=== block 1 ===
## config.mk

```make
export PLATFORM = sky130hd
export DESIGN_NAME = ctrl_mem_write_banked
export DESIGN_NICKNAME = d
export VERILOG_FILES = /design/src/rtl/ctrl_mem_write_banked.sv
export SDC_FILE = /design/constraint.sdc
export NUM_CORES = 1
export LEC_CHECK = 0
export CORE_MARGIN = 2
export CORE_UTILIZATION = 40
export DETAILED_ROUTE_END_ITERATION = 16
export GPL_TIMING_DRIVEN = 0
export PLACE_DENSITY_LB_ADDON = 0.3
export SLEW_MARGIN = 5
export SYNTH_ARGS = -nofsm -noshare
export SYNTH_HDL_FRONTEND = slang
export SYNTH_SLANG_ARGS = --single-unit
```

## constraint.sdc

```tcl
create_clock -name clk -period 1.79 [get_ports clk]
set_input_delay 0.179 -clock clk [delete_from_list [all_inputs] [get_ports clk]]
set_output_delay 0.179 -clock clk [all_outputs]
set_load 0.05 [all_outputs]
```

## src/rtl/ctrl_mem_write_banked.sv

```systemverilog
// Banked memory write controller: zero-latency writes from a valid/ready stream into NUM_BANKS x DEPTH words.
// s_ready drops after the last word until reload re-arms; optional TLAST framing check under CTRL_MEM_WRITE_TLAST_EN.
module ctrl_mem_write_banked #(
    parameter int DEPTH     = 20,
    parameter int NUM_BANKS = 1,
    parameter int ADDR_W    = $clog2(DEPTH),
    parameter int BANK_W    = (NUM_BANKS > 1) ? $clog2(NUM_BANKS) : 1
) (
    input  logic                 clk,
    input  logic                 reset,
    input  logic                 s_valid,
    output logic                 s_ready,
`ifdef CTRL_MEM_WRITE_TLAST_EN
    input  logic                 s_last,
    output logic                 frame_err,
`endif
    input  logic                 reload,
    input  logic                 en_ext_ctrl,
    input  logic                 ext_load_addr,
    input  logic [ADDR_W-1:0]    ext_load_addr_val,
    input  logic [BANK_W-1:0]    ext_load_bank_val,
    input  logic                 ext_incr_addr,
    output logic [ADDR_W-1:0]    mem_addr,
    output logic [BANK_W-1:0]    mem_bank,
    output logic [NUM_BANKS-1:0] mem_wr_en,
    output logic                 fill_done
);

    localparam logic [ADDR_W-1:0] LAST_ADDR = ADDR_W'(DEPTH - 1);
    localparam logic [BANK_W-1:0] LAST_BANK = BANK_W'(NUM_BANKS - 1);

    typedef enum logic {FILL = 1'b0, FULL = 1'b1} state_t;

    state_t            r_state;
    state_t            w_state_nxt;
    logic [ADDR_W-1:0] r_addr;
    logic [BANK_W-1:0] r_bank;
    logic              r_fill_done;

    logic              w_accept;
    logic              w_last_word;
    logic              w_full_trig;
    logic [ADDR_W-1:0] w_addr_inc;
    logic [BANK_W-1:0] w_bank_inc;
    logic              w_ld_addr_ok;
    logic              w_ld_bank_ok;

    assign w_accept    = s_valid & s_ready;
    assign w_last_word = (r_addr == LAST_ADDR) && (r_bank == LAST_BANK);

`ifdef CTRL_MEM_WRITE_TLAST_EN
    logic r_frame_err;

    // An early s_last ends the frame just like the final word does.
    assign w_full_trig = w_accept & (w_last_word | s_last);

    always_ff @(posedge clk) begin
        if (reset || reload) begin
            r_frame_err <= 1'b0;
        end else if (r_state == FILL && w_accept && (s_last != w_last_word)) begin
            r_frame_err <= 1'b1;
        end
    end

    assign frame_err = r_frame_err;
`else
    assign w_full_trig = w_accept & w_last_word;
`endif

    // Shared wrap rule for auto increment and external increment.
    always_comb begin
        w_addr_inc = r_addr + ADDR_W'(1);
        w_bank_inc = r_bank;
        if (r_addr == LAST_ADDR) begin
            w_addr_inc = '0;
            w_bank_inc = (r_bank == LAST_BANK) ? '0 : r_bank + BANK_W'(1);
        end
    end

    assign w_ld_addr_ok = (32'(ext_load_addr_val) < 32'(DEPTH));
    assign w_ld_bank_ok = (32'(ext_load_bank_val) < 32'(NUM_BANKS));

    always_ff @(posedge clk) begin
        if (reset) begin
            r_state <= FILL;
        end else begin
            r_state <= w_state_nxt;
        end
    end

    always_comb begin
        w_state_nxt = r_state;
        case (r_state)
            FILL:    if (!reload && w_full_trig) w_state_nxt = FULL;
            FULL:    if (reload) w_state_nxt = FILL;
            default: w_state_nxt = FILL;
        endcase
    end

    always_comb begin
        s_ready   = (r_state == FILL);
        mem_wr_en = w_accept ? (NUM_BANKS'(1) << r_bank) : '0;
    end

    always_ff @(posedge clk) begin
        if (reset) begin
            r_addr      <= '0;
            r_bank      <= '0;
            r_fill_done <= 1'b0;
        end else begin
            r_fill_done <= 1'b0;
            if (reload) begin
                r_addr <= '0;
                r_bank <= '0;
            end else if (r_state == FILL) begin
                if (w_full_trig) begin
                    r_addr      <= '0;
                    r_bank      <= '0;
                    r_fill_done <= 1'b1;
                end else if (en_ext_ctrl) begin
                    if (ext_load_addr) begin
                        if (w_ld_addr_ok) r_addr <= ext_load_addr_val;
                        if (w_ld_bank_ok) r_bank <= ext_load_bank_val;
                    end else if (ext_incr_addr) begin
                        r_addr <= w_addr_inc;
                        r_bank <= w_bank_inc;
                    end
                end else if (w_accept) begin
                    r_addr <= w_addr_inc;
                    r_bank <= w_bank_inc;
                end
            end
        end
    end

    assign mem_addr  = r_addr;
    assign mem_bank  = r_bank;
    assign fill_done = r_fill_done;

endmodule
```

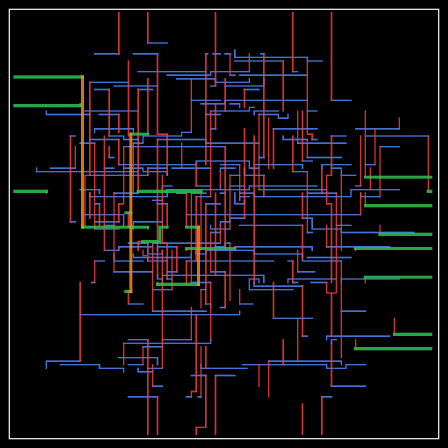
**Above:** block 1 (wiring by layer).
[blue] metal 1 | wire length: 600 um
[green] metal 3 | wire length: 84.6 um
[red] metal 2 | wire length: 586 um
[orange] metal 4 | wire length: 34.7 um

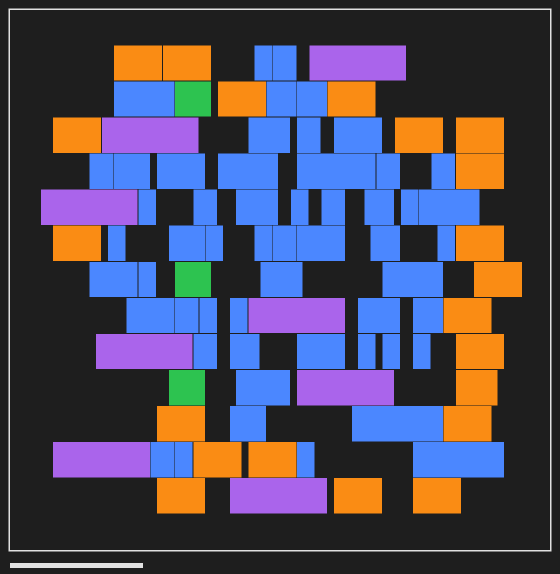
**Above:** block 1 (placement by cell class).
Bar = 10 um.
[blue] combinational and other logic | cells: 54 | share of their area: 50%
[purple] sequential cells | cells: 8 | share of their area: 21%
[green] clock drivers | cells: 3 | share of their area: 2.9%
[orange] remaining buffers and delay cells | cells: 21 | share of their area: 27%
row count: 13
core outline area: 0.001285 mm^2
final core occ: 61.93%

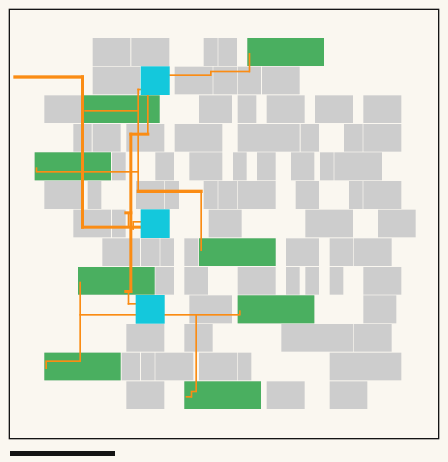
**Above:** block 1 (clock wires, drivers and flops).
Bar = 10 um.
[green] flip-flops | count: 8
[orange] clock wires | length: 141 um
[cyan] clock drivers | count: 3
routed clock nets: 4

==> run notes <==
impl run done, here's what came out: FF-to-FF Start mem_addr[0]$_SDFFE_PP0P_, grt ovf 0, first-pass GRT wire length 2083 um, Sequential Power Share 41.5%, Post-Place Setup Slack -238.1 ps, count of flip-flops and latches 8, DRT Pass-1 Iters 4, status finished, final reports clean, worst-path cell chain clkdlybuf4s50_1 > nor3b_4 > dlygate4sd2_1, WHS 500.7 ps, grt met1 use 24.09%, power group with the highest consumption registers, timing-limited maximum frequency 0.5778 GHz, most popular library cell in the synthesized design by count dfxtp_1, Flop+latch power 191 uW, setup repair after global routing missed its margin false, Switching Power 139.9 uW, insertion delay at the late pin of the worst-skew pair 260 ps, reported clock group power 145 uW, top cell family by delay on the critical path buffers and inverters, aoi/oai-family share of the synthesized area 30.16%, H-tree lvl count 1, count of final max-slew check failures 0, placed cell count 98, top logic cells by instance count in the layout 20 x clkdlybuf4s50_1, 8 x dfxtp_1, 7 x nand2_1, path class of the lowest-slack min-delay path in -> reg

=== block 2 ===
**Block 2: power grid**

Bar = 50 um. Pins as bars on the die edge.
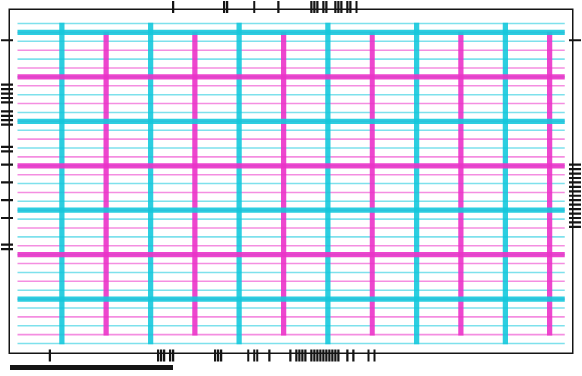
**Block 2: placement by cell class**

Bar = 50 um.
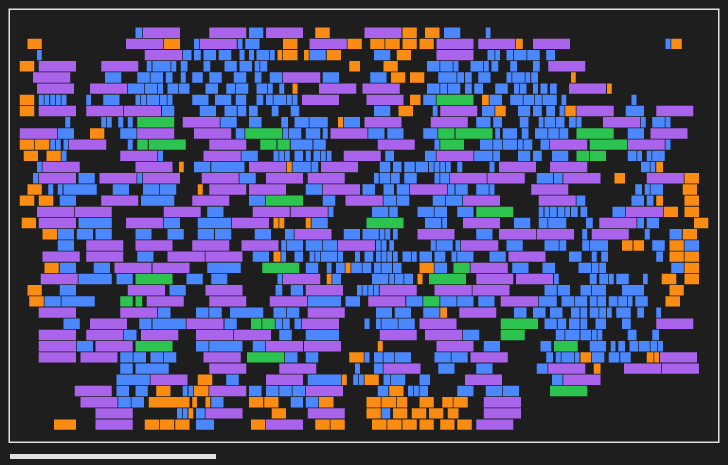
--- src/rtl/s_io_regs.sv ---
// SPC700 I/O register block at $00F0-$00FF: control, DSP address/data port,
// host mailboxes, scratch and three timers. Optional IPL overlay: S_IO_IPL_EN.
module s_io_regs #(
  parameter int DIV_FAST = 16,
  parameter int DIV_SLOW = 128
) (
  input  logic        clk,
  input  logic        reset_n,
  input  logic        cpu_en,
  input  logic [15:0] mem_addr,
  input  logic [7:0]  mem_wdata,
  input  logic        mem_read,
  input  logic        mem_write,
  output logic        io_sel,
  output logic        ipl_sel,
  output logic [7:0]  io_rdata,
  input  logic [1:0]  host_addr,
  input  logic [7:0]  host_wdata,
  input  logic        host_write,
  output logic [7:0]  host_rdata,
  output logic [6:0]  dsp_addr,
  output logic [7:0]  dsp_wdata,
  output logic        dsp_write,
  input  logic [7:0]  dsp_rdata
);

  localparam int PW = $clog2(DIV_SLOW);

  logic [PW-1:0] presc;
  logic [2:0]    timer_en;
  logic [7:0]    dspaddr;
  logic [7:0]    cpuio_in  [4];
  logic [7:0]    cpuio_out [4];
  logic [7:0]    scratch   [2];
  logic [7:0]    target    [3];
  logic [7:0]    stage2    [3];
  logic [3:0]    out_cnt   [3];

  logic [3:0] reg_idx;
  logic       wr_take, rd_take, ctrl_wr;
  logic       tick_fast, tick_slow;
  logic [2:0] tick, run, hit, clr, en_rise;
  logic [7:0] stage_inc [3];

  assign io_sel     = (mem_addr[15:4] == 12'h00F);
  assign reg_idx    = mem_addr[3:0];
  // A simultaneous read+write request is handled as a write only.
  assign wr_take    = cpu_en & mem_write & io_sel;
  assign rd_take    = cpu_en & mem_read & ~mem_write & io_sel;
  assign ctrl_wr    = wr_take & (reg_idx == 4'h1);
  assign dsp_addr   = dspaddr[6:0];
  assign host_rdata = cpuio_out[host_addr];

  assign tick_fast = cpu_en & ((32'(presc) % DIV_FAST) == DIV_FAST - 1);
  assign tick_slow = cpu_en & (presc == PW'(DIV_SLOW - 1));
  assign tick      = {tick_fast, tick_slow, tick_slow};

`ifdef S_IO_IPL_EN
  logic ipl_en;
  assign ipl_sel = mem_read & ipl_en & (mem_addr >= 16'hFFC0);
`else
  assign ipl_sel = 1'b0;
`endif

  // Target $00 means 256: the 8-bit increment wraps to 0 and matches.
  always_comb begin
    for (int n = 0; n < 3; n++) begin
      stage_inc[n] = stage2[n] + 8'd1;
      run[n]       = tick[n] & timer_en[n];
      hit[n]       = run[n] & (stage_inc[n] == target[n]);
      clr[n]       = rd_take & (reg_idx == 4'(13 + n));
      en_rise[n]   = ctrl_wr & mem_wdata[n] & ~timer_en[n];
    end
  end

  always_comb begin
    io_rdata = 8'h00;
    if (io_sel) begin
      case (reg_idx)
        4'h2:                      io_rdata = dspaddr;
        4'h3:                      io_rdata = dsp_rdata;
        4'h4, 4'h5, 4'h6, 4'h7:    io_rdata = cpuio_in[reg_idx[1:0]];
        4'h8, 4'h9:                io_rdata = scratch[reg_idx[0]];
        4'hD:                      io_rdata = {4'h0, out_cnt[0]};
        4'hE:                      io_rdata = {4'h0, out_cnt[1]};
        4'hF:                      io_rdata = {4'h0, out_cnt[2]};
        default:                   io_rdata = 8'h00;
      endcase
    end
  end

  always_ff @(posedge clk or negedge reset_n) begin
    if (!reset_n) begin
      presc     <= '0;
      timer_en  <= 3'b000;
      dspaddr   <= 8'h00;
      dsp_wdata <= 8'h00;
      dsp_write <= 1'b0;
`ifdef S_IO_IPL_EN
      ipl_en    <= 1'b1;
`endif
      for (int i = 0; i < 4; i++) begin
        cpuio_in[i]  <= 8'h00;
        cpuio_out[i] <= 8'h00;
      end
      for (int i = 0; i < 2; i++) scratch[i] <= 8'h00;
      for (int i = 0; i < 3; i++) begin
        target[i]  <= 8'h00;
        stage2[i]  <= 8'h00;
        out_cnt[i] <= 4'h0;
      end
    end else begin
      dsp_write <= 1'b0;
      if (cpu_en) presc <= tick_slow ? '0 : presc + 1'b1;

      for (int n = 0; n < 3; n++) begin
        if (en_rise[n]) begin
          stage2[n]  <= 8'h00;
          out_cnt[n] <= 4'h0;
        end else begin
          if (run[n]) stage2[n] <= hit[n] ? 8'h00 : stage_inc[n];
          // Read-clear keeps a coincident increment.
          if (clr[n])      out_cnt[n] <= {3'b000, hit[n]};
          else if (hit[n]) out_cnt[n] <= out_cnt[n] + 4'd1;
        end
      end

      if (wr_take) begin
        case (reg_idx)
          4'h1: begin
            timer_en <= mem_wdata[2:0];
`ifdef S_IO_IPL_EN
            ipl_en   <= mem_wdata[7];
`endif
          end
          4'h2: dspaddr <= mem_wdata;
          4'h3: if (!dspaddr[7]) begin
            dsp_write <= 1'b1;
            dsp_wdata <= mem_wdata;
          end
          4'h4, 4'h5, 4'h6, 4'h7: cpuio_out[reg_idx[1:0]] <= mem_wdata;
          4'h8, 4'h9:             scratch[reg_idx[0]] <= mem_wdata;
          4'hA: target[0] <= mem_wdata;
          4'hB: target[1] <= mem_wdata;
          4'hC: target[2] <= mem_wdata;
          default: ;
        endcase
      end

      // Host write beats a CONTROL clear of the same port.
      for (int p = 0; p < 4; p++) begin
        if (host_write && (host_addr == 2'(p)))       cpuio_in[p] <= host_wdata;
        else if (ctrl_wr && mem_wdata[4 + (p / 2)])   cpuio_in[p] <= 8'h00;
      end
    end
  end

endmodule
--- config.mk ---
export PLATFORM = sky130hd
export DESIGN_NAME = s_io_regs
export DESIGN_NICKNAME = d
export VERILOG_FILES = /design/src/rtl/s_io_regs.sv
export SDC_FILE = /design/constraint.sdc
export NUM_CORES = 1
export LEC_CHECK = 0
export CORE_ASPECT_RATIO = 0.6
export CORE_MARGIN = 2
export CORE_UTILIZATION = 50
export DETAILED_ROUTE_END_ITERATION = 10
export GPL_TIMING_DRIVEN = 0
export PLACE_DENSITY = 0.69
export SKIP_LAST_GASP = 1
export SLEW_MARGIN = 20
export SYNTH_ARGS = -nofsm -noshare
export SYNTH_HDL_FRONTEND = slang
export SYNTH_SLANG_ARGS = --single-unit
--- constraint.sdc ---
create_clock -name clk -period 7 [get_ports clk]
set_clock_uncertainty 0.1 [all_clocks]
set_input_delay 1.4 -clock clk [delete_from_list [all_inputs] [get_ports clk]]
set_output_delay 1.4 -clock clk [all_outputs]
set_load 0.05 [all_outputs]
==> run notes <==
impl run done, here's what came out: most popular library cell in the synthesized design by count dfrtp_1, Sequential Power Share 48.6%, timing-limited maximum frequency 0.1684 GHz, met2 demand-to-capacity share in global routing 39.04%, fill count 1309, WHS Endpoint presc[6]$_DFFE_PN0P_, CTS tree yes, post-synthesis async set-or-reset flop share 100.0%, core utilization at floorplan 51.63%, length in cells of the worst reg-to-reg path 8, number of DRC violations after detailed-routing iteration 0 654, path class of the lowest-slack min-delay path reg -> reg, sequential share of cell area 41.07%, number of warnings printed during yosys synthesis 0, Combinational Power 186 uW, inverter count 14, # IOs 82, sequential standard cell area 0.004179 mm^2, hold_sp presc[6]$_DFFE_PN0P_, top cells by count 167 x dfrtp_1, 91 x mux2_2, 88 x nand2_1, Post-Synth Simple-Gate Area 13.48%, most area-hungry cell class in the final design sequential cells, Flop+latch power 1050 uW, DR top layer met4, Switching Power 577.3 uW, final core occ 62.06%, final count of negative-setup-slack endpoints 0, status finished, final reports clean, relative slew slack 41.66%, leading post-synthesis cells by cell area dfrtp_1 49%, mux2_2 12%, mux4_2 4.3%, a22o_1 4.1%, nand2_1 3.9%, Critical Path Start Type input pin, number of cells on the worst hold path 1, nets in the synthesized netlist 796
Notes on 'power grid' of block 2 above:
[cyan] VSS
[magenta] VDD
met1 rails: 37
rows: 36
signal pins: 82
met4 straps: 12
met5 straps: 7
core outline area: 0.01640 mm^2
maximum resistive drop on vdd: 160.1 uV
Chip Width: 172.0 um

Notes on 'placement by cell class' of block 2 above:
[blue] combinational and other logic | cells: 532 | share of their area: 41%
[green] clock drivers and dummy loads | cells: 32 | share of their area: 5.9%
[purple] sequential cells | cells: 167 | share of their area: 42%
[orange] remaining buffers and delay cells | cells: 123 | share of their area: 11%


=== block 3 ===
**Block 3: power grid**

Bar = 50 um. Pins as bars on the die edge.
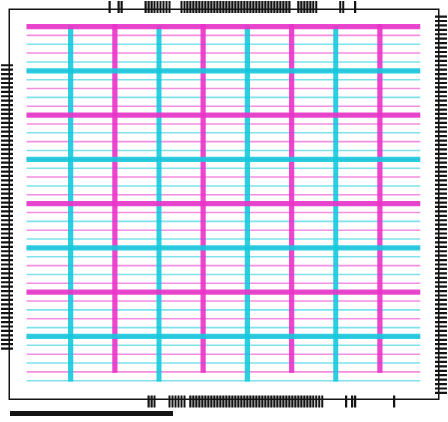
**Block 3: placement by cell class**

Bar = 50 um.
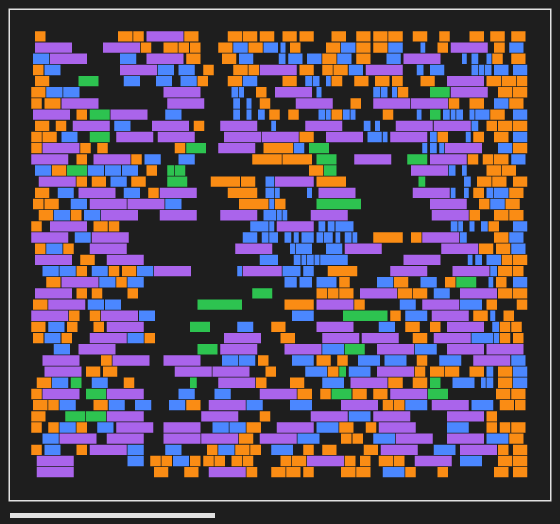
**Block 3: clock wires, drivers and flops**

Bar = 50 um.
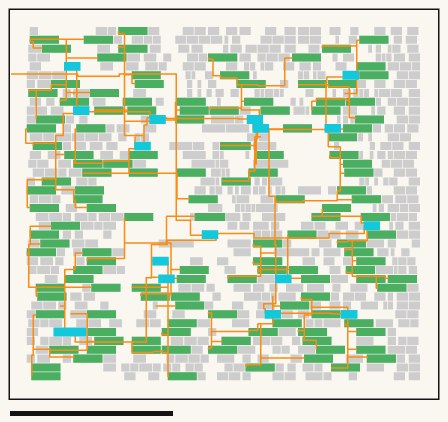
## src/rtl/mem_port_arbiter_if.sv

```systemverilog
// Bundle of the fetch, data and shared-memory handshakes around mem_port_arbiter.
// slave is the arbiter's view; master is the surrounding pipeline/memory view.
interface mem_port_arbiter_if #(
  parameter int unsigned ADDR_W = 32,
  parameter int unsigned DATA_W = 32
);
  logic              i_req;
  logic [ADDR_W-1:0] i_addr;
  logic [DATA_W-1:0] i_rdata;
  logic              i_valid;

  logic              d_req;
  logic              d_we;
  logic [ADDR_W-1:0] d_addr;
  logic [DATA_W-1:0] d_wdata;
  logic [DATA_W-1:0] d_rdata;
  logic              d_valid;

  logic              mem_req;
  logic              mem_we;
  logic [ADDR_W-1:0] mem_addr;
  logic [DATA_W-1:0] mem_wdata;
  logic              mem_ack;
  logic [DATA_W-1:0] mem_rdata;

  logic              stall_if;
  logic              stall_mem;

  modport slave (
    input  i_req, i_addr, d_req, d_we, d_addr, d_wdata, mem_ack, mem_rdata,
    output i_rdata, i_valid, d_rdata, d_valid, mem_req, mem_we, mem_addr, mem_wdata,
           stall_if, stall_mem
  );

  modport master (
    output i_req, i_addr, d_req, d_we, d_addr, d_wdata, mem_ack, mem_rdata,
    input  i_rdata, i_valid, d_rdata, d_valid, mem_req, mem_we, mem_addr, mem_wdata,
           stall_if, stall_mem
  );
endinterface

```

## src/rtl/mem_port_arbiter.sv

```systemverilog
// Arbitrates instruction fetch and data access onto one single-port memory.
// Data wins contention unless the fetch has been starved for STARVE_MAX data grants.
module mem_port_arbiter #(
  parameter int unsigned ADDR_W     = 32,
  parameter int unsigned DATA_W     = 32,
  parameter int unsigned STARVE_MAX = 4
) (
  input logic              clk,
  input logic              rst,
  mem_port_arbiter_if.slave bus
);

  localparam int unsigned CntW = (STARVE_MAX > 0) ? $clog2(STARVE_MAX + 1) : 1;
  localparam logic [CntW-1:0] StarveMax = CntW'(STARVE_MAX);

  typedef enum logic [1:0] {StIdle, StServeI, StServeD} state_e;

  state_e            state_q, state_d;
  logic [CntW-1:0]   starve_q, starve_d;
  logic [ADDR_W-1:0] addr_q, addr_d;
  logic              we_q, we_d;
  logic [DATA_W-1:0] wdata_q, wdata_d;
  logic [DATA_W-1:0] i_rdata_q, i_rdata_d;
  logic [DATA_W-1:0] d_rdata_q, d_rdata_d;
  logic              i_valid_q, i_valid_d;
  logic              d_valid_q, d_valid_d;

  always_ff @(posedge clk or negedge rst) begin
    if (!rst) begin
      state_q   <= StIdle;
      starve_q  <= '0;
      addr_q    <= '0;
      we_q      <= 1'b0;
      wdata_q   <= '0;
      i_rdata_q <= '0;
      d_rdata_q <= '0;
      i_valid_q <= 1'b0;
      d_valid_q <= 1'b0;
    end else begin
      state_q   <= state_d;
      starve_q  <= starve_d;
      addr_q    <= addr_d;
      we_q      <= we_d;
      wdata_q   <= wdata_d;
      i_rdata_q <= i_rdata_d;
      d_rdata_q <= d_rdata_d;
      i_valid_q <= i_valid_d;
      d_valid_q <= d_valid_d;
    end
  end

  always_comb begin
    state_d   = state_q;
    starve_d  = starve_q;
    addr_d    = addr_q;
    we_d      = we_q;
    wdata_d   = wdata_q;
    i_rdata_d = i_rdata_q;
    d_rdata_d = d_rdata_q;
    i_valid_d = 1'b0;
    d_valid_d = 1'b0;

    unique case (state_q)
      StIdle: begin
        if (!bus.i_req) begin
          starve_d = '0;
        end
        // While a valid pulse is out its requester still shows the old req: grant nothing.
        if (!i_valid_q && !d_valid_q) begin
          if (bus.d_req && (!bus.i_req || (starve_q < StarveMax))) begin
            state_d = StServeD;
            addr_d  = bus.d_addr;
            we_d    = bus.d_we;
            wdata_d = bus.d_wdata;
            if (bus.i_req) begin
              starve_d = starve_q + CntW'(1);
            end
          end else if (bus.i_req) begin
            state_d  = StServeI;
            addr_d   = bus.i_addr;
            we_d     = 1'b0;
            starve_d = '0;
          end
        end
      end
      StServeI: begin
        if (bus.mem_ack) begin
          state_d   = StIdle;
          i_rdata_d = bus.mem_rdata;
          i_valid_d = 1'b1;
        end
      end
      StServeD: begin
        if (bus.mem_ack) begin
          state_d   = StIdle;
          d_valid_d = 1'b1;
          if (!we_q) begin
            d_rdata_d = bus.mem_rdata;
          end
        end
      end
      default: state_d = StIdle;
    endcase
  end

  assign bus.mem_req   = (state_q != StIdle);
  assign bus.mem_we    = (state_q == StServeD) && we_q;
  assign bus.mem_addr  = addr_q;
  assign bus.mem_wdata = wdata_q;
  assign bus.i_rdata   = i_rdata_q;
  assign bus.i_valid   = i_valid_q;
  assign bus.d_rdata   = d_rdata_q;
  assign bus.d_valid   = d_valid_q;
  assign bus.stall_if  = bus.i_req & ~i_valid_q;
  assign bus.stall_mem = bus.d_req & ~d_valid_q;

endmodule

```

## src/flat_wrapper.sv

```systemverilog
// flat-port wrapper written by rule: the top's interface ports become plain ports
module mem_port_arbiter_flat 
#(
  parameter int unsigned ADDR_W     = 32,
  parameter int unsigned DATA_W     = 32,
  parameter int unsigned STARVE_MAX = 4
)
  (clk, rst, bus_i_req, bus_i_addr, bus_d_req, bus_d_we, bus_d_addr, bus_d_wdata, bus_mem_ack, bus_mem_rdata, bus_i_rdata, bus_i_valid, bus_d_rdata, bus_d_valid, bus_mem_req, bus_mem_we, bus_mem_addr, bus_mem_wdata, bus_stall_if, bus_stall_mem);
  mem_port_arbiter_if #(.ADDR_W(ADDR_W), .DATA_W(DATA_W)) bus_i ();
  input logic clk;
  input logic rst;
  input wire logic [$bits(bus_i.i_req)-1:0] bus_i_req;
  input wire logic [$bits(bus_i.i_addr)-1:0] bus_i_addr;
  input wire logic [$bits(bus_i.d_req)-1:0] bus_d_req;
  input wire logic [$bits(bus_i.d_we)-1:0] bus_d_we;
  input wire logic [$bits(bus_i.d_addr)-1:0] bus_d_addr;
  input wire logic [$bits(bus_i.d_wdata)-1:0] bus_d_wdata;
  input wire logic [$bits(bus_i.mem_ack)-1:0] bus_mem_ack;
  input wire logic [$bits(bus_i.mem_rdata)-1:0] bus_mem_rdata;
  output wire logic [$bits(bus_i.i_rdata)-1:0] bus_i_rdata;
  output wire logic [$bits(bus_i.i_valid)-1:0] bus_i_valid;
  output wire logic [$bits(bus_i.d_rdata)-1:0] bus_d_rdata;
  output wire logic [$bits(bus_i.d_valid)-1:0] bus_d_valid;
  output wire logic [$bits(bus_i.mem_req)-1:0] bus_mem_req;
  output wire logic [$bits(bus_i.mem_we)-1:0] bus_mem_we;
  output wire logic [$bits(bus_i.mem_addr)-1:0] bus_mem_addr;
  output wire logic [$bits(bus_i.mem_wdata)-1:0] bus_mem_wdata;
  output wire logic [$bits(bus_i.stall_if)-1:0] bus_stall_if;
  output wire logic [$bits(bus_i.stall_mem)-1:0] bus_stall_mem;
  assign bus_i.i_req = bus_i_req;
  assign bus_i.i_addr = bus_i_addr;
  assign bus_i.d_req = bus_d_req;
  assign bus_i.d_we = bus_d_we;
  assign bus_i.d_addr = bus_d_addr;
  assign bus_i.d_wdata = bus_d_wdata;
  assign bus_i.mem_ack = bus_mem_ack;
  assign bus_i.mem_rdata = bus_mem_rdata;
  assign bus_i_rdata = bus_i.i_rdata;
  assign bus_i_valid = bus_i.i_valid;
  assign bus_d_rdata = bus_i.d_rdata;
  assign bus_d_valid = bus_i.d_valid;
  assign bus_mem_req = bus_i.mem_req;
  assign bus_mem_we = bus_i.mem_we;
  assign bus_mem_addr = bus_i.mem_addr;
  assign bus_mem_wdata = bus_i.mem_wdata;
  assign bus_stall_if = bus_i.stall_if;
  assign bus_stall_mem = bus_i.stall_mem;
  mem_port_arbiter #(.ADDR_W(ADDR_W), .DATA_W(DATA_W), .STARVE_MAX(STARVE_MAX)) u_core (.clk(clk), .rst(rst), .bus(bus_i));
endmodule
```

## config.mk

```make
export PLATFORM = sky130hd
export DESIGN_NAME = mem_port_arbiter_flat
export DESIGN_NICKNAME = d
export VERILOG_FILES = /design/src/rtl/mem_port_arbiter_if.sv /design/src/rtl/mem_port_arbiter.sv /design/src/flat_wrapper.sv
export SDC_FILE = /design/constraint.sdc
export NUM_CORES = 1
export LEC_CHECK = 0
export CAP_MARGIN = 20
export CORE_ASPECT_RATIO = 0.9
export CORE_MARGIN = 5
export CORE_UTILIZATION = 42
export CTS_BUF_LIST = sky130_fd_sc_hd__clkbuf_4 sky130_fd_sc_hd__clkbuf_8
export DETAILED_ROUTE_END_ITERATION = 8
export PLACE_DENSITY_LB_ADDON = 0.3
export SLEW_MARGIN = 20
export SYNTH_ARGS = -nofsm -noshare
export SYNTH_HDL_FRONTEND = slang
export SYNTH_SLANG_ARGS = --single-unit
```

## constraint.sdc

```tcl
create_clock -name clk -period 2.3 [get_ports clk]
set_clock_uncertainty 0.2 [all_clocks]
set_input_delay 0.23 -clock clk [delete_from_list [all_inputs] [get_ports clk]]
set_output_delay 0.23 -clock clk [all_outputs]
set_load 0.1 [all_outputs]
```

==> run notes <==
impl run done, here's what came out: clock transition time at the flip-flop clock pins of the worst setup and hold paths 70 ps, Post-Syn Area per Cell 14.34 um^2, count of antenna-violating nets left after detailed routing 0, global routing met3 resource utilization 10.56%, Die H 119.3 um, worst-margin pin slew 426.5 ps, critical path depth in cells 6, register area share after synthesis 61.03%, ys cells 389, total length of routed met3 wires 1715 um, slack of the critical path 158.6 ps, critical path class reg -> reg, path class of the lowest-slack min-delay path in -> async, final hold violation count 0, Chip Width 131.5 um, grt met1 use 22.63%, Slowest Stage Delay on Critical Path 420 ps, Die Area 0.01569 mm^2, Routability Congestion 0.7787, aggregate negative setup slack 0 ps, count of final max-slew check failures 0, tap cell count 168, fill count 984, Distinct cells, synth 28, destination of the worst register-to-register timing path u_core.bus.mem_wdata[12]$_DFFE_PN0P_, # IOs 268, FF-to-FF Start u_core.state_q[0]$_DFFE_PN0P_, status finished, final reports clean, H-tree lvl count 4, grt ovf 0, placed instance area 0.008217 mm^2, layer with the highest usage met2, vias in the first global route 4490, relative slew slack 71.56%, main flop type dfrtp_1, DRT Pass-1 Iters 4, Clock Tree Buf Depth 2
## Picture notes: 'power grid' of block 3
[cyan] VSS
[magenta] VDD
signal pins: 268
met5 straps: 8
rows: 40

## Picture notes: 'placement by cell class' of block 3
[green] clock drivers and dummy loads | cells: 32 | share of their area: 5.0%
[orange] remaining buffers and delay cells | cells: 278 | share of their area: 30%
[blue] combinational and other logic | cells: 232 | share of their area: 24%
[purple] sequential cells | cells: 136 | share of their area: 40%
core outline area: 0.01316 mm^2
sequential share of cell area: 39.37%
row count: 40

## Picture notes: 'clock wires, drivers and flops' of block 3
[green] flip-flops | count: 136
[cyan] clock drivers | count: 17
[orange] clock wires | length: 1680 um
flops lie: all over the die
insertion delay at the late pin of the worst-skew pair: 430 ps


=== block 4 ===
$ cat src/rtl/csa_acc_pkg.sv
// Shared definitions for csa_accumulator: FSM state encoding and the
// helper that splits the AW-bit carry-propagate add into two halves.
package csa_acc_pkg;

    localparam logic [1:0] ACCUM  = 2'd0;
    localparam logic [1:0] RES_LO = 2'd1;
    localparam logic [1:0] RES_HI = 2'd2;
    localparam logic [1:0] OUT    = 2'd3;

    // Width of each CPA half; AW is expected to be even.
    function automatic int half_width(input int aw);
        return aw / 2;
    endfunction

endpackage

$ cat src/rtl/compressor42.sv
// Bitwise 4:2 compressor: a+b+c+d == sum+carry exactly, both W+1 bits wide.
// Bit W of sum and carry holds the weight that a W-bit accumulator would drop.
module compressor42 #(
    parameter int W = 24
) (
    input  logic [W-1:0] a,
    input  logic [W-1:0] b,
    input  logic [W-1:0] c,
    input  logic [W-1:0] d,
    output logic [W:0]   sum,
    output logic [W:0]   carry
);

    logic [W-1:0] s1;
    logic [W-1:0] t;
    logic [W-1:0] t_in;
    logic [W-1:0] s2;
    logic [W-1:0] cy;

    // First full-adder row; its carries move sideways one bit without rippling.
    assign s1   = a ^ b ^ c;
    assign t    = (a & b) | (a & c) | (b & c);
    assign t_in = {t[W-2:0], 1'b0};

    assign s2 = s1 ^ d ^ t_in;
    assign cy = (s1 & d) | (s1 & t_in) | (d & t_in);

    assign sum   = {t[W-1], s2};
    assign carry = {cy, 1'b0};

endmodule

$ cat src/rtl/csa_accumulator.sv
// Carry-save accumulator with a two-stage pipelined resolve and valid/ready output.
// Define CSA_ACC_OVF_EN to track the sticky overflow flag; otherwise out_ovf is 0.
module csa_accumulator
    import csa_acc_pkg::*;
#(
    parameter int NN = 16,
    parameter int AW = 24
) (
    input  logic          clk,
    input  logic          rst,
    input  logic          in_valid,
    output logic          in_ready,
    input  logic [NN:0]   in_sum,
    input  logic [NN:0]   in_carry,
    input  logic          in_last,
    output logic          out_valid,
    input  logic          out_ready,
    output logic [AW-1:0] out_data,
    output logic          out_ovf
);

    localparam int HW = half_width(AW);

    logic [1:0]    state;
    logic [AW-1:0] acc_s;
    logic [AW-1:0] acc_c;
    logic [HW-1:0] lo_q;
    logic          lo_cy_q;
    logic [AW-1:0] sum_ext;
    logic [AW-1:0] carry_ext;
    logic [AW:0]   cmp_s;
    logic [AW:0]   cmp_c;
    logic [HW:0]   lo_add;
    logic [HW:0]   hi_add;
    logic          accept;
    logic          handshake;

    // Gated by rst so the upstream sees no acceptance while reset is held.
    assign in_ready  = ~rst & (state == ACCUM);
    assign accept    = in_valid & in_ready;
    assign handshake = out_valid & out_ready;

    assign sum_ext   = AW'(in_sum);
    assign carry_ext = AW'(in_carry);

    compressor42 #(.W(AW)) u_cmp (
        .a     (acc_s),
        .b     (acc_c),
        .c     (sum_ext),
        .d     (carry_ext),
        .sum   (cmp_s),
        .carry (cmp_c)
    );

    assign lo_add = {1'b0, acc_s[HW-1:0]} + {1'b0, acc_c[HW-1:0]};
    assign hi_add = {1'b0, acc_s[AW-1:HW]} + {1'b0, acc_c[AW-1:HW]} + {{HW{1'b0}}, lo_cy_q};

    // NOTE: clocked state uses non-blocking assignments so every flop samples pre-edge values.
    always_ff @(posedge clk) begin
        if (rst) begin
            state     <= ACCUM;
            acc_s     <= '0;
            acc_c     <= '0;
            lo_q      <= '0;
            lo_cy_q   <= 1'b0;
            out_valid <= 1'b0;
            out_data  <= '0;
        end else begin
            case (state)
                ACCUM: begin
                    if (accept) begin
                        acc_s <= cmp_s[AW-1:0];
                        acc_c <= cmp_c[AW-1:0];
                        if (in_last) state <= RES_LO;
                    end
                end
                RES_LO: begin
                    lo_q    <= lo_add[HW-1:0];
                    lo_cy_q <= lo_add[HW];
                    state   <= RES_HI;
                end
                RES_HI: begin
                    out_data <= {hi_add[HW-1:0], lo_q};
                    state    <= OUT;
                end
                OUT: begin
                    // out_valid is itself registered, so it rises one cycle into OUT.
                    if (handshake) begin
                        acc_s     <= '0;
                        acc_c     <= '0;
                        out_valid <= 1'b0;
                        state     <= ACCUM;
                    end else begin
                        out_valid <= 1'b1;
                    end
                end
                default: state <= ACCUM;
            endcase
        end
    end

`ifdef CSA_ACC_OVF_EN
    logic ovf_sticky;
    logic ovf_q;

    // Weight dropped at bit AW on any compression, or the final CPA carry, means sum >= 2^AW.
    always_ff @(posedge clk) begin
        if (rst) begin
            ovf_sticky <= 1'b0;
            ovf_q      <= 1'b0;
        end else begin
            if (accept && (cmp_s[AW] || cmp_c[AW])) ovf_sticky <= 1'b1;
            if (state == RES_HI) ovf_q <= ovf_sticky | hi_add[HW];
            if (state == OUT && handshake) ovf_sticky <= 1'b0;
        end
    end

    assign out_ovf = ovf_q;
`else
    logic unused_ovf_taps;
    assign unused_ovf_taps = cmp_s[AW] | cmp_c[AW] | hi_add[HW];
    assign out_ovf = 1'b0;
`endif

endmodule

$ cat config.mk
export PLATFORM = sky130hd
export DESIGN_NAME = csa_accumulator
export DESIGN_NICKNAME = d
export VERILOG_FILES = /design/src/rtl/csa_acc_pkg.sv /design/src/rtl/compressor42.sv /design/src/rtl/csa_accumulator.sv
export SDC_FILE = /design/constraint.sdc
export NUM_CORES = 1
export LEC_CHECK = 0
export CAP_MARGIN = 30
export CORE_MARGIN = 3
export CORE_UTILIZATION = 62
export CTS_BUF_LIST = sky130_fd_sc_hd__clkbuf_8
export DETAILED_ROUTE_END_ITERATION = 7
export PLACE_DENSITY = 0.88
export SYNTH_ARGS = -nofsm -noshare
export SYNTH_HDL_FRONTEND = slang
export SYNTH_SLANG_ARGS = --single-unit
$ cat constraint.sdc
create_clock -name clk -period 3.1 [get_ports clk]
set_input_delay 0.31 -clock clk [delete_from_list [all_inputs] [get_ports clk]]
set_output_delay 0.31 -clock clk [all_outputs]
set_load 0.01 [all_outputs]
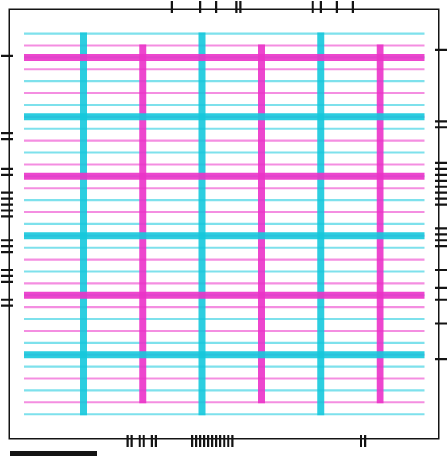
**Above:** block 4 (power grid).
Bar = 20 um. Pins as bars on the die edge.
[cyan] VSS
[magenta] VDD
met5 straps: 6
met4 straps: 6
met1 rails: 33
signal pins: 66
rows: 32
Chip Width: 97.88 um
Die H: 97.88 um
maximum resistive drop on vdd: 408.8 uV
core outline area: 0.007968 mm^2

==> run notes <==
impl run done, here's what came out: shortest period the worst path allows 2291 ps, placed instance area 0.005924 mm^2, power consumption 3390 uW, count of final max-slew check failures 0, layer with the highest usage met2, WHS Endpoint acc_s[1]$_SDFFE_PP0P_, worst-path cell chain fa_1 > inv_1 > fa_1 > nor2b_4 > o2111ai_2 > a211oi_1 > or4_1 > o311ai_1, Clock buf/inv share 2.932%, top cells by count 87 x dfxtp_1, 61 x a21oi_1, 60 x nand2_1, biggest registers after layout acc_s: 24 flops, out_data: 24 flops, acc_c: 23 flops, Dominant cell area share 33.28%, cell accounting for the most synthesized area dfxtp_1, timing-limited maximum frequency 0.4364 GHz, status finished, final reports clean, detailed-route wire length per cell 16.26 um, tap cell count 102, count of hold buffers inserted by post-cts repair 0, most common library cell in the layout ignoring fill and taps dfxtp_1, fill count 580, critical path class reg -> reg, met2 demand-to-capacity share in global routing 40.10%
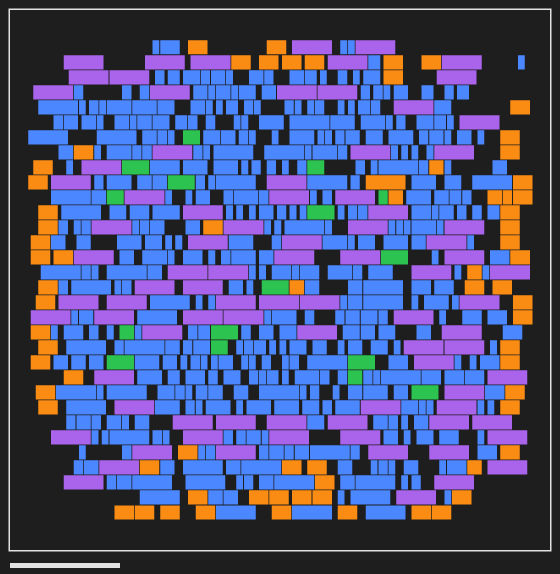
**Above:** block 4 (placement by cell class).
Bar = 20 um.
[purple] sequential cells | cells: 87 | share of their area: 29%
[orange] remaining buffers and delay cells | cells: 71 | share of their area: 12%
[blue] combinational and other logic | cells: 441 | share of their area: 56%
[green] clock drivers and dummy loads | cells: 16 | share of their area: 3.0%
final standard cell area without fillers: 0.006103 mm^2
sequential share of cell area: 28.54%
row count: 32
final core occ: 76.60%


=== block 5 ===
### config.mk
export PLATFORM = sky130hd
export DESIGN_NAME = mux_n_pipe
export DESIGN_NICKNAME = d
export VERILOG_FILES = /design/src/rtl/mux_pkg.sv /design/src/rtl/mux_pipe_stage.sv /design/src/rtl/mux_n_pipe.sv
export SDC_FILE = /design/constraint.sdc
export NUM_CORES = 1
export LEC_CHECK = 0
export CELL_PAD_IN_SITES_DETAIL_PLACEMENT = 0
export CELL_PAD_IN_SITES_GLOBAL_PLACEMENT = 1
export CORE_MARGIN = 2
export CORE_UTILIZATION = 28
export CTS_BUF_LIST = sky130_fd_sc_hd__clkbuf_2
export CTS_CLUSTER_SIZE = 25
export DETAILED_ROUTE_END_ITERATION = 10
export PLACE_DENSITY = 0.95
export SYNTH_ARGS = -nofsm -noshare
export SYNTH_HDL_FRONTEND = slang
export SYNTH_SLANG_ARGS = --single-unit
export TNS_END_PERCENT = 1
### constraint.sdc
create_clock -name CLK -period 3.2 [get_ports CLK]
set_clock_uncertainty 0.2 [all_clocks]
set_input_delay 0.64 -clock CLK [delete_from_list [all_inputs] [get_ports CLK]]
set_output_delay 0.64 -clock CLK [all_outputs]
set_load 0.01 [all_outputs]
### src/rtl/mux_pkg.sv
// rtl/mux_pkg.sv - shared constants and helpers for the N:1 pipelined selector
package mux_pkg;

  localparam int   ERRCNT_W         = 16;
  localparam logic DEFAULT_ALL_ONES = 1'b1;

  // Smallest r with 2**r >= value; returns 0 for value <= 1.
  function automatic int clog2(input int value);
    int r;
    r = 0;
    for (int i = 0; i < 31; i++) begin
      if ((1 << i) < value) r = i + 1;
    end
    return r;
  endfunction

endpackage

### src/rtl/mux_pipe_stage.sv
// rtl/mux_pipe_stage.sv - one valid/data/err register slot of the output pipeline
module mux_pipe_stage import mux_pkg::*; #(
  parameter int WIDTH = 32
) (
  input  logic             clk_i,
  input  logic             rst_i,
  input  logic             flush_i,
  input  logic             advance_i,
  input  logic             valid_i,
  input  logic [WIDTH-1:0] data_i,
  input  logic             err_i,
  output logic             valid_o,
  output logic [WIDTH-1:0] data_o,
  output logic             err_o
);

  logic             valid_q, valid_d;
  logic [WIDTH-1:0] data_q, data_d;
  logic             err_q, err_d;

  // Payload only moves with a real word so Out/Sel_Err keep the last word across bubbles.
  always_comb begin
    valid_d = valid_q;
    data_d  = data_q;
    err_d   = err_q;
    if (flush_i) begin
      valid_d = 1'b0;
    end else if (advance_i) begin
      valid_d = valid_i;
      if (valid_i) begin
        data_d = data_i;
        err_d  = err_i;
      end
    end
  end

  always_ff @(posedge clk_i) begin
    if (rst_i) begin
      valid_q <= 1'b0;
      data_q  <= '0;
      err_q   <= 1'b0;
    end else begin
      valid_q <= valid_d;
      data_q  <= data_d;
      err_q   <= err_d;
    end
  end

  assign valid_o = valid_q;
  assign data_o  = data_q;
  assign err_o   = err_q;

endmodule

### src/rtl/mux_n_pipe.sv
// rtl/mux_n_pipe.sv - N:1 operand/forwarding selector with valid/ready output pipeline
module mux_n_pipe import mux_pkg::*; #(
  parameter int               WIDTH       = 32,
  parameter int               NUM_IN      = 4,
  parameter int               SEL_W       = 4,
  parameter int               STAGES      = 1,
  parameter logic [WIDTH-1:0] DEFAULT_VAL = {WIDTH{DEFAULT_ALL_ONES}}
) (
  input  logic                    CLK,
  input  logic                    RST,
  input  logic [NUM_IN*WIDTH-1:0] In_Bus,
  input  logic [SEL_W-1:0]        SEL,
  input  logic                    In_Valid,
  output logic                    In_Ready,
  input  logic                    FLUSH,
  output logic [WIDTH-1:0]        Out,
  output logic                    Out_Valid,
  input  logic                    Out_Ready,
  output logic                    Sel_Err,
  output logic [ERRCNT_W-1:0]     Err_Count
);

  localparam int IDX_W = (clog2(NUM_IN) < 1) ? 1 : clog2(NUM_IN);
  localparam int SLOTS = 1 << IDX_W;

  // Inputs padded to a power of two so the index never runs off the bus.
  logic [WIDTH-1:0] slot [SLOTS];
  for (genvar k = 0; k < SLOTS; k++) begin : g_slot
    if (k < NUM_IN) begin : g_in
      assign slot[k] = In_Bus[k*WIDTH +: WIDTH];
    end else begin : g_def
      assign slot[k] = DEFAULT_VAL;
    end
  end

  logic             sel_ok;
  logic [WIDTH-1:0] sel_data;
  assign sel_ok   = 32'(SEL) < 32'(NUM_IN);
  assign sel_data = sel_ok ? slot[SEL[IDX_W-1:0]] : DEFAULT_VAL;

  logic [STAGES:0]  adv;
  logic [STAGES:0]  vld;
  logic [STAGES:0]  err;
  logic [WIDTH-1:0] dat [STAGES+1];

  // Advance ripples back from the consumer; In_Ready has no skid buffer behind it.
  always_comb begin
    adv         = '0;
    adv[STAGES] = Out_Ready;
    for (int i = STAGES - 1; i >= 0; i--) begin
      adv[i] = ~vld[i+1] | adv[i+1];
    end
  end

  assign In_Ready = adv[0] & ~FLUSH & ~RST;
  assign vld[0]   = In_Valid & In_Ready;
  assign dat[0]   = sel_data;
  assign err[0]   = ~sel_ok;

  for (genvar i = 0; i < STAGES; i++) begin : g_stage
    mux_pipe_stage #(.WIDTH(WIDTH)) u_stage (
      .clk_i     (CLK),
      .rst_i     (RST),
      .flush_i   (FLUSH),
      .advance_i (adv[i]),
      .valid_i   (vld[i]),
      .data_i    (dat[i]),
      .err_i     (err[i]),
      .valid_o   (vld[i+1]),
      .data_o    (dat[i+1]),
      .err_o     (err[i+1])
    );
  end

  assign Out       = dat[STAGES];
  assign Out_Valid = vld[STAGES];
  assign Sel_Err   = err[STAGES];

  logic [ERRCNT_W-1:0] err_cnt_q, err_cnt_d;

  // Counted at acceptance, so flushed words stay counted.
  always_comb begin
    err_cnt_d = err_cnt_q;
    if (vld[0] && !sel_ok && (err_cnt_q != {ERRCNT_W{1'b1}})) begin
      err_cnt_d = err_cnt_q + ERRCNT_W'(1);
    end
  end

  always_ff @(posedge CLK) begin
    if (RST) begin
      err_cnt_q <= '0;
    end else begin
      err_cnt_q <= err_cnt_d;
    end
  end

  assign Err_Count = err_cnt_q;

endmodule

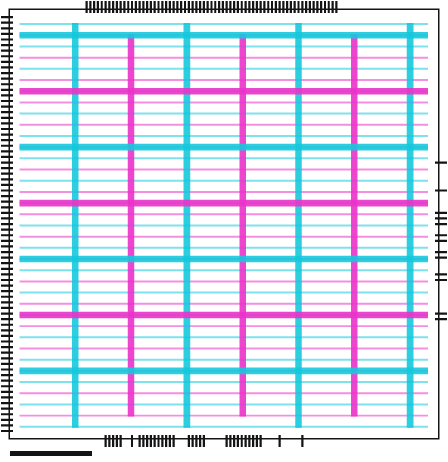
**Above:** block 5 (power grid).
Bar = 20 um. Pins as bars on the die edge.
[cyan] VSS
[magenta] VDD
rows: 36
met1 rails: 37
Die H: 104.1 um
maximum resistive drop on vdd: 140.2 uV

==> run notes <==
impl run done, here's what came out: fill count 890, critical path class in -> out, count of antenna-violating nets left after detailed routing 0, Post-Syn Area per Cell 10.83 um^2, most area-hungry cell class in the final design non-clock buffers, number of max-cap violations 0, number of non-clock buffers in the layout 198, Int Pwr 1053 uW, logic area 0.001695 mm^2, MUX area fraction 27.62%, status finished, final reports clean, first-pass GRT wire length 14760 um, critical path arrival 2040 ps, path class of the lowest-slack min-delay path in -> reg, dominant non-sequential cell family after synthesis multiplexers, total global routing track utilization 16.66%, final standard cell area without fillers 0.004880 mm^2, top cells by count 50 x dfxtp_1, 40 x nor2_1, 32 x mux4_2, 32 x o22ai_1, 10 x clkbuf_1, leading post-synthesis cells by cell area dfxtp_1 36%, mux4_2 26%, o22ai_1 7.1%, nor2_1 5.4%, or4_1 1.6%, row count 36, tap cell count 133, detailed placer's ending HPWL 7590 um, length in cells of the worst reg-to-reg path 5, most popular library cell in the synthesized design by count dfxtp_1, largest fanout on the critical path 2, aggregate negative setup slack 0 ps, post-synthesis adder-cell area fraction 0.4462%, post-synth tally of flip-flops with integrated enable 0, worst-margin pin slew 467.7 ps, Critical Path Start Type input pin, CP Capture Type primary output, Die Area 0.01083 mm^2, main flop type dfxtp_1

=== block 6 ===
**Block 6: power grid**

Bar = 100 um. Pins as bars on the die edge.
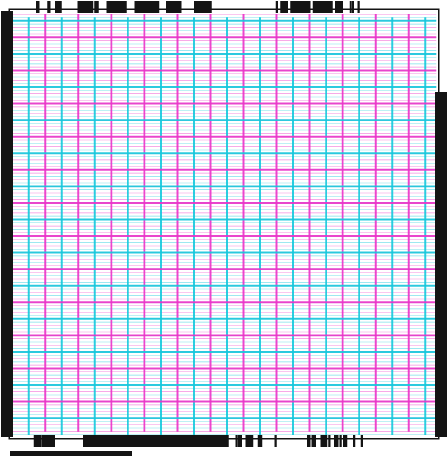
**Block 6: placement by cell class**

Bar = 100 um.
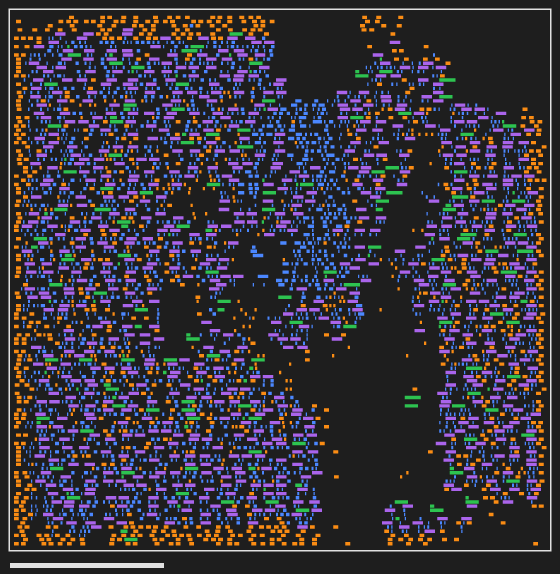
**Block 6: clock wires, drivers and flops**

Bar = 100 um.
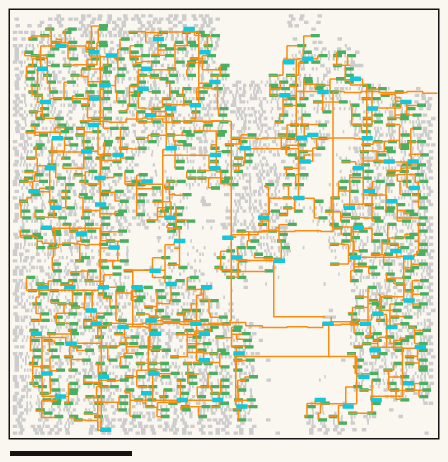
### config.mk
export PLATFORM = sky130hd
export DESIGN_NAME = subtractor_mp_flat
export DESIGN_NICKNAME = d
export VERILOG_FILES = /design/src/rtl/subtractor_mp_if.sv /design/src/rtl/subtractor_mp.sv /design/src/flat_wrapper.sv
export SDC_FILE = /design/constraint.sdc
export NUM_CORES = 2
export LEC_CHECK = 0
export CELL_PAD_IN_SITES_DETAIL_PLACEMENT = 1
export CELL_PAD_IN_SITES_GLOBAL_PLACEMENT = 1
export CORE_MARGIN = 1.5
export CORE_UTILIZATION = 25
export CTS_CLUSTER_DIAMETER = 60
export DETAILED_ROUTE_END_ITERATION = 12
export GPL_TIMING_DRIVEN = 0
export PLACE_DENSITY = 0.63
export SLEW_MARGIN = 30
export SYNTH_ARGS = -nofsm -noshare
export SYNTH_HDL_FRONTEND = slang
export SYNTH_SLANG_ARGS = --single-unit
### constraint.sdc
create_clock -name clk -period 3.38 [get_ports clk]
set_input_delay 0.338 -clock clk [delete_from_list [all_inputs] [get_ports clk]]
set_output_delay 0.338 -clock clk [all_outputs]
set_load 0.005 [all_outputs]
### src/rtl/subtractor_mp_if.sv
// Operand/result handshake bundle for subtractor_mp.
// Optional feature macro: SUBTRACTOR_MP_OVF_EN adds the signed-overflow flag.
interface subtractor_mp_if #(
    parameter int unsigned OPERAND_WIDTH = 256
);
    logic                     op_valid;
    logic                     op_ready;
    logic [OPERAND_WIDTH-1:0] a;
    logic [OPERAND_WIDTH-1:0] b;
    logic                     op_borrow;
    logic                     res_valid;
    logic                     res_ready;
    logic [OPERAND_WIDTH-1:0] diff;
    logic                     res_borrow;
`ifdef SUBTRACTOR_MP_OVF_EN
    logic                     ovf;

    modport master (
        output op_valid, a, b, op_borrow, res_ready,
        input  op_ready, res_valid, diff, res_borrow, ovf
    );
    modport slave (
        input  op_valid, a, b, op_borrow, res_ready,
        output op_ready, res_valid, diff, res_borrow, ovf
    );
`else
    modport master (
        output op_valid, a, b, op_borrow, res_ready,
        input  op_ready, res_valid, diff, res_borrow
    );
    modport slave (
        input  op_valid, a, b, op_borrow, res_ready,
        output op_ready, res_valid, diff, res_borrow
    );
`endif
endinterface

### src/rtl/subtractor_mp.sv
// Multi-cycle multi-precision subtractor: diff = a - b - borrow, one chunk per
// cycle LSB-first with a registered inter-chunk borrow.
// Optional feature macro: SUBTRACTOR_MP_OVF_EN (signed-overflow output).
module subtractor_mp #(
    parameter int unsigned OPERAND_WIDTH = 256,
    parameter int unsigned CHUNK_WIDTH   = 32
) (
    input  logic             clk,
    input  logic             rst_n,
    subtractor_mp_if.slave   bus
);
    localparam int unsigned NCHUNK = OPERAND_WIDTH / CHUNK_WIDTH;
    localparam int unsigned CNT_W  = (NCHUNK > 1) ? $clog2(NCHUNK) : 1;
    localparam logic [CNT_W-1:0] LAST_CHUNK = CNT_W'(NCHUNK - 1);

    typedef enum logic [1:0] {
        IDLE = 2'd0,
        RUN  = 2'd1,
        DONE = 2'd2
    } state_t;

    state_t                   state_q;
    state_t                   state_nxt;
    logic                     accept;
    logic                     step;

    logic [CNT_W-1:0]         cnt_q;
    logic [OPERAND_WIDTH-1:0] a_q;
    logic [OPERAND_WIDTH-1:0] b_q;
    logic                     borrow_q;
    logic [OPERAND_WIDTH-1:0] diff_q;
    logic                     res_borrow_q;
    logic                     res_valid_q;
    logic                     op_ready_q;

    logic [CHUNK_WIDTH:0]     chunk_sum;
    logic [CHUNK_WIDTH-1:0]   chunk_diff;
    logic                     chunk_borrow;

    // Chunk slice: a + ~b + ~borrow, borrow out is the inverted carry out.
    always_comb begin
        chunk_sum    = {1'b0, a_q[CHUNK_WIDTH-1:0]}
                     + {1'b0, ~b_q[CHUNK_WIDTH-1:0]}
                     + {(CHUNK_WIDTH)'(0), ~borrow_q};
        chunk_diff   = chunk_sum[CHUNK_WIDTH-1:0];
        chunk_borrow = ~chunk_sum[CHUNK_WIDTH];
    end

    // State register.
    always_ff @(posedge clk) begin
        if (!rst_n) state_q <= IDLE;
        else        state_q <= state_nxt;
    end

    // Next-state and datapath control.
    always_comb begin
        state_nxt = state_q;
        accept    = 1'b0;
        step      = 1'b0;
        case (state_q)
            IDLE: begin
                if (bus.op_valid && op_ready_q) begin
                    accept    = 1'b1;
                    state_nxt = RUN;
                end
            end
            RUN: begin
                step = 1'b1;
                if (cnt_q == LAST_CHUNK) state_nxt = DONE;
            end
            DONE: begin
                if (bus.res_ready) state_nxt = IDLE;
            end
            default: state_nxt = IDLE;
        endcase
    end

    // Operand capture, per-chunk shift/accumulate and registered handshake flags.
    always_ff @(posedge clk) begin
        if (!rst_n) begin
            cnt_q        <= '0;
            a_q          <= '0;
            b_q          <= '0;
            borrow_q     <= 1'b0;
            diff_q       <= '0;
            res_borrow_q <= 1'b0;
            res_valid_q  <= 1'b0;
            op_ready_q   <= 1'b0;
        end else begin
            op_ready_q  <= (state_nxt == IDLE);
            res_valid_q <= (state_nxt == DONE);
            if (accept) begin
                a_q      <= bus.a;
                b_q      <= bus.b;
                borrow_q <= bus.op_borrow;
                cnt_q    <= '0;
            end else if (step) begin
                a_q      <= a_q >> CHUNK_WIDTH;
                b_q      <= b_q >> CHUNK_WIDTH;
                borrow_q <= chunk_borrow;
                diff_q   <= {chunk_diff, diff_q[OPERAND_WIDTH-1:CHUNK_WIDTH]};
                cnt_q    <= cnt_q + CNT_W'(1);
                if (cnt_q == LAST_CHUNK) res_borrow_q <= chunk_borrow;
            end
        end
    end

`ifdef SUBTRACTOR_MP_OVF_EN
    logic ovf_q;
    logic msb_carry_in;

    // Carry into the MSB recovered from the sum bit; overflow = cin ^ cout.
    always_comb begin
        msb_carry_in = a_q[CHUNK_WIDTH-1] ^ ~b_q[CHUNK_WIDTH-1]
                     ^ chunk_sum[CHUNK_WIDTH-1];
    end

    // Capture overflow on the top chunk only.
    always_ff @(posedge clk) begin
        if (!rst_n) begin
            ovf_q <= 1'b0;
        end else if (step && (cnt_q == LAST_CHUNK)) begin
            ovf_q <= msb_carry_in ^ chunk_sum[CHUNK_WIDTH];
        end
    end

    assign bus.ovf = ovf_q;
`endif

    assign bus.op_ready   = op_ready_q;
    assign bus.res_valid  = res_valid_q;
    assign bus.diff       = diff_q;
    assign bus.res_borrow = res_borrow_q;

endmodule
### src/flat_wrapper.sv
// flat-port wrapper written by rule: the top's interface ports become plain ports
module subtractor_mp_flat 
#(
    parameter int unsigned OPERAND_WIDTH = 256,
    parameter int unsigned CHUNK_WIDTH   = 32
)
  (clk, rst_n, bus_op_valid, bus_a, bus_b, bus_op_borrow, bus_res_ready, bus_op_ready, bus_res_valid, bus_diff, bus_res_borrow);
  subtractor_mp_if #(.OPERAND_WIDTH(OPERAND_WIDTH)) bus_i ();
  input  logic clk;
  input  logic rst_n;
  input wire logic [$bits(bus_i.op_valid)-1:0] bus_op_valid;
  input wire logic [$bits(bus_i.a)-1:0] bus_a;
  input wire logic [$bits(bus_i.b)-1:0] bus_b;
  input wire logic [$bits(bus_i.op_borrow)-1:0] bus_op_borrow;
  input wire logic [$bits(bus_i.res_ready)-1:0] bus_res_ready;
  output wire logic [$bits(bus_i.op_ready)-1:0] bus_op_ready;
  output wire logic [$bits(bus_i.res_valid)-1:0] bus_res_valid;
  output wire logic [$bits(bus_i.diff)-1:0] bus_diff;
  output wire logic [$bits(bus_i.res_borrow)-1:0] bus_res_borrow;
  assign bus_i.op_valid = bus_op_valid;
  assign bus_i.a = bus_a;
  assign bus_i.b = bus_b;
  assign bus_i.op_borrow = bus_op_borrow;
  assign bus_i.res_ready = bus_res_ready;
  assign bus_op_ready = bus_i.op_ready;
  assign bus_res_valid = bus_i.res_valid;
  assign bus_diff = bus_i.diff;
  assign bus_res_borrow = bus_i.res_borrow;
  subtractor_mp #(.OPERAND_WIDTH(OPERAND_WIDTH), .CHUNK_WIDTH(CHUNK_WIDTH)) u_core (.clk(clk), .rst_n(rst_n), .bus(bus_i));
endmodule
==> run notes <==
impl run done, here's what came out: Switching Power 6881 uW, Flop+latch power 9870 uW, post-synthesis async set-or-reset flop share 0%, clock transition time at the flip-flop clock pins of the worst setup and hold paths 60 ps, aggregate negative setup slack 0 ps, Multi-Input Combinational 2609, via total after detailed routing 30625, Post-Place Setup Slack -237.0 ps, Dominant cell area share 51.20%, Post-Route Skew 42.58 ps, Post-Route M1 WL 58390 um, portion of the layout cell area used by non-clock buffers 20.64%, share of layout cells above drive strength 1 3.929%, tap cell count 1612, H-tree lvl count 3, worst endpoint required time 4000 ps, CP Capture Type flop, grt met1 use 25.60%, cell at the root of the clock tree clkbuf_16, total global routing track utilization 24.35%, post-synthesis chip area from yosys 0.03038 mm^2, detailed-route wire length per cell 24.47 um, Die H 351.6 um, nets in the synthesized netlist 4308, largest fanout on the critical path 5, final hold violation count 0, number of buffers inserted to repair setup after CTS 0, vias in the first global route 31566, inverter count 43, length in cells of the worst reg-to-reg path 12, Distinct cells, synth 56, status finished, final reports clean, FF-to-FF Start u_core.borrow_q$_SDFFE_PN0P_, maximum resistive drop on vdd 440.3 uV, post-cts gate resize count 1, number of nets at the end of the flow 5187, Mapped Area 0.03038 mm^2, maximum number of pins on one net before global-route repair 16, count of hold buffers inserted by post-cts repair 0, area growth from synthesis to layout 43.63%, Combinational Power 3560 uW
Notes on 'power grid' of block 6 above:
[magenta] VDD
[cyan] VSS
rows: 127
signal pins: 776
met1 rails: 128
met4 straps: 25

Notes on 'placement by cell class' of block 6 above:
[blue] combinational and other logic | cells: 2652 | share of their area: 33%
[purple] sequential cells | cells: 777 | share of their area: 37%
[orange] remaining buffers and delay cells | cells: 1103 | share of their area: 22%
[green] clock drivers and dummy loads | cells: 176 | share of their area: 8.1%
final core occ: 36.27%
final standard cell area without fillers: 0.04363 mm^2
row count: 127

Notes on 'clock wires, drivers and flops' of block 6 above:
[green] flip-flops | count: 777
[cyan] clock drivers | count: 101
[orange] clock wires | length: 11800 um
flops lie: all over the die
routed clock nets: 102
insertion delay at the late pin of the worst-skew pair: 720 ps
reported clock group power: 10900 uW


=== block 7 ===
[src/rtl/mdr_unit.sv]
// Memory Data Register stage: loads from the bus or from memory via a req/ack read,
// writes its contents back to memory, and aborts a transaction that is never acknowledged.
module mdr_unit #(
    parameter int unsigned DATA_W  = 32,
    parameter int unsigned ADDR_W  = 9,
    parameter int unsigned TIMEOUT = 15
) (
    input  logic              clk,
    input  logic              clr,
    input  logic [DATA_W-1:0] BusMuxOut,
    input  logic              MDRin,
    input  logic [ADDR_W-1:0] MAR,
    input  logic              rd_start,
    input  logic              wr_start,
    output logic [ADDR_W-1:0] mem_addr,
    output logic              mem_rd,
    output logic              mem_wr,
    output logic [DATA_W-1:0] mem_wdata,
    input  logic [DATA_W-1:0] mem_rdata,
    input  logic              mem_ack,
    output logic [DATA_W-1:0] BusMuxinMDR,
    output logic              busy,
    output logic              done,
    output logic              timeout_err
);

    localparam int unsigned CntW = (TIMEOUT > 1) ? $clog2(TIMEOUT) : 1;
    localparam logic [CntW-1:0] CntLast = CntW'(TIMEOUT - 1);

    typedef enum logic [1:0] {StIdle, StRdWait, StWrWait, StDone} state_e;

    state_e            stateQ, stateD;
    logic [DATA_W-1:0] mdrQ, mdrD;
    logic [ADDR_W-1:0] addrQ, addrD;
    logic              rdQ, rdD;
    logic              wrQ, wrD;
    logic              busyQ, busyD;
    logic              doneQ, doneD;
    logic              errQ, errD;
    logic [CntW-1:0]   cntQ, cntD;

    always_ff @(posedge clk) begin
        if (!clr) begin
            stateQ <= StIdle;
            mdrQ   <= '0;
            addrQ  <= '0;
            rdQ    <= 1'b0;
            wrQ    <= 1'b0;
            busyQ  <= 1'b0;
            doneQ  <= 1'b0;
            errQ   <= 1'b0;
            cntQ   <= '0;
        end else begin
            stateQ <= stateD;
            mdrQ   <= mdrD;
            addrQ  <= addrD;
            rdQ    <= rdD;
            wrQ    <= wrD;
            busyQ  <= busyD;
            doneQ  <= doneD;
            errQ   <= errD;
            cntQ   <= cntD;
        end
    end

    always_comb begin
        stateD = stateQ;
        mdrD   = mdrQ;
        addrD  = addrQ;
        rdD    = rdQ;
        wrD    = wrQ;
        busyD  = busyQ;
        doneD  = 1'b0;
        errD   = errQ;
        cntD   = cntQ;
        case (stateQ)
            StIdle: begin
                // Read beats write; any start beats a bus load.
                if (rd_start || wr_start) begin
                    stateD = rd_start ? StRdWait : StWrWait;
                    addrD  = MAR;
                    rdD    = rd_start;
                    wrD    = !rd_start;
                    busyD  = 1'b1;
                    errD   = 1'b0;
                    cntD   = '0;
                end else if (MDRin) begin
                    mdrD = BusMuxOut;
                end
            end
            StRdWait, StWrWait: begin
                // An ack arriving on the timeout edge still completes the transaction.
                if (mem_ack) begin
                    if (stateQ == StRdWait) begin
                        mdrD = mem_rdata;
                    end
                    rdD    = 1'b0;
                    wrD    = 1'b0;
                    doneD  = 1'b1;
                    stateD = StDone;
                end else if (cntQ == CntLast) begin
                    rdD    = 1'b0;
                    wrD    = 1'b0;
                    errD   = 1'b1;
                    busyD  = 1'b0;
                    stateD = StIdle;
                end else begin
                    cntD = cntQ + CntW'(1);
                end
            end
            StDone: begin
                busyD  = 1'b0;
                stateD = StIdle;
            end
            default: stateD = StIdle;
        endcase
    end

    always_comb begin
        mem_addr    = addrQ;
        mem_rd      = rdQ;
        mem_wr      = wrQ;
        mem_wdata   = mdrQ;
        BusMuxinMDR = mdrQ;
        busy        = busyQ;
        done        = doneQ;
        timeout_err = errQ;
    end

endmodule

[config.mk]
export PLATFORM = sky130hd
export DESIGN_NAME = mdr_unit
export DESIGN_NICKNAME = d
export VERILOG_FILES = /design/src/rtl/mdr_unit.sv
export SDC_FILE = /design/constraint.sdc
export NUM_CORES = 1
export LEC_CHECK = 0
export ABC_AREA = 1
export CAP_MARGIN = 20
export CORE_MARGIN = 4
export CORE_UTILIZATION = 24
export DETAILED_ROUTE_END_ITERATION = 12
export GPL_TIMING_DRIVEN = 0
export PLACE_DENSITY = 0.63
export SLEW_MARGIN = 20
export SYNTH_ARGS = -nofsm -noshare
export SYNTH_HDL_FRONTEND = slang
export SYNTH_SLANG_ARGS = --single-unit
[constraint.sdc]
create_clock -name clk -period 1.8 [get_ports clk]
set_clock_uncertainty 0.15 [all_clocks]
set_input_delay 0.45 -clock clk [delete_from_list [all_inputs] [get_ports clk]]
set_output_delay 0.45 -clock clk [all_outputs]
set_load 0.03 [all_outputs]
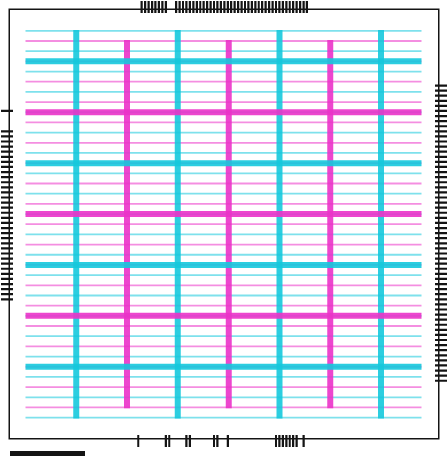
**Above:** block 7 (power grid).
Bar = 20 um. Pins as bars on the die edge.
[magenta] VDD
[cyan] VSS
signal pins: 157
rows: 38
met5 straps: 7
met4 straps: 7
met1 rails: 39

==> run notes <==
impl run done, here's what came out: number of max-cap violations 0, Post-Place Setup Slack -482.4 ps, first-pass GRT wire length 13810 um, relative contribution of the clock network to total power 10.5%, count of hold buffers inserted by post-cts repair 0, power group with the highest consumption combinational logic, clock transition time at the flip-flop clock pins of the worst setup and hold paths 70 ps, number of clock buffers in the layout 6, hold_sp timeout_err$_SDFFE_PN0P_, sequential standard cell area 0.001044 mm^2, Top cell by count, worst path nand2_2, status finished, final reports clean, period utilization 98.64%, total global routing track utilization 12.95%, cell at the root of the clock tree clkbuf_16, path class of the lowest-slack min-delay path reg -> reg, final count of negative-setup-slack endpoints 0, DRT Pass-1 Iters 4, detailed placer's ending HPWL 6869 um, area growth from synthesis to layout 74.98%, DR top layer met4, core outline area 0.01094 mm^2, WHS 313.7 ps, switching part of the total power 45.43%, worst path buffer plus inverter count 3, xor-xnor portion of the synthesized cell area 0%, Routability Congestion 0.7774, antenna violations before repair 0, layer with the highest usage met2, clk sinks 52, shortest period the worst path allows 1776 ps, largest fanout on the critical path 10, tap cell count 140, top logic cells by instance count in the layout 89 x nor2_1, 86 x nand2_1, 76 x clkdlybuf4s50_1, # IOs 157

=== block 8 ===
**Block 8: placement by cell class**

Bar = 20 um.
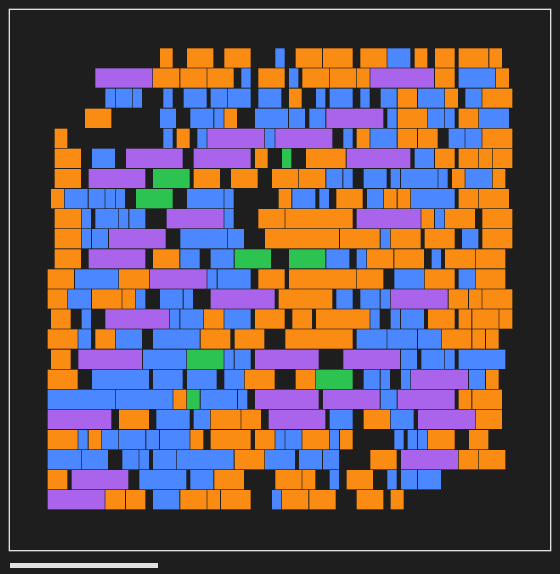
**Block 8: power grid**

Bar = 20 um. Pins as bars on the die edge.
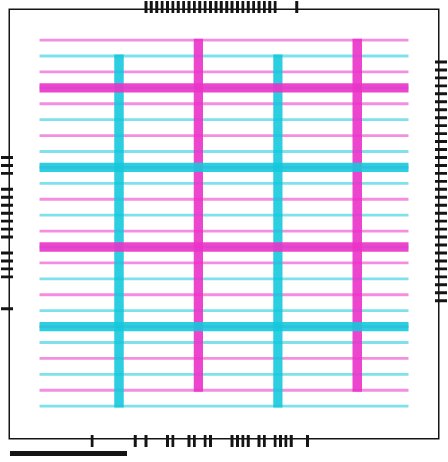
$ cat src/rtl/rf_write_arbiter.sv
// ============================================================================
// Module   : rf_write_arbiter
// Purpose  : Round-robin arbiter sharing one register-file write port between
//            an ALU (A) and a load (B) writeback requester, with a registered
//            write stage, pending-write mask and saturating conflict counter.
//            Optional macro RF_WR_ZERO_LOCK_EN makes register 0 hardwired zero.
// Revision : 1.0 - initial release
// ============================================================================
`default_nettype none

module rf_write_arbiter #(
    parameter int DATA_W = 16,
    parameter int ADDR_W = 4,
    parameter int CNT_W  = 8
) (
    input  logic                  clk,
    input  logic                  rst,
    input  logic                  hold,
    input  logic                  a_valid,
    input  logic [ADDR_W-1:0]     a_addr,
    input  logic [DATA_W-1:0]     a_data,
    output logic                  a_ready,
    input  logic                  b_valid,
    input  logic [ADDR_W-1:0]     b_addr,
    input  logic [DATA_W-1:0]     b_data,
    output logic                  b_ready,
    output logic                  rf_we,
    output logic [ADDR_W-1:0]     rf_wad,
    output logic [DATA_W-1:0]     rf_wdata,
    output logic [2**ADDR_W-1:0]  pend_mask,
    output logic [CNT_W-1:0]      conflict_cnt
);

    localparam logic [0:0] PRIO_A = 1'b0;
    localparam logic [0:0] PRIO_B = 1'b1;

    logic [0:0]        prio_q, prio_d;
    logic              grant_a, grant_b;
    logic              wr_commit;
    logic [ADDR_W-1:0] sel_addr;
    logic [DATA_W-1:0] sel_data;

    logic              rf_we_q, rf_we_d;
    logic [ADDR_W-1:0] rf_wad_q, rf_wad_d;
    logic [DATA_W-1:0] rf_wdata_q, rf_wdata_d;
    logic [CNT_W-1:0]  cnt_q, cnt_d;

    // Round-robin priority: state register
    always_ff @(posedge clk) begin
        if (!rst) begin
            prio_q <= PRIO_A;
        end else begin
            prio_q <= prio_d;
        end
    end

    // Round-robin priority: next state
    always_comb begin
        prio_d = prio_q;
        if (grant_a) begin
            prio_d = PRIO_B;
        end else if (grant_b) begin
            prio_d = PRIO_A;
        end
    end

    // Round-robin priority: grant outputs
    always_comb begin
        grant_a = rst & ~hold & a_valid & (~b_valid | (prio_q == PRIO_A));
        grant_b = rst & ~hold & b_valid & (~a_valid | (prio_q == PRIO_B));
    end

    assign a_ready = grant_a;
    assign b_ready = grant_b;

    assign sel_addr = grant_a ? a_addr : b_addr;
    assign sel_data = grant_a ? a_data : b_data;

`ifdef RF_WR_ZERO_LOCK_EN
    // Writes to r0 are accepted on the handshake but never reach the file
    assign wr_commit = (grant_a | grant_b) & (sel_addr != '0);
`else
    assign wr_commit = grant_a | grant_b;
`endif

    always_comb begin
        rf_we_d    = wr_commit;
        rf_wad_d   = wr_commit ? sel_addr : rf_wad_q;
        rf_wdata_d = wr_commit ? sel_data : rf_wdata_q;
        cnt_d      = cnt_q;
        if (a_valid && b_valid && !hold && (cnt_q != {CNT_W{1'b1}})) begin
            cnt_d = cnt_q + 1'b1;
        end
    end

    always_ff @(posedge clk) begin
        if (!rst) begin
            rf_we_q    <= 1'b0;
            rf_wad_q   <= '0;
            rf_wdata_q <= '0;
            cnt_q      <= '0;
        end else begin
            rf_we_q    <= rf_we_d;
            rf_wad_q   <= rf_wad_d;
            rf_wdata_q <= rf_wdata_d;
            cnt_q      <= cnt_d;
        end
    end

    always_comb begin
        pend_mask = '0;
        if (rf_we_q) begin
            pend_mask[rf_wad_q] = 1'b1;
        end
    end

    assign rf_we        = rf_we_q;
    assign rf_wad       = rf_wad_q;
    assign rf_wdata     = rf_wdata_q;
    assign conflict_cnt = cnt_q;

endmodule

`default_nettype wire

$ cat config.mk
export PLATFORM = sky130hd
export DESIGN_NAME = rf_write_arbiter
export DESIGN_NICKNAME = d
export VERILOG_FILES = /design/src/rtl/rf_write_arbiter.sv
export SDC_FILE = /design/constraint.sdc
export NUM_CORES = 1
export LEC_CHECK = 0
export CAP_MARGIN = 5
export CORE_MARGIN = 5
export CORE_UTILIZATION = 37
export CTS_CLUSTER_SIZE = 10
export DETAILED_ROUTE_END_ITERATION = 10
export PLACE_DENSITY = 0.9
export SETUP_SLACK_MARGIN = 0.5
export SYNTH_ARGS = -nofsm -noshare
export SYNTH_HDL_FRONTEND = slang
export SYNTH_SLANG_ARGS = --single-unit
$ cat constraint.sdc
create_clock -name clk -period 1.6 [get_ports clk]
set_input_delay 0.32 -clock clk [delete_from_list [all_inputs] [get_ports clk]]
set_output_delay 0.32 -clock clk [all_outputs]
set_load 0.005 [all_outputs]
==> run notes <==
impl run done, here's what came out: status complete, but fails checks, violations in the final reports setup timing, first-pass GRT wire length 9432 um, aggregate negative setup slack -315.9 ps, placed cell count 330, length in cells of the worst reg-to-reg path 7, number of DRC violations after detailed routing 0, # IOs 92, top cell family by delay on the critical path buffers and inverters, slack of the critical path -82.97 ps, met2 demand-to-capacity share in global routing 41.41%, final count of negative-setup-slack endpoints 8, count of final max-slew check failures 0, final core occ 83.08%, Multi-Input Combinational 146, Sequential Power Share 42.4%
## Picture notes: 'placement by cell class' of block 8
[blue] combinational and other logic | cells: 149 | share of their area: 35%
[green] clock drivers and dummy loads | cells: 8 | share of their area: 2.8%
[orange] remaining buffers and delay cells | cells: 143 | share of their area: 41%
[purple] sequential cells | cells: 30 | share of their area: 21%

## Picture notes: 'power grid' of block 8
[cyan] VSS
[magenta] VDD
signal pins: 92
met1 rails: 24
Chip Width: 73.14 um
Die H: 73.14 um
core outline area: 0.003943 mm^2


=== block 9 ===
**src/rtl/cpu_pkg.sv**
```systemverilog
// rtl/cpu_pkg.sv - shared constants for the fetch path
package cpu_pkg;

  localparam logic [31:0] PC_RESET  = 32'h0000_3000;
  localparam logic [31:0] EXC_ENTRY = 32'h0000_4180;
  localparam logic [31:0] IMEM_LO   = 32'h0000_3000;
  localparam logic [31:0] IMEM_HI   = 32'h0000_6FFC;

  localparam logic [4:0] EXC_NONE = 5'd0;
  localparam logic [4:0] EXC_ADEL = 5'd4;

  localparam logic [31:0] BUBBLE_INSTR = 32'h0;
  localparam logic [31:0] BUBBLE_PC    = 32'h0;
  localparam logic [4:0]  BUBBLE_EXC   = EXC_NONE;
  localparam logic        BUBBLE_BD    = 1'b0;

  function automatic logic fetch_addr_err(input logic [31:0] addr,
                                          input logic [31:0] lo,
                                          input logic [31:0] hi);
    return (addr[1:0] != 2'b00) || (addr < lo) || (addr > hi);
  endfunction

endpackage

```
**src/rtl/fd_reg.sv**
```systemverilog
// rtl/fd_reg.sv - F/D pipeline register with clear-over-enable priority
module fd_reg
  import cpu_pkg::*;
(
  input  logic        clk,
  input  logic        reset,
  input  logic        en,
  input  logic        clr,
  input  logic [31:0] instr,
  input  logic [31:0] pc,
  input  logic [4:0]  exc,
  input  logic        bd,
  output logic [31:0] instr_q,
  output logic [31:0] pc_q,
  output logic [4:0]  exc_q,
  output logic        bd_q
);

  always_ff @(posedge clk or negedge reset) begin
    if (!reset) begin
      instr_q <= BUBBLE_INSTR;
      pc_q    <= BUBBLE_PC;
      exc_q   <= BUBBLE_EXC;
      bd_q    <= BUBBLE_BD;
    end else if (clr) begin
      instr_q <= BUBBLE_INSTR;
      pc_q    <= BUBBLE_PC;
      exc_q   <= BUBBLE_EXC;
      bd_q    <= BUBBLE_BD;
    end else if (en) begin
      instr_q <= instr;
      pc_q    <= pc;
      exc_q   <= exc;
      bd_q    <= bd;
    end
  end

endmodule

```
**src/rtl/fetch_stage.sv**
```systemverilog
// rtl/fetch_stage.sv - PC register, next-PC selection, AdEL check and F/D register
module fetch_stage
  import cpu_pkg::*;
#(
  parameter logic [31:0] PC_RESET = cpu_pkg::PC_RESET,
  parameter logic [31:0] IMEM_LO  = cpu_pkg::IMEM_LO,
  parameter logic [31:0] IMEM_HI  = cpu_pkg::IMEM_HI
) (
  input  logic        clk,
  input  logic        reset,
  input  logic        stall,
  input  logic        redirect,
  input  logic [31:0] npc,
  input  logic        intreq,
  input  logic        eret,
  input  logic        br_in_d,
  output logic [31:0] imem_addr,
  input  logic [31:0] imem_rdata,
  output logic [31:0] pc_f,
  output logic [31:0] instr_d,
  output logic [31:0] pc_d,
  output logic [31:0] pc8_d,
  output logic [4:0]  exc_d,
  output logic        bd_d
);

  logic [31:0] pc;
  logic [31:0] pc_next;
  logic        flush;
  logic        adel_f;
  logic [31:0] instr_f;
  logic [4:0]  exc_f;

  assign flush  = intreq | eret;
  assign adel_f = fetch_addr_err(pc, IMEM_LO, IMEM_HI);

  // A faulting fetch enters D as a nop so only the exception code carries meaning.
  assign instr_f = adel_f ? 32'h0 : imem_rdata;
  assign exc_f   = adel_f ? EXC_ADEL : EXC_NONE;

  always_comb begin
    pc_next = pc + 32'd4;
    if (flush) begin
      pc_next = npc;
    end else if (stall) begin
      pc_next = pc;
    end else if (redirect) begin
      pc_next = npc;
    end
  end

  always_ff @(posedge clk or negedge reset) begin
    if (!reset) begin
      pc <= PC_RESET;
    end else begin
      pc <= pc_next;
    end
  end

  fd_reg u_fd_reg (
    .clk     (clk),
    .reset   (reset),
    .en      (!stall),
    .clr     (flush),
    .instr   (instr_f),
    .pc      (pc),
    .exc     (exc_f),
    .bd      (br_in_d),
    .instr_q (instr_d),
    .pc_q    (pc_d),
    .exc_q   (exc_d),
    .bd_q    (bd_d)
  );

  assign imem_addr = pc;
  assign pc_f      = pc;
  assign pc8_d     = pc_d + 32'd8;

endmodule
```
**config.mk**
```make
export PLATFORM = sky130hd
export DESIGN_NAME = fetch_stage
export DESIGN_NICKNAME = d
export VERILOG_FILES = /design/src/rtl/cpu_pkg.sv /design/src/rtl/fd_reg.sv /design/src/rtl/fetch_stage.sv
export SDC_FILE = /design/constraint.sdc
export NUM_CORES = 1
export LEC_CHECK = 0
export CORE_UTILIZATION = 41
export CTS_BUF_LIST = sky130_fd_sc_hd__clkbuf_4 sky130_fd_sc_hd__clkbuf_8
export DETAILED_ROUTE_END_ITERATION = 10
export HOLD_SLACK_MARGIN = 0.08
export PLACE_DENSITY = 0.79
export SLEW_MARGIN = 25
export SYNTH_ARGS = -nofsm -noshare
export SYNTH_HDL_FRONTEND = slang
export SYNTH_HIERARCHICAL = 1
export SYNTH_SLANG_ARGS = --single-unit
```
**constraint.sdc**
```tcl
create_clock -name clk -period 1.85 [get_ports clk]
set_input_delay 0.185 -clock clk [delete_from_list [all_inputs] [get_ports clk]]
set_output_delay 0.185 -clock clk [all_outputs]
set_load 0.01 [all_outputs]
```
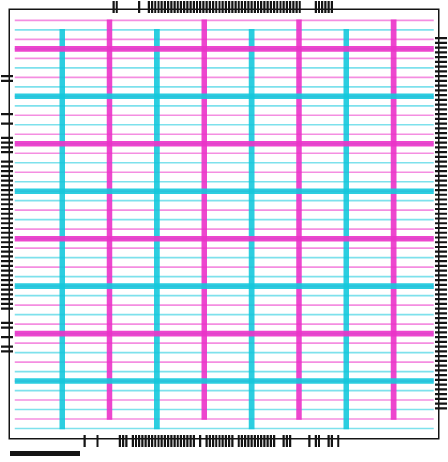
**Above:** block 9 (power grid).
Bar = 20 um. Pins as bars on the die edge.
[cyan] VSS
[magenta] VDD
signal pins: 237
met5 straps: 8
Die H: 122.7 um
core outline area: 0.01404 mm^2
maximum resistive drop on vdd: 363.9 uV
Chip Width: 122.7 um

==> run notes <==
impl run done, here's what came out: count of input and output buffers 236, violations in the final reports setup timing, slack of the worst reg-to-reg path 20 ps, core utilization at floorplan 42.50%, # IOs 237, final hold violation count 0, most area-hungry cell class in the final design non-clock buffers, fill count 1107, Sequential Power Share 45.9%, tally of OpenROAD warnings 29, Post-Synth Simple-Gate Area 23.42%, status complete, but fails checks, Slowest Stage Delay on Critical Path 380 ps, final count of negative-setup-slack endpoints 19, post-synthesis chip area from yosys 0.005968 mm^2, Multi-Input Combinational 453, count of hold buffers inserted by post-cts repair 1, worst endpoint required time 1660 ps, overall routed net length 20790 um, post-DR vias/cell 5.353, top logic cells by instance count in the layout 203 x clkdlybuf4s50_1, 122 x buf_4, 95 x nor2_1, relative contribution of the clock network to total power 25.0%, Dominant cell area share 41.93%, DRT Pass-1 Iters 5, slack of the critical path -355.4 ps, Post-Route M1 WL 8299 um, post-synthesis async set-or-reset flop share 100.0%, placed instance area 0.009084 mm^2, Int Pwr 3697 uW, FF-to-FF Start imem_addr[3]$_DFFE_PN0P_, first-pass GRT wire length 29870 um, power consumption 5340 uW, Post-Route Skew 14.63 ps, worst path buffer plus inverter count 3, number of clock buffers in the layout 11, Distinct cells, synth 54, period utilization 119.2%, via total after detailed routing 6108, portion of the layout cell area used by non-clock buffers 35.84%, antenna violations before repair 0, logic area 0.003214 mm^2, WHS 208.6 ps
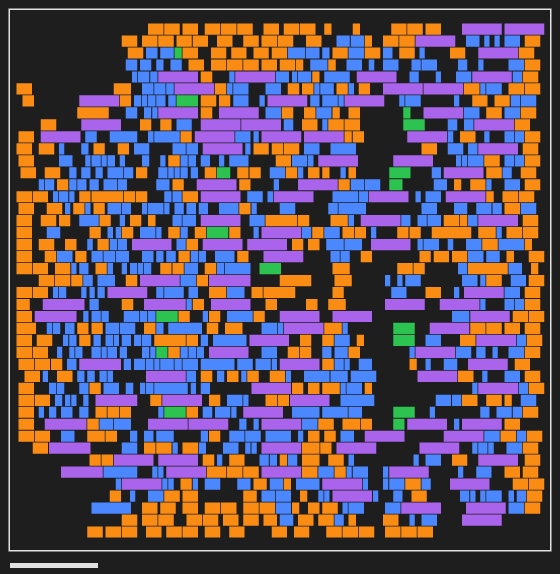
**Above:** block 9 (placement by cell class).
Bar = 20 um.
[green] clock drivers and dummy loads | cells: 16 | share of their area: 1.9%
[orange] remaining buffers and delay cells | cells: 380 | share of their area: 37%
[blue] combinational and other logic | cells: 463 | share of their area: 34%
[purple] sequential cells | cells: 102 | share of their area: 27%


=== block 10 ===
**Block 10: wiring by layer**

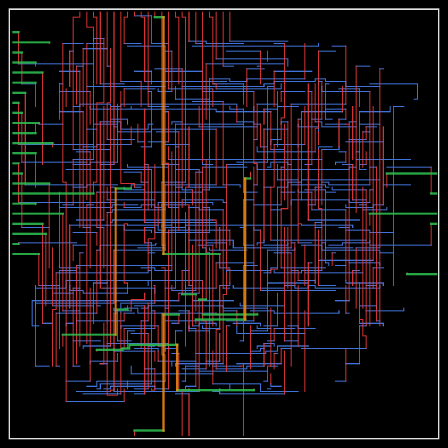
**Block 10: congestion heat map**

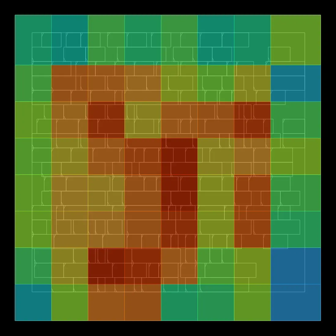
**Block 10: placement by cell class**

Bar = 20 um.
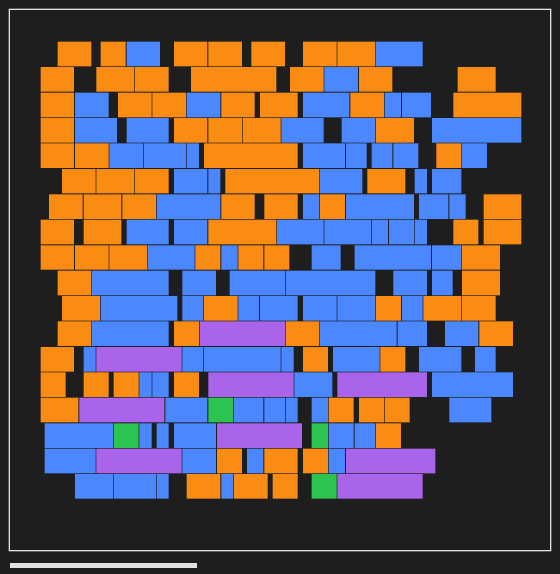
===== config.mk =====
export PLATFORM = sky130hd
export DESIGN_NAME = fifo_write_arbiter
export DESIGN_NICKNAME = d
export VERILOG_FILES = /design/src/rtl/fifo_write_arbiter.sv
export SDC_FILE = /design/constraint.sdc
export NUM_CORES = 1
export LEC_CHECK = 0
export CORE_MARGIN = 3
export CORE_UTILIZATION = 40
export DETAILED_ROUTE_END_ITERATION = 10
export PLACE_DENSITY = 0.81
export SYNTH_ARGS = -nofsm -noshare
export SYNTH_HDL_FRONTEND = slang
export SYNTH_SLANG_ARGS = --single-unit
export TNS_END_PERCENT = 5

===== constraint.sdc =====
create_clock -name clk_i -period 2.6 [get_ports clk_i]
set_input_delay 0.52 -clock clk_i [delete_from_list [all_inputs] [get_ports clk_i]]
set_output_delay 0.52 -clock clk_i [all_outputs]
set_load 0.03 [all_outputs]

===== src/rtl/fifo_write_arbiter.sv =====
// Round-robin write-port arbiter in front of a FIFO, with bounded burst hold.
// N requesters share one W-bit write port. A winner may keep the grant for up
// to MAX_BURST consecutive beats before the pointer moves on.
// Optional: define FIFO_ARB_STATS_EN to add per-requester accepted-beat counters
// on beat_count_o (16 bits each, saturating).
module fifo_write_arbiter #(
  parameter int unsigned N         = 4,
  parameter int unsigned W         = 8,
  parameter int unsigned MAX_BURST = 4
) (
  input  logic                 clk_i,
  input  logic                 rst_ni,
  input  logic [N-1:0]         req_valid_i,
  input  logic [N*W-1:0]       req_data_i,
  output logic [N-1:0]         req_ready_o,
  input  logic                 fifo_full_i,
  output logic                 fifo_write_en_o,
  output logic [W-1:0]         fifo_write_data_o,
  output logic [$clog2(N)-1:0] grant_id_o,
`ifdef FIFO_ARB_STATS_EN
  output logic [N*16-1:0]      beat_count_o,
`endif
  output logic                 burst_active_o
);

  localparam int unsigned IdxW = $clog2(N);
  localparam int unsigned CntW = $clog2(MAX_BURST + 1);

  typedef enum logic [0:0] {StIdle, StBurst} state_e;

  state_e          state_q;
  logic [IdxW-1:0] last_ptr_q;
  logic [IdxW-1:0] owner_q;
  logic [CntW-1:0] burst_cnt_q;

  logic [IdxW-1:0] scan_idx;
  logic [IdxW-1:0] winner;
  logic            win_found;
  logic [IdxW-1:0] grant_idx;
  logic            grant_vld;
  logic            accept;

  // Rotating-priority search starting just after the last served requester.
  always_comb begin
    scan_idx  = '0;
    winner    = '0;
    win_found = 1'b0;
    for (int k = 1; k <= int'(N); k++) begin
      scan_idx = IdxW'((int'(last_ptr_q) + k) % int'(N));
      if (!win_found && req_valid_i[scan_idx]) begin
        winner    = scan_idx;
        win_found = 1'b1;
      end
    end
  end

  // Select the granted requester: the burst owner, or the round-robin winner.
  always_comb begin
    if (state_q == StBurst) begin
      grant_idx = owner_q;
      grant_vld = req_valid_i[owner_q];
    end else begin
      grant_idx = winner;
      grant_vld = win_found;
    end
  end

  // Zero-latency accept path; reset low forces every strobe off.
  always_comb begin
    req_ready_o = '0;
    if (grant_vld && !fifo_full_i && rst_ni) begin
      req_ready_o[grant_idx] = 1'b1;
    end
  end

  assign accept          = |req_ready_o;
  assign fifo_write_en_o = accept;

  // Write-data mux from the granted requester; zero when nobody is granted.
  always_comb begin
    fifo_write_data_o = '0;
    for (int i = 0; i < int'(N); i++) begin
      if (grant_vld && grant_idx == IdxW'(i)) begin
        fifo_write_data_o = req_data_i[i*W +: W];
      end
    end
  end

  // Arbitration FSM; a full FIFO freezes state, pointer and count.
  always_ff @(posedge clk_i or negedge rst_ni) begin
    if (!rst_ni) begin
      state_q        <= StIdle;
      last_ptr_q     <= IdxW'(N - 1);
      owner_q        <= '0;
      burst_cnt_q    <= '0;
      grant_id_o     <= '0;
      burst_active_o <= 1'b0;
    end else if (accept) begin
      unique case (state_q)
        StIdle: begin
          grant_id_o  <= winner;
          owner_q     <= winner;
          burst_cnt_q <= CntW'(1);
          if (MAX_BURST > 1) begin
            state_q        <= StBurst;
            burst_active_o <= 1'b1;
          end else begin
            last_ptr_q <= winner;
          end
        end
        StBurst: begin
          grant_id_o  <= owner_q;
          burst_cnt_q <= burst_cnt_q + CntW'(1);
          if (burst_cnt_q + CntW'(1) == CntW'(MAX_BURST)) begin
            last_ptr_q     <= owner_q;
            state_q        <= StIdle;
            burst_active_o <= 1'b0;
          end
        end
        default: state_q <= StIdle;
      endcase
    end else if (state_q == StBurst && !req_valid_i[owner_q] && !fifo_full_i) begin
      // Owner went idle: give up the grant, costing one bubble cycle.
      last_ptr_q     <= owner_q;
      state_q        <= StIdle;
      burst_active_o <= 1'b0;
    end
  end

`ifdef FIFO_ARB_STATS_EN
  for (genvar g = 0; g < int'(N); g++) begin : g_stats
    logic [15:0] cnt_q;
    // Per-requester accepted-beat counter, saturating at all-ones.
    always_ff @(posedge clk_i or negedge rst_ni) begin
      if (!rst_ni) begin
        cnt_q <= '0;
      end else if (req_ready_o[g] && cnt_q != 16'hFFFF) begin
        cnt_q <= cnt_q + 16'd1;
      end
    end
    assign beat_count_o[g*16 +: 16] = cnt_q;
  end
`endif

endmodule


==> run notes <==
impl run done, here's what came out: status complete, but fails checks, violations in the final reports setup timing, relative contribution of the clock network to total power 3.6%, detailed placer's ending HPWL 2607 um, slack of the critical path -315.9 ps, Post-Route M1 WL 1742 um, setup repair after global routing missed its margin true, number of warnings printed during yosys synthesis 0, register bit count reported by yosys 9, DR top layer met4, Dominant cell area share 18.69%, sequential standard cell area 227.7 um^2, final count of negative-setup-slack endpoints 13, power group with the highest consumption combinational logic, core outline area 0.002522 mm^2, WHS 550.1 ps, cell accounting for the most synthesized area mux2i_1, Post-Route Skew 10.69 ps, multi-input combinational area share 44.56%, critical path class in -> out, Die Area 0.003334 mm^2, Critical Path Start Type input pin, antenna violations before repair 0, met2 demand-to-capacity share in global routing 45.65%, top cell family by delay on the critical path buffers and inverters, register area share after synthesis 21.26%, Chip Width 57.75 um, aggregate negative setup slack -3021 ps, cell at the root of the clock tree clkbuf_4, post-synthesis adder-cell area fraction 2.336%, top cells by count 20 x mux2i_1, 7 x dfrtp_1, 7 x nand2_1, met2 routed WL 2394 um, path class of the lowest-slack min-delay path reg -> reg, post-cts gate resize count 60, final hold violation count 0, Synth Instances 109, reported clock group power 108 uW, grt met1 use 28.67%, switching part of the total power 45.88%, Clock buf/inv share 1.302%, first-pass GRT wire length 6451 um, power consumption 2955 uW, max FFs per register 3
## Picture notes: 'wiring by layer' of block 10
[blue] metal 1 | wire length: 1740 um
[red] metal 2 | wire length: 2390 um
[green] metal 3 | wire length: 160 um
[orange] metal 4 | wire length: 92.5 um

## Picture notes: 'congestion heat map' of block 10
final core occ: 83.83%
total global routing track utilization: 25.06%
layer with the highest usage: met2

## Picture notes: 'placement by cell class' of block 10
[blue] combinational and other logic | cells: 91 | share of their area: 46%
[green] clock drivers and dummy loads | cells: 4 | share of their area: 1.3%
[orange] remaining buffers and delay cells | cells: 83 | share of their area: 42%
[purple] sequential cells | cells: 9 | share of their area: 11%
final standard cell area without fillers: 0.002115 mm^2
sequential share of cell area: 10.77%
row count: 18


=== block 11 ===
==> src/rtl/dct8_scale_stage.sv <==
`default_nettype none
// ============================================================================
//  Module      : dct8_scale_stage
//  Description : Scaling stage for the 8-point DCT datapath. Arithmetic
//                right shift with optional round-half-up, output saturation
//                with a sticky overflow flag, valid/ready handshake through
//                a 2-entry skid buffer, and an end-of-block tag.
//  Revision    : 1.0  initial release
// ============================================================================
module dct8_scale_stage #(
   parameter int IN_WIDTH  = 16,
   parameter int OUT_WIDTH = 16,
   parameter int SHIFT_W   = 2,
   parameter int BLOCK_LEN = 8
) (
   input  logic                 clk,
   input  logic                 rst_n,
   input  logic                 in_valid,
   output logic                 in_ready,
   input  logic [IN_WIDTH-1:0]  in_sample,
   input  logic [SHIFT_W-1:0]   shift_amt,
   input  logic                 round_en,
   output logic                 out_valid,
   input  logic                 out_ready,
   output logic [OUT_WIDTH-1:0] out_sample,
   output logic                 out_last,
   output logic                 ovf_sticky,
   input  logic                 ovf_clear
);

   // ------------------------------------------------------------------------
   // Constants
   // ------------------------------------------------------------------------
   localparam int c_cnt_w = (BLOCK_LEN > 2) ? $clog2(BLOCK_LEN) : 1;

   localparam logic [c_cnt_w-1:0] c_cnt_last = c_cnt_w'(BLOCK_LEN - 1);
   localparam logic [c_cnt_w-1:0] c_cnt_one  = c_cnt_w'(1);
   localparam logic [SHIFT_W-1:0] c_shift_one = SHIFT_W'(1);

   // Arithmetic is carried one bit wider than the input so that the rounding
   // increment can never wrap the most positive input.
   localparam logic signed [IN_WIDTH:0] c_one = (IN_WIDTH + 1)'(1);

   // Largest / smallest representable output, sign-extended to IN_WIDTH+1.
   localparam logic signed [IN_WIDTH:0] c_max =
      {{(IN_WIDTH - OUT_WIDTH + 2){1'b0}}, {(OUT_WIDTH - 1){1'b1}}};
   localparam logic signed [IN_WIDTH:0] c_min =
      {{(IN_WIDTH - OUT_WIDTH + 2){1'b1}}, {(OUT_WIDTH - 1){1'b0}}};

   // ------------------------------------------------------------------------
   // Registers
   // ------------------------------------------------------------------------
   logic [c_cnt_w-1:0]   r_cnt;

   logic                 r_m_valid;
   logic [OUT_WIDTH-1:0] r_m_sample;
   logic                 r_m_last;

   logic                 r_s_valid;
   logic [OUT_WIDTH-1:0] r_s_sample;
   logic                 r_s_last;

   logic                 r_ovf;

   // ------------------------------------------------------------------------
   // Combinational datapath
   // ------------------------------------------------------------------------
   logic signed [IN_WIDTH:0] w_ext;
   logic signed [IN_WIDTH:0] w_rnd;
   logic signed [IN_WIDTH:0] w_t;
   logic signed [IN_WIDTH:0] w_r;
   logic                     w_sat_hi;
   logic                     w_sat_lo;
   logic                     w_sat;
   logic [OUT_WIDTH-1:0]     w_res;
   logic                     w_last;
   logic                     w_acc;
   logic                     w_take;

   // The skid register being empty is the only thing that gates acceptance,
   // so in_ready has no combinational path from in_valid or out_ready.
   assign in_ready = !r_s_valid;
   assign w_acc    = in_valid && in_ready;

   // M may be (re)loaded whenever it is empty or its content leaves this cycle.
   assign w_take   = !r_m_valid || out_ready;

   // The incoming sample closes a block when the counter sits on its last index.
   assign w_last   = (r_cnt == c_cnt_last);

   // Shift with optional round-half-up, then clamp to the output range.
   always_comb begin
      w_ext = {in_sample[IN_WIDTH-1], in_sample};
      w_rnd = '0;
      if (round_en && (shift_amt != '0)) begin
         w_rnd = c_one << (shift_amt - c_shift_one);
      end
      w_t      = w_ext + w_rnd;
      w_r      = w_t >>> shift_amt;
      w_sat_hi = (w_r > c_max);
      w_sat_lo = (w_r < c_min);
      w_sat    = w_sat_hi || w_sat_lo;
      if (w_sat_hi) begin
         w_res = c_max[OUT_WIDTH-1:0];
      end else if (w_sat_lo) begin
         w_res = c_min[OUT_WIDTH-1:0];
      end else begin
         w_res = w_r[OUT_WIDTH-1:0];
      end
   end

   // ------------------------------------------------------------------------
   // Sequential logic
   // ------------------------------------------------------------------------

   // Block position counter, advanced on every accepted sample.
   always_ff @(posedge clk) begin
      if (!rst_n) begin
         r_cnt <= '0;
      end else if (w_acc) begin
         r_cnt <= w_last ? '0 : (r_cnt + c_cnt_one);
      end
   end

   // Main output register: refilled from the skid first to keep FIFO order.
   always_ff @(posedge clk) begin
      if (!rst_n) begin
         r_m_valid  <= 1'b0;
         r_m_sample <= '0;
         r_m_last   <= 1'b0;
      end else if (w_take) begin
         if (r_s_valid) begin
            r_m_valid  <= 1'b1;
            r_m_sample <= r_s_sample;
            r_m_last   <= r_s_last;
         end else if (w_acc) begin
            r_m_valid  <= 1'b1;
            r_m_sample <= w_res;
            r_m_last   <= w_last;
         end else begin
            r_m_valid  <= 1'b0;
         end
      end
   end

   // Skid register: catches a new sample while M is stalled downstream.
   always_ff @(posedge clk) begin
      if (!rst_n) begin
         r_s_valid  <= 1'b0;
         r_s_sample <= '0;
         r_s_last   <= 1'b0;
      end else if (w_take) begin
         if (r_s_valid && w_acc) begin
            r_s_valid  <= 1'b1;
            r_s_sample <= w_res;
            r_s_last   <= w_last;
         end else begin
            r_s_valid  <= 1'b0;
         end
      end else if (w_acc) begin
         r_s_valid  <= 1'b1;
         r_s_sample <= w_res;
         r_s_last   <= w_last;
      end
   end

   // Sticky overflow: a saturating accept takes priority over a clear.
   always_ff @(posedge clk) begin
      if (!rst_n) begin
         r_ovf <= 1'b0;
      end else if (w_acc && w_sat) begin
         r_ovf <= 1'b1;
      end else if (ovf_clear) begin
         r_ovf <= 1'b0;
      end
   end

   // ------------------------------------------------------------------------
   // Outputs
   // ------------------------------------------------------------------------
   assign out_valid  = r_m_valid;
   assign out_sample = r_m_sample;
   assign out_last   = r_m_last;
   assign ovf_sticky = r_ovf;

endmodule
`default_nettype wire

==> config.mk <==
export PLATFORM = sky130hd
export DESIGN_NAME = dct8_scale_stage
export DESIGN_NICKNAME = d
export VERILOG_FILES = /design/src/rtl/dct8_scale_stage.sv
export SDC_FILE = /design/constraint.sdc
export NUM_CORES = 1
export LEC_CHECK = 0
export CAP_MARGIN = 15
export CORE_MARGIN = 2
export CORE_UTILIZATION = 31
export CTS_BUF_LIST = sky130_fd_sc_hd__clkbuf_8
export CTS_CLUSTER_SIZE = 20
export DETAILED_ROUTE_END_ITERATION = 16
export GPL_TIMING_DRIVEN = 0
export PLACE_DENSITY = 0.61
export SLEW_MARGIN = 5
export SYNTH_ARGS = -nofsm -noshare
export SYNTH_HDL_FRONTEND = slang
export SYNTH_SLANG_ARGS = --single-unit
==> constraint.sdc <==
create_clock -name clk -period 5.2 [get_ports clk]
set_input_delay 0.52 -clock clk [delete_from_list [all_inputs] [get_ports clk]]
set_output_delay 0.52 -clock clk [all_outputs]
set_load 0.1 [all_outputs]
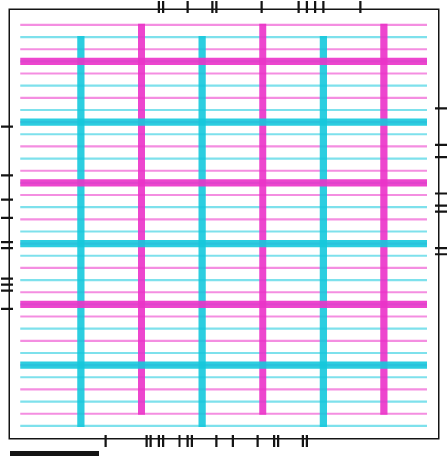
**Above:** block 11 (power grid).
Bar = 20 um. Pins as bars on the die edge.
[cyan] VSS
[magenta] VDD
signal pins: 44
met4 straps: 6
met5 straps: 6
core outline area: 0.008175 mm^2
maximum resistive drop on vdd: 101.4 uV
Die H: 95.83 um
Chip Width: 95.83 um

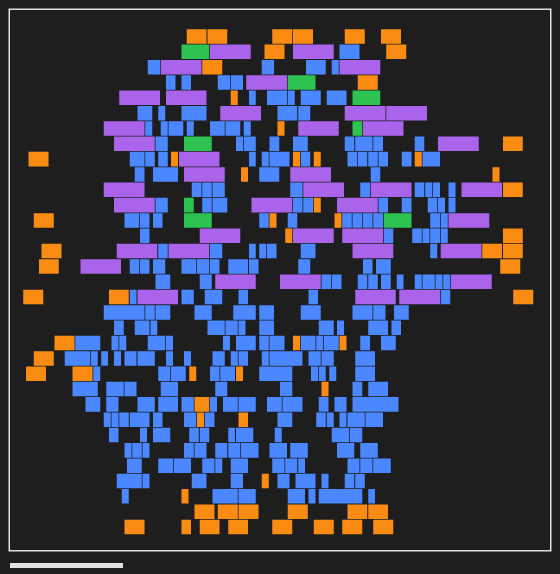
**Above:** block 11 (placement by cell class).
Bar = 20 um.
[purple] sequential cells | cells: 40 | share of their area: 26%
[blue] combinational and other logic | cells: 269 | share of their area: 55%
[green] clock drivers and dummy loads | cells: 8 | share of their area: 3.0%
[orange] remaining buffers and delay cells | cells: 63 | share of their area: 16%

==> run notes <==
impl run done, here's what came out: dominant non-sequential cell family after synthesis AND-OR/OR-AND gates, critical path class in -> reg, met2 demand-to-capacity share in global routing 28.26%, Top cell by count, worst path clkbuf_1, tally of OpenROAD warnings 26, number of warnings printed during yosys synthesis 0, number of nets at the end of the flow 410, Slowest Stage Delay on Critical Path 530 ps, final count of negative-setup-slack endpoints 0, share of layout cells above drive strength 1 5.789%, Post-Route Skew 5.799 ps, vias in the first global route 2505, status finished, final reports clean, WHS 477.4 ps, length in cells of the worst reg-to-reg path 5, worst-path cell chain clkdlybuf4s50_1 > clkbuf_1 > clkbuf_2 > clkbuf_1 > nand2_1 > nor2_1 > ha_1 > inv_1 > fa_1 > nand2b_1 > a21oi_2 > a21boi_1 > or2_1 > nor3_4 > nor3_2 > a31oi_1, total global routing track utilization 16.79%, WHS Endpoint r_cnt[2]$_SDFFE_PN0P_, DR top layer met4, sequential standard cell area 800.8 um^2, cell accounting for the most synthesized area dfxtp_1, final standard cell area without fillers 0.003243 mm^2, maximum number of pins on one net before global-route repair 13, tap cell count 105

=== block 12 ===
**Block 12: power grid**

Bar = 100 um. Pins as bars on the die edge.
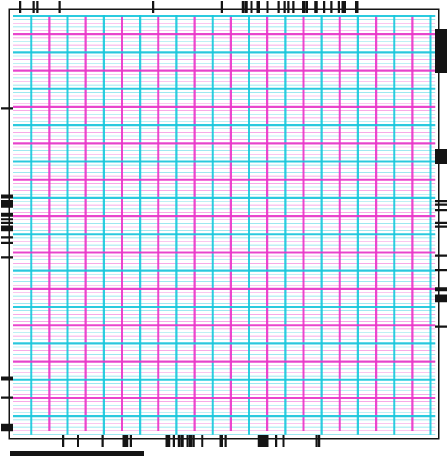
### src/rtl/mppt_po_controller.sv
// Perturb-and-observe MPPT: settles after each v_ref change, averages PV power
// over a window, then steps v_ref toward higher power within a clamped range.
module mppt_po_controller #(
  parameter int                            DATA_WIDTH     = 32,
  parameter logic signed [DATA_WIDTH-1:0]  V_REF_INIT     = 32'h0012_0000,
  parameter logic signed [DATA_WIDTH-1:0]  V_REF_MIN      = 32'h0005_0000,
  parameter logic signed [DATA_WIDTH-1:0]  V_REF_MAX      = 32'h0028_0000,
  parameter logic signed [DATA_WIDTH-1:0]  V_STEP         = 32'h0000_8000,
  parameter logic signed [DATA_WIDTH-1:0]  P_DEADBAND     = 32'h0000_4000,
  parameter int                            SETTLE_SAMPLES = 4,
  parameter int                            AVG_LOG2       = 2
) (
  input  logic                         clk,
  input  logic                         rst,
  input  logic                         enable,
  input  logic                         sample_valid,
  input  logic signed [DATA_WIDTH-1:0] v_pv,
  input  logic signed [DATA_WIDTH-1:0] i_pv,
  output logic signed [DATA_WIDTH-1:0] v_ref,
  output logic                         v_ref_valid,
  output logic signed [DATA_WIDTH-1:0] p_avg,
  output logic                         dir_up,
  output logic                         busy
);

  localparam int FRAC    = DATA_WIDTH / 2;
  localparam int ACC_W   = DATA_WIDTH + AVG_LOG2;
  localparam int AVG_N   = 1 << AVG_LOG2;
  localparam int CNT_MAX = (SETTLE_SAMPLES > AVG_N) ? SETTLE_SAMPLES : AVG_N;
  localparam int CNT_W   = $clog2(CNT_MAX + 1);

  localparam logic [CNT_W-1:0] SETTLE_LAST = CNT_W'(SETTLE_SAMPLES - 1);
  localparam logic [CNT_W-1:0] AVG_LAST    = CNT_W'(AVG_N - 1);

  localparam logic signed [DATA_WIDTH-1:0] P_POS_SAT = {1'b0, {(DATA_WIDTH-1){1'b1}}};
  localparam logic signed [DATA_WIDTH-1:0] P_NEG_SAT = {1'b1, {(DATA_WIDTH-1){1'b0}}};

  // One-bit-wider copies so step and power-delta comparisons cannot wrap.
  localparam logic signed [DATA_WIDTH:0] REF_MAX_X = {V_REF_MAX[DATA_WIDTH-1], V_REF_MAX};
  localparam logic signed [DATA_WIDTH:0] REF_MIN_X = {V_REF_MIN[DATA_WIDTH-1], V_REF_MIN};
  localparam logic signed [DATA_WIDTH:0] STEP_X    = {V_STEP[DATA_WIDTH-1], V_STEP};
  localparam logic signed [DATA_WIDTH:0] DB_POS    = {P_DEADBAND[DATA_WIDTH-1], P_DEADBAND};
  localparam logic signed [DATA_WIDTH:0] DB_NEG    = -DB_POS;

  typedef enum logic [2:0] {IDLE, SETTLE, ACCUM, COMPUTE, UPDATE} state_t;

  state_t                         state;
  logic [CNT_W-1:0]               cnt;
  logic signed [ACC_W-1:0]        acc;
  logic signed [DATA_WIDTH-1:0]   p_prev;
  logic                           first_pass;
  logic                           step_dir;
  logic                           do_step;

  logic signed [2*DATA_WIDTH-1:0] product;
  logic [DATA_WIDTH-FRAC:0]       prod_top;
  logic signed [DATA_WIDTH-1:0]   p_sample;
  logic signed [DATA_WIDTH-1:0]   p_avg_next;
  logic signed [DATA_WIDTH:0]     dp;
  logic signed [DATA_WIDTH:0]     v_ref_x;
  logic signed [DATA_WIDTH:0]     step_sum;

  assign product    = v_pv * i_pv;
  assign prod_top   = product[2*DATA_WIDTH-1 : DATA_WIDTH+FRAC-1];
  assign p_avg_next = DATA_WIDTH'(acc >>> AVG_LOG2);
  assign dp         = {p_avg_next[DATA_WIDTH-1], p_avg_next} - {p_prev[DATA_WIDTH-1], p_prev};
  assign v_ref_x    = {v_ref[DATA_WIDTH-1], v_ref};
  assign step_sum   = step_dir ? (v_ref_x + STEP_X) : (v_ref_x - STEP_X);

  // Truncated Q-format power, saturated when the discarded high bits disagree.
  always_comb begin
    // NOTE: assign every always_comb output first so no path leaves it unassigned and infers a latch.
    p_sample = product[DATA_WIDTH+FRAC-1 : FRAC];
    if (!((&prod_top) || (~|prod_top))) begin
      p_sample = product[2*DATA_WIDTH-1] ? P_NEG_SAT : P_POS_SAT;
    end
  end

  // NOTE: sequential state uses non-blocking assignments so every register samples pre-edge values.
  always_ff @(posedge clk) begin
    if (rst) begin
      state       <= IDLE;
      cnt         <= '0;
      acc         <= '0;
      p_prev      <= '0;
      first_pass  <= 1'b1;
      step_dir    <= 1'b1;
      do_step     <= 1'b0;
      v_ref       <= V_REF_INIT;
      v_ref_valid <= 1'b0;
      p_avg       <= '0;
      dir_up      <= 1'b1;
      busy        <= 1'b0;
    end else begin
      v_ref_valid <= 1'b0;
      busy        <= enable;
      if (!enable) begin
        state      <= IDLE;
        cnt        <= '0;
        acc        <= '0;
        first_pass <= 1'b1;
        v_ref      <= V_REF_INIT;
        dir_up     <= 1'b1;
      end else begin
        unique case (state)
          IDLE: begin
            state <= SETTLE;
            cnt   <= '0;
          end
          SETTLE: if (sample_valid) begin
            if (cnt == SETTLE_LAST) begin
              cnt   <= '0;
              acc   <= '0;
              state <= ACCUM;
            end else begin
              cnt <= cnt + 1'b1;
            end
          end
          ACCUM: if (sample_valid) begin
            acc <= acc + ACC_W'(p_sample);
            if (cnt == AVG_LAST) begin
              cnt   <= '0;
              state <= COMPUTE;
            end else begin
              cnt <= cnt + 1'b1;
            end
          end
          COMPUTE: begin
            p_avg  <= p_avg_next;
            p_prev <= p_avg_next;
            state  <= UPDATE;
            if (first_pass) begin
              first_pass <= 1'b0;
              step_dir   <= dir_up;
              do_step    <= 1'b1;
            end else if (dp > DB_POS) begin
              step_dir <= dir_up;
              do_step  <= 1'b1;
            end else if (dp < DB_NEG) begin
              step_dir <= ~dir_up;
              do_step  <= 1'b1;
            end else begin
              step_dir <= dir_up;
              do_step  <= 1'b0;
            end
          end
          UPDATE: begin
            v_ref_valid <= 1'b1;
            state       <= SETTLE;
            cnt         <= '0;
            if (do_step) begin
              if (step_sum > REF_MAX_X) begin
                v_ref  <= V_REF_MAX;
                dir_up <= 1'b0;
              end else if (step_sum < REF_MIN_X) begin
                v_ref  <= V_REF_MIN;
                dir_up <= 1'b1;
              end else begin
                v_ref  <= DATA_WIDTH'(step_sum);
                dir_up <= step_dir;
              end
            end
          end
          default: state <= IDLE;
        endcase
      end
    end
  end

endmodule

### config.mk
export PLATFORM = sky130hd
export DESIGN_NAME = mppt_po_controller
export DESIGN_NICKNAME = d
export VERILOG_FILES = /design/src/rtl/mppt_po_controller.sv
export SDC_FILE = /design/constraint.sdc
export NUM_CORES = 2
export LEC_CHECK = 0
export CAP_MARGIN = 20
export CORE_MARGIN = 2
export CORE_UTILIZATION = 45
export DETAILED_ROUTE_END_ITERATION = 7
export PLACE_DENSITY = 0.72
export SYNTH_ARGS = -nofsm -noshare
export SYNTH_HDL_FRONTEND = slang
export SYNTH_SLANG_ARGS = --single-unit
### constraint.sdc
create_clock -name clk -period 38 [get_ports clk]
set_input_delay 3.8 -clock clk [delete_from_list [all_inputs] [get_ports clk]]
set_output_delay 3.8 -clock clk [all_outputs]
set_load 0.02 [all_outputs]
==> run notes <==
impl run done, here's what came out: status finished, final reports clean, cell accounting for the most synthesized area fa_1, Clock Tree Buf Depth 2, ys cells 5113, post-synth tally of flip-flops with integrated enable 0, met2 demand-to-capacity share in global routing 42.50%, biggest registers after layout acc: 34 flops, p_prev: 32 flops, v_ref: 17 flops, length in cells of the worst reg-to-reg path 15, Top cell by count, worst path fa_1, clk sinks 95, sequential standard cell area 0.001902 mm^2, worst path buffer plus inverter count 8, CP Capture Type flop, leading post-synthesis cells by cell area fa_1 48%, inv_1 8.2%, ha_1 7.3%, and2_1 7.2%, nand2_1 5.6%, most popular library cell in the synthesized design by count fa_1, insertion delay at the late pin of the worst-skew pair 370 ps, final standard cell area without fillers 0.04747 mm^2, top logic cells by instance count in the layout 1084 x fa_1, 982 x inv_1, 672 x nand2_1, FF-to-FF Start acc[2]$_SDFFE_PP0P_, most common library cell in the layout ignoring fill and taps fa_1, # IOs 135, antenna cells 1, layer with the highest usage met2, Mapped Area 0.04494 mm^2, core utilization at floorplan 45.52%, aoi/oai-family share of the synthesized area 8.247%, final hold violation count 0, core outline area 0.09871 mm^2, Distinct cells, synth 84, Chip Width 320 um, number of DRC violations after detailed-routing iteration 0 2237, via total after detailed routing 34714, tally of OpenROAD warnings 26, Critical Path Start Type input pin, critical path depth in cells 40, dominant non-sequential cell family after synthesis adder cells, Post-Syn Area per Cell 8.788 um^2
About 'power grid' of block 12:
[cyan] VSS
[magenta] VDD
rows: 115
met4 straps: 23
met1 rails: 116
met5 straps: 23


=== block 13 ===
$ cat config.mk
export PLATFORM = sky130hd
export DESIGN_NAME = pl_hazard_ctrl
export DESIGN_NICKNAME = d
export VERILOG_FILES = /design/src/rtl/pl_hazard_ctrl.sv
export SDC_FILE = /design/constraint.sdc
export NUM_CORES = 1
export LEC_CHECK = 0
export ABC_AREA = 1
export CELL_PAD_IN_SITES_DETAIL_PLACEMENT = 1
export CELL_PAD_IN_SITES_GLOBAL_PLACEMENT = 1
export CORE_MARGIN = 2
export CORE_UTILIZATION = 37
export DETAILED_ROUTE_END_ITERATION = 16
export HOLD_SLACK_MARGIN = 0.15
export PLACE_DENSITY_LB_ADDON = 0.1
export SYNTH_ARGS = -nofsm -noshare
export SYNTH_HDL_FRONTEND = slang
export SYNTH_SLANG_ARGS = --single-unit
$ cat constraint.sdc
create_clock -name clk -period 3.6 [get_ports clk]
set_input_delay 0.72 -clock clk [delete_from_list [all_inputs] [get_ports clk]]
set_output_delay 0.72 -clock clk [all_outputs]
set_load 0.01 [all_outputs]
$ cat src/rtl/pl_hazard_ctrl.sv
// Pipeline control shift chain with load-use stall, forwarding selects,
// flush bubble insertion and a saturating stall counter.
module pl_hazard_ctrl #(
    parameter  int CTRL_W     = 8,
    parameter  int DEPTH      = 3,
    parameter  int LOAD_STAGE = 2,
    parameter  int CNT_W      = 16,
    localparam int FW         = $clog2(DEPTH + 1)
) (
    input  logic                      clk,
    input  logic                      rst,
    input  logic                      id_valid,
    input  logic [CTRL_W-1:0]         id_ctrl,
    input  logic [4:0]                id_rd,
    input  logic [4:0]                id_rs1,
    input  logic [4:0]                id_rs2,
    input  logic                      id_use_rs1,
    input  logic                      id_use_rs2,
    input  logic                      id_regwen,
    input  logic                      id_is_load,
    input  logic                      flush,
    output logic                      stall_if,
    output logic [FW-1:0]             fwd_a_sel,
    output logic [FW-1:0]             fwd_b_sel,
    output logic [DEPTH-1:0]          stg_valid,
    output logic [DEPTH*CTRL_W-1:0]   stg_ctrl,
    output logic [4:0]                wb_rd,
    output logic                      wb_regwen,
    output logic [CNT_W-1:0]          stall_cnt
);

    localparam logic [CNT_W-1:0] CNT_MAX = '1;

    // index i holds stage i+1 (EX at 0, WB at DEPTH-1)
    logic [DEPTH-1:0]             vld_q;
    logic [DEPTH-1:0][CTRL_W-1:0] ctrl_q;
    logic [DEPTH-1:0][4:0]        rd_q;
    logic [DEPTH-1:0]             wen_q;
    logic [DEPTH-1:0]             ld_q;
    logic [CNT_W-1:0]             cnt_q;

    logic                         s1_vld_d;
    logic [CTRL_W-1:0]            s1_ctrl_d;
    logic [4:0]                   s1_rd_d;
    logic                         s1_wen_d;
    logic                         s1_ld_d;
    logic [CNT_W-1:0]             cnt_d;

    logic [DEPTH-1:0]             hit_a;
    logic [DEPTH-1:0]             hit_b;
    logic [FW-1:0]                sel_a;
    logic [FW-1:0]                sel_b;
    logic                         ld_a;
    logic                         ld_b;
    logic                         use_stall_a;
    logic                         use_stall_b;

    // per-stage writer match against each decode source
    always_comb begin
        hit_a = '0;
        hit_b = '0;
        for (int i = 0; i < DEPTH; i++) begin
            hit_a[i] = vld_q[i] & wen_q[i] & (rd_q[i] != 5'd0)
                     & (rd_q[i] == id_rs1) & id_use_rs1;
            hit_b[i] = vld_q[i] & wen_q[i] & (rd_q[i] != 5'd0)
                     & (rd_q[i] == id_rs2) & id_use_rs2;
        end
    end

    // youngest matching stage wins: scan oldest to youngest, last hit sticks
    always_comb begin
        sel_a = '0;
        sel_b = '0;
        ld_a  = 1'b0;
        ld_b  = 1'b0;
        for (int k = DEPTH; k >= 1; k--) begin
            if (hit_a[k-1]) begin
                sel_a = FW'(k);
                ld_a  = ld_q[k-1];
            end
            if (hit_b[k-1]) begin
                sel_b = FW'(k);
                ld_b  = ld_q[k-1];
            end
        end
    end

    assign use_stall_a = (|hit_a) & ld_a & (sel_a < FW'(LOAD_STAGE));
    assign use_stall_b = (|hit_b) & ld_b & (sel_b < FW'(LOAD_STAGE));

    assign stall_if  = id_valid & ~flush & (use_stall_a | use_stall_b);
    assign fwd_a_sel = sel_a;
    assign fwd_b_sel = sel_b;

    // stage 1 takes the decode instruction only when it really issues
    always_comb begin
        s1_vld_d  = id_valid & ~flush & ~stall_if;
        s1_ctrl_d = s1_vld_d ? id_ctrl    : '0;
        s1_rd_d   = s1_vld_d ? id_rd      : 5'd0;
        s1_wen_d  = s1_vld_d & id_regwen;
        s1_ld_d   = s1_vld_d & id_is_load;
        cnt_d     = cnt_q;
        if (stall_if && (cnt_q != CNT_MAX)) begin
            cnt_d = cnt_q + CNT_W'(1);
        end
    end

    // free-running shift of the control chain plus stall counter
    always_ff @(posedge clk or posedge rst) begin
        if (rst) begin
            vld_q  <= '0;
            ctrl_q <= '0;
            rd_q   <= '0;
            wen_q  <= '0;
            ld_q   <= '0;
            cnt_q  <= '0;
        end else begin
            vld_q  <= {vld_q[DEPTH-2:0], s1_vld_d};
            ctrl_q <= {ctrl_q[DEPTH-2:0], s1_ctrl_d};
            rd_q   <= {rd_q[DEPTH-2:0], s1_rd_d};
            wen_q  <= {wen_q[DEPTH-2:0], s1_wen_d};
            ld_q   <= {ld_q[DEPTH-2:0], s1_ld_d};
            cnt_q  <= cnt_d;
        end
    end

    assign stg_valid = vld_q;
    assign stg_ctrl  = ctrl_q;
    assign wb_rd     = rd_q[DEPTH-1];
    assign wb_regwen = vld_q[DEPTH-1] & wen_q[DEPTH-1];
    assign stall_cnt = cnt_q;

endmodule
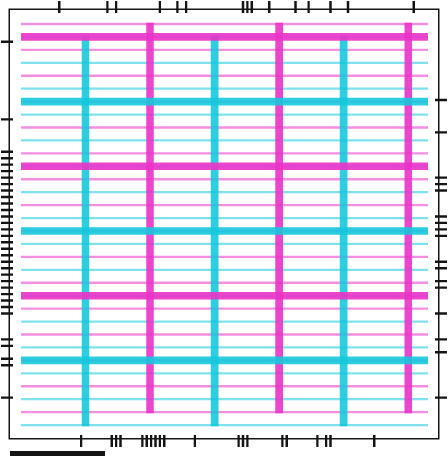
**Above:** block 13 (power grid).
Bar = 20 um. Pins as bars on the die edge.
[cyan] VSS
[magenta] VDD
met5 straps: 6
met4 straps: 6
signal pins: 85
met1 rails: 32
rows: 31

==> run notes <==
impl run done, here's what came out: critical path arrival 2670 ps, count of hold buffers inserted by post-cts repair 0, Post-Place Setup Slack 147.6 ps, critical path class in -> out, DRT Pass-1 Iters 4, total global routing track utilization 18.82%, count of final max-slew check failures 0, Die Area 0.008096 mm^2, Combinational Power 142 uW, FF-to-FF Start stall_cnt[0]$_DFFE_PP0P_, Clock Tree Buf Depth 2, vias in the first global route 2484, final hold violation count 0, leading post-synthesis cells by cell area dfrtp_1 57%, inv_1 8.5%, nand2_1 8.2%, xor2_1 5.8%, nor2_1 4.1%, top logic cells by instance count in the layout 82 x clkdlybuf4s50_1, 62 x dfrtp_1, 61 x inv_1, leakage power total 0.002040 uW, status finished, final reports clean
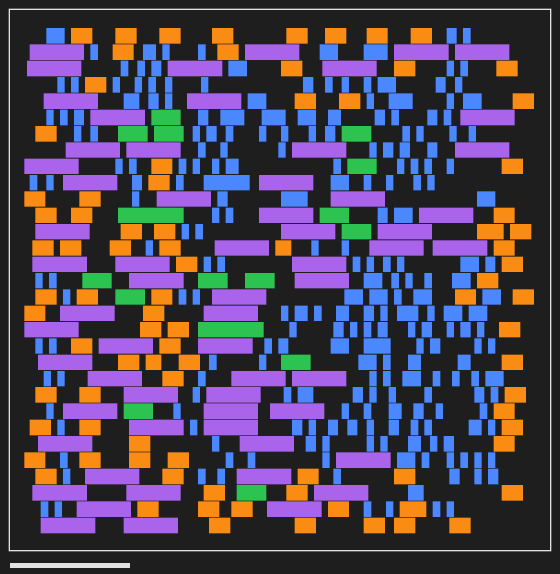
**Above:** block 13 (placement by cell class).
Bar = 20 um.
[blue] combinational and other logic | cells: 233 | share of their area: 30%
[purple] sequential cells | cells: 62 | share of their area: 41%
[green] clock drivers and dummy loads | cells: 16 | share of their area: 6.6%
[orange] remaining buffers and delay cells | cells: 86 | share of their area: 23%
final standard cell area without fillers: 0.003936 mm^2
row count: 31



==> layout pictures side by side <==
Placement by cell class.
(a)
Bar = 20 um.
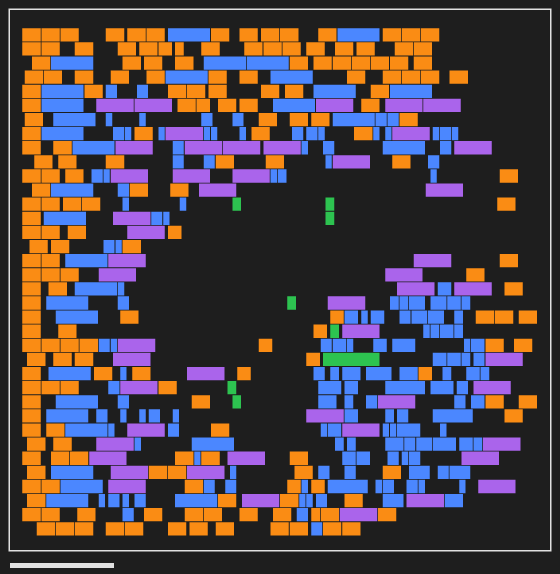
(b)
Bar = 20 um.
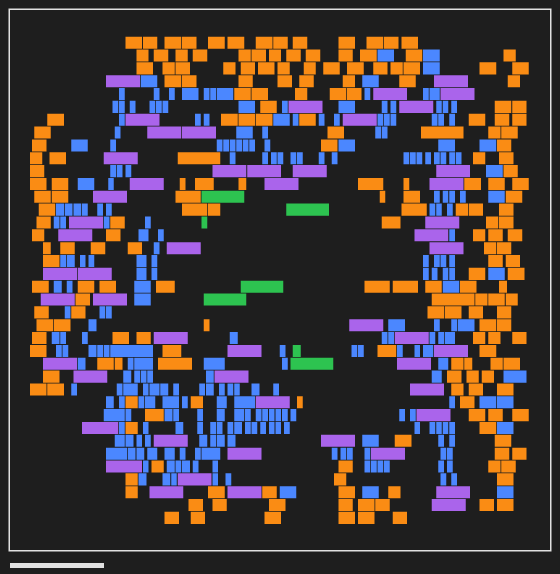
(c)
Bar = 100 um.
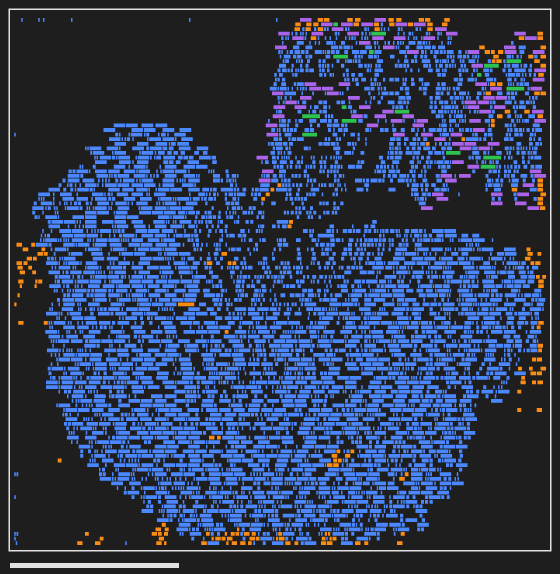
Of these, most cells: (c)
Of these, most sequential cells: (c)
(b): block 7
(a): block 5
(c): block 12


==> gallery <==
Clock wires, drivers and flops.
shot_01.png
Bar = 100 um.
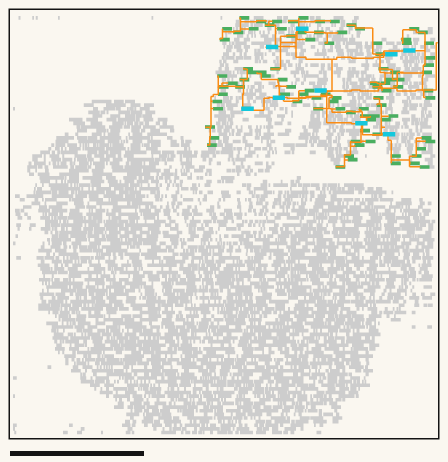
shot_02.png
Bar = 20 um.
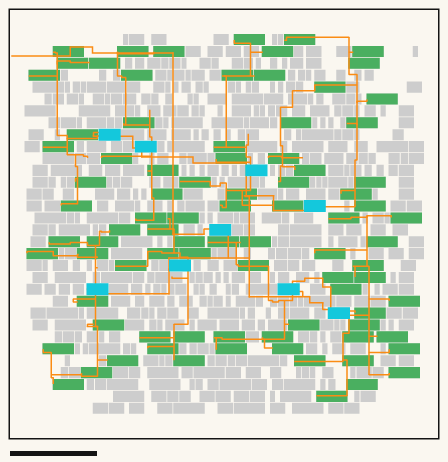
shot_03.png
Bar = 20 um.
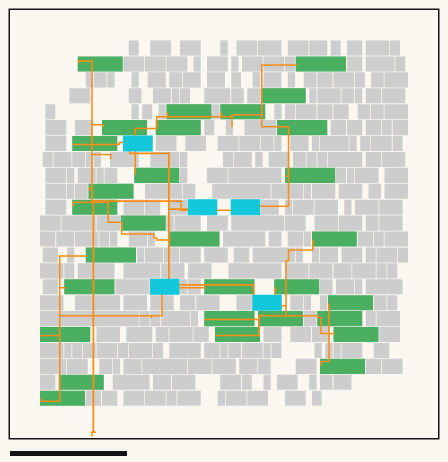
shot_04.png
Bar = 20 um.
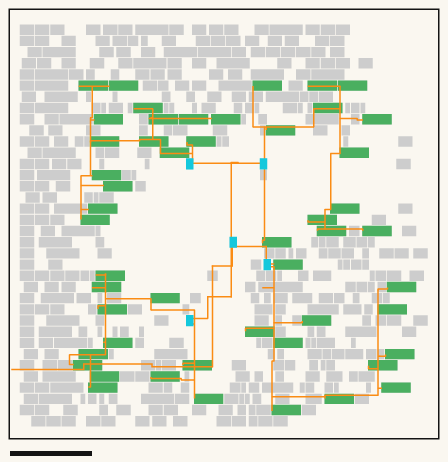
shot_05.png
Bar = 20 um.
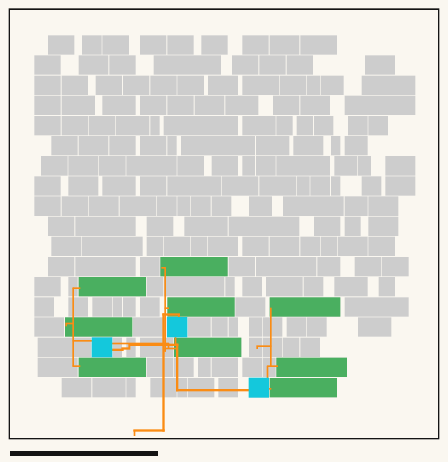
shot_06.png
Bar = 20 um.
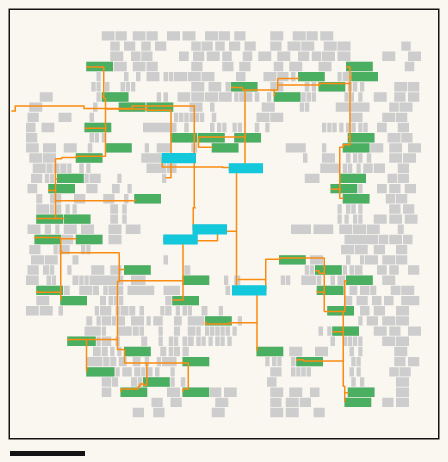
- fewest sequential cells: shot_05.png
- smallest die: shot_05.png
block 5: shot_04.png
block 4: shot_02.png
block 12: shot_01.png
block 7: shot_06.png
block 10: shot_05.png
block 8: shot_03.png

Key to shot_01.png:
[orange] clock wires | length: 1490 um
[cyan] clock drivers | count: 9
[green] flip-flops | count: 95
routed clock nets: 10

Power is estimated from default activity; no workload was simulated.
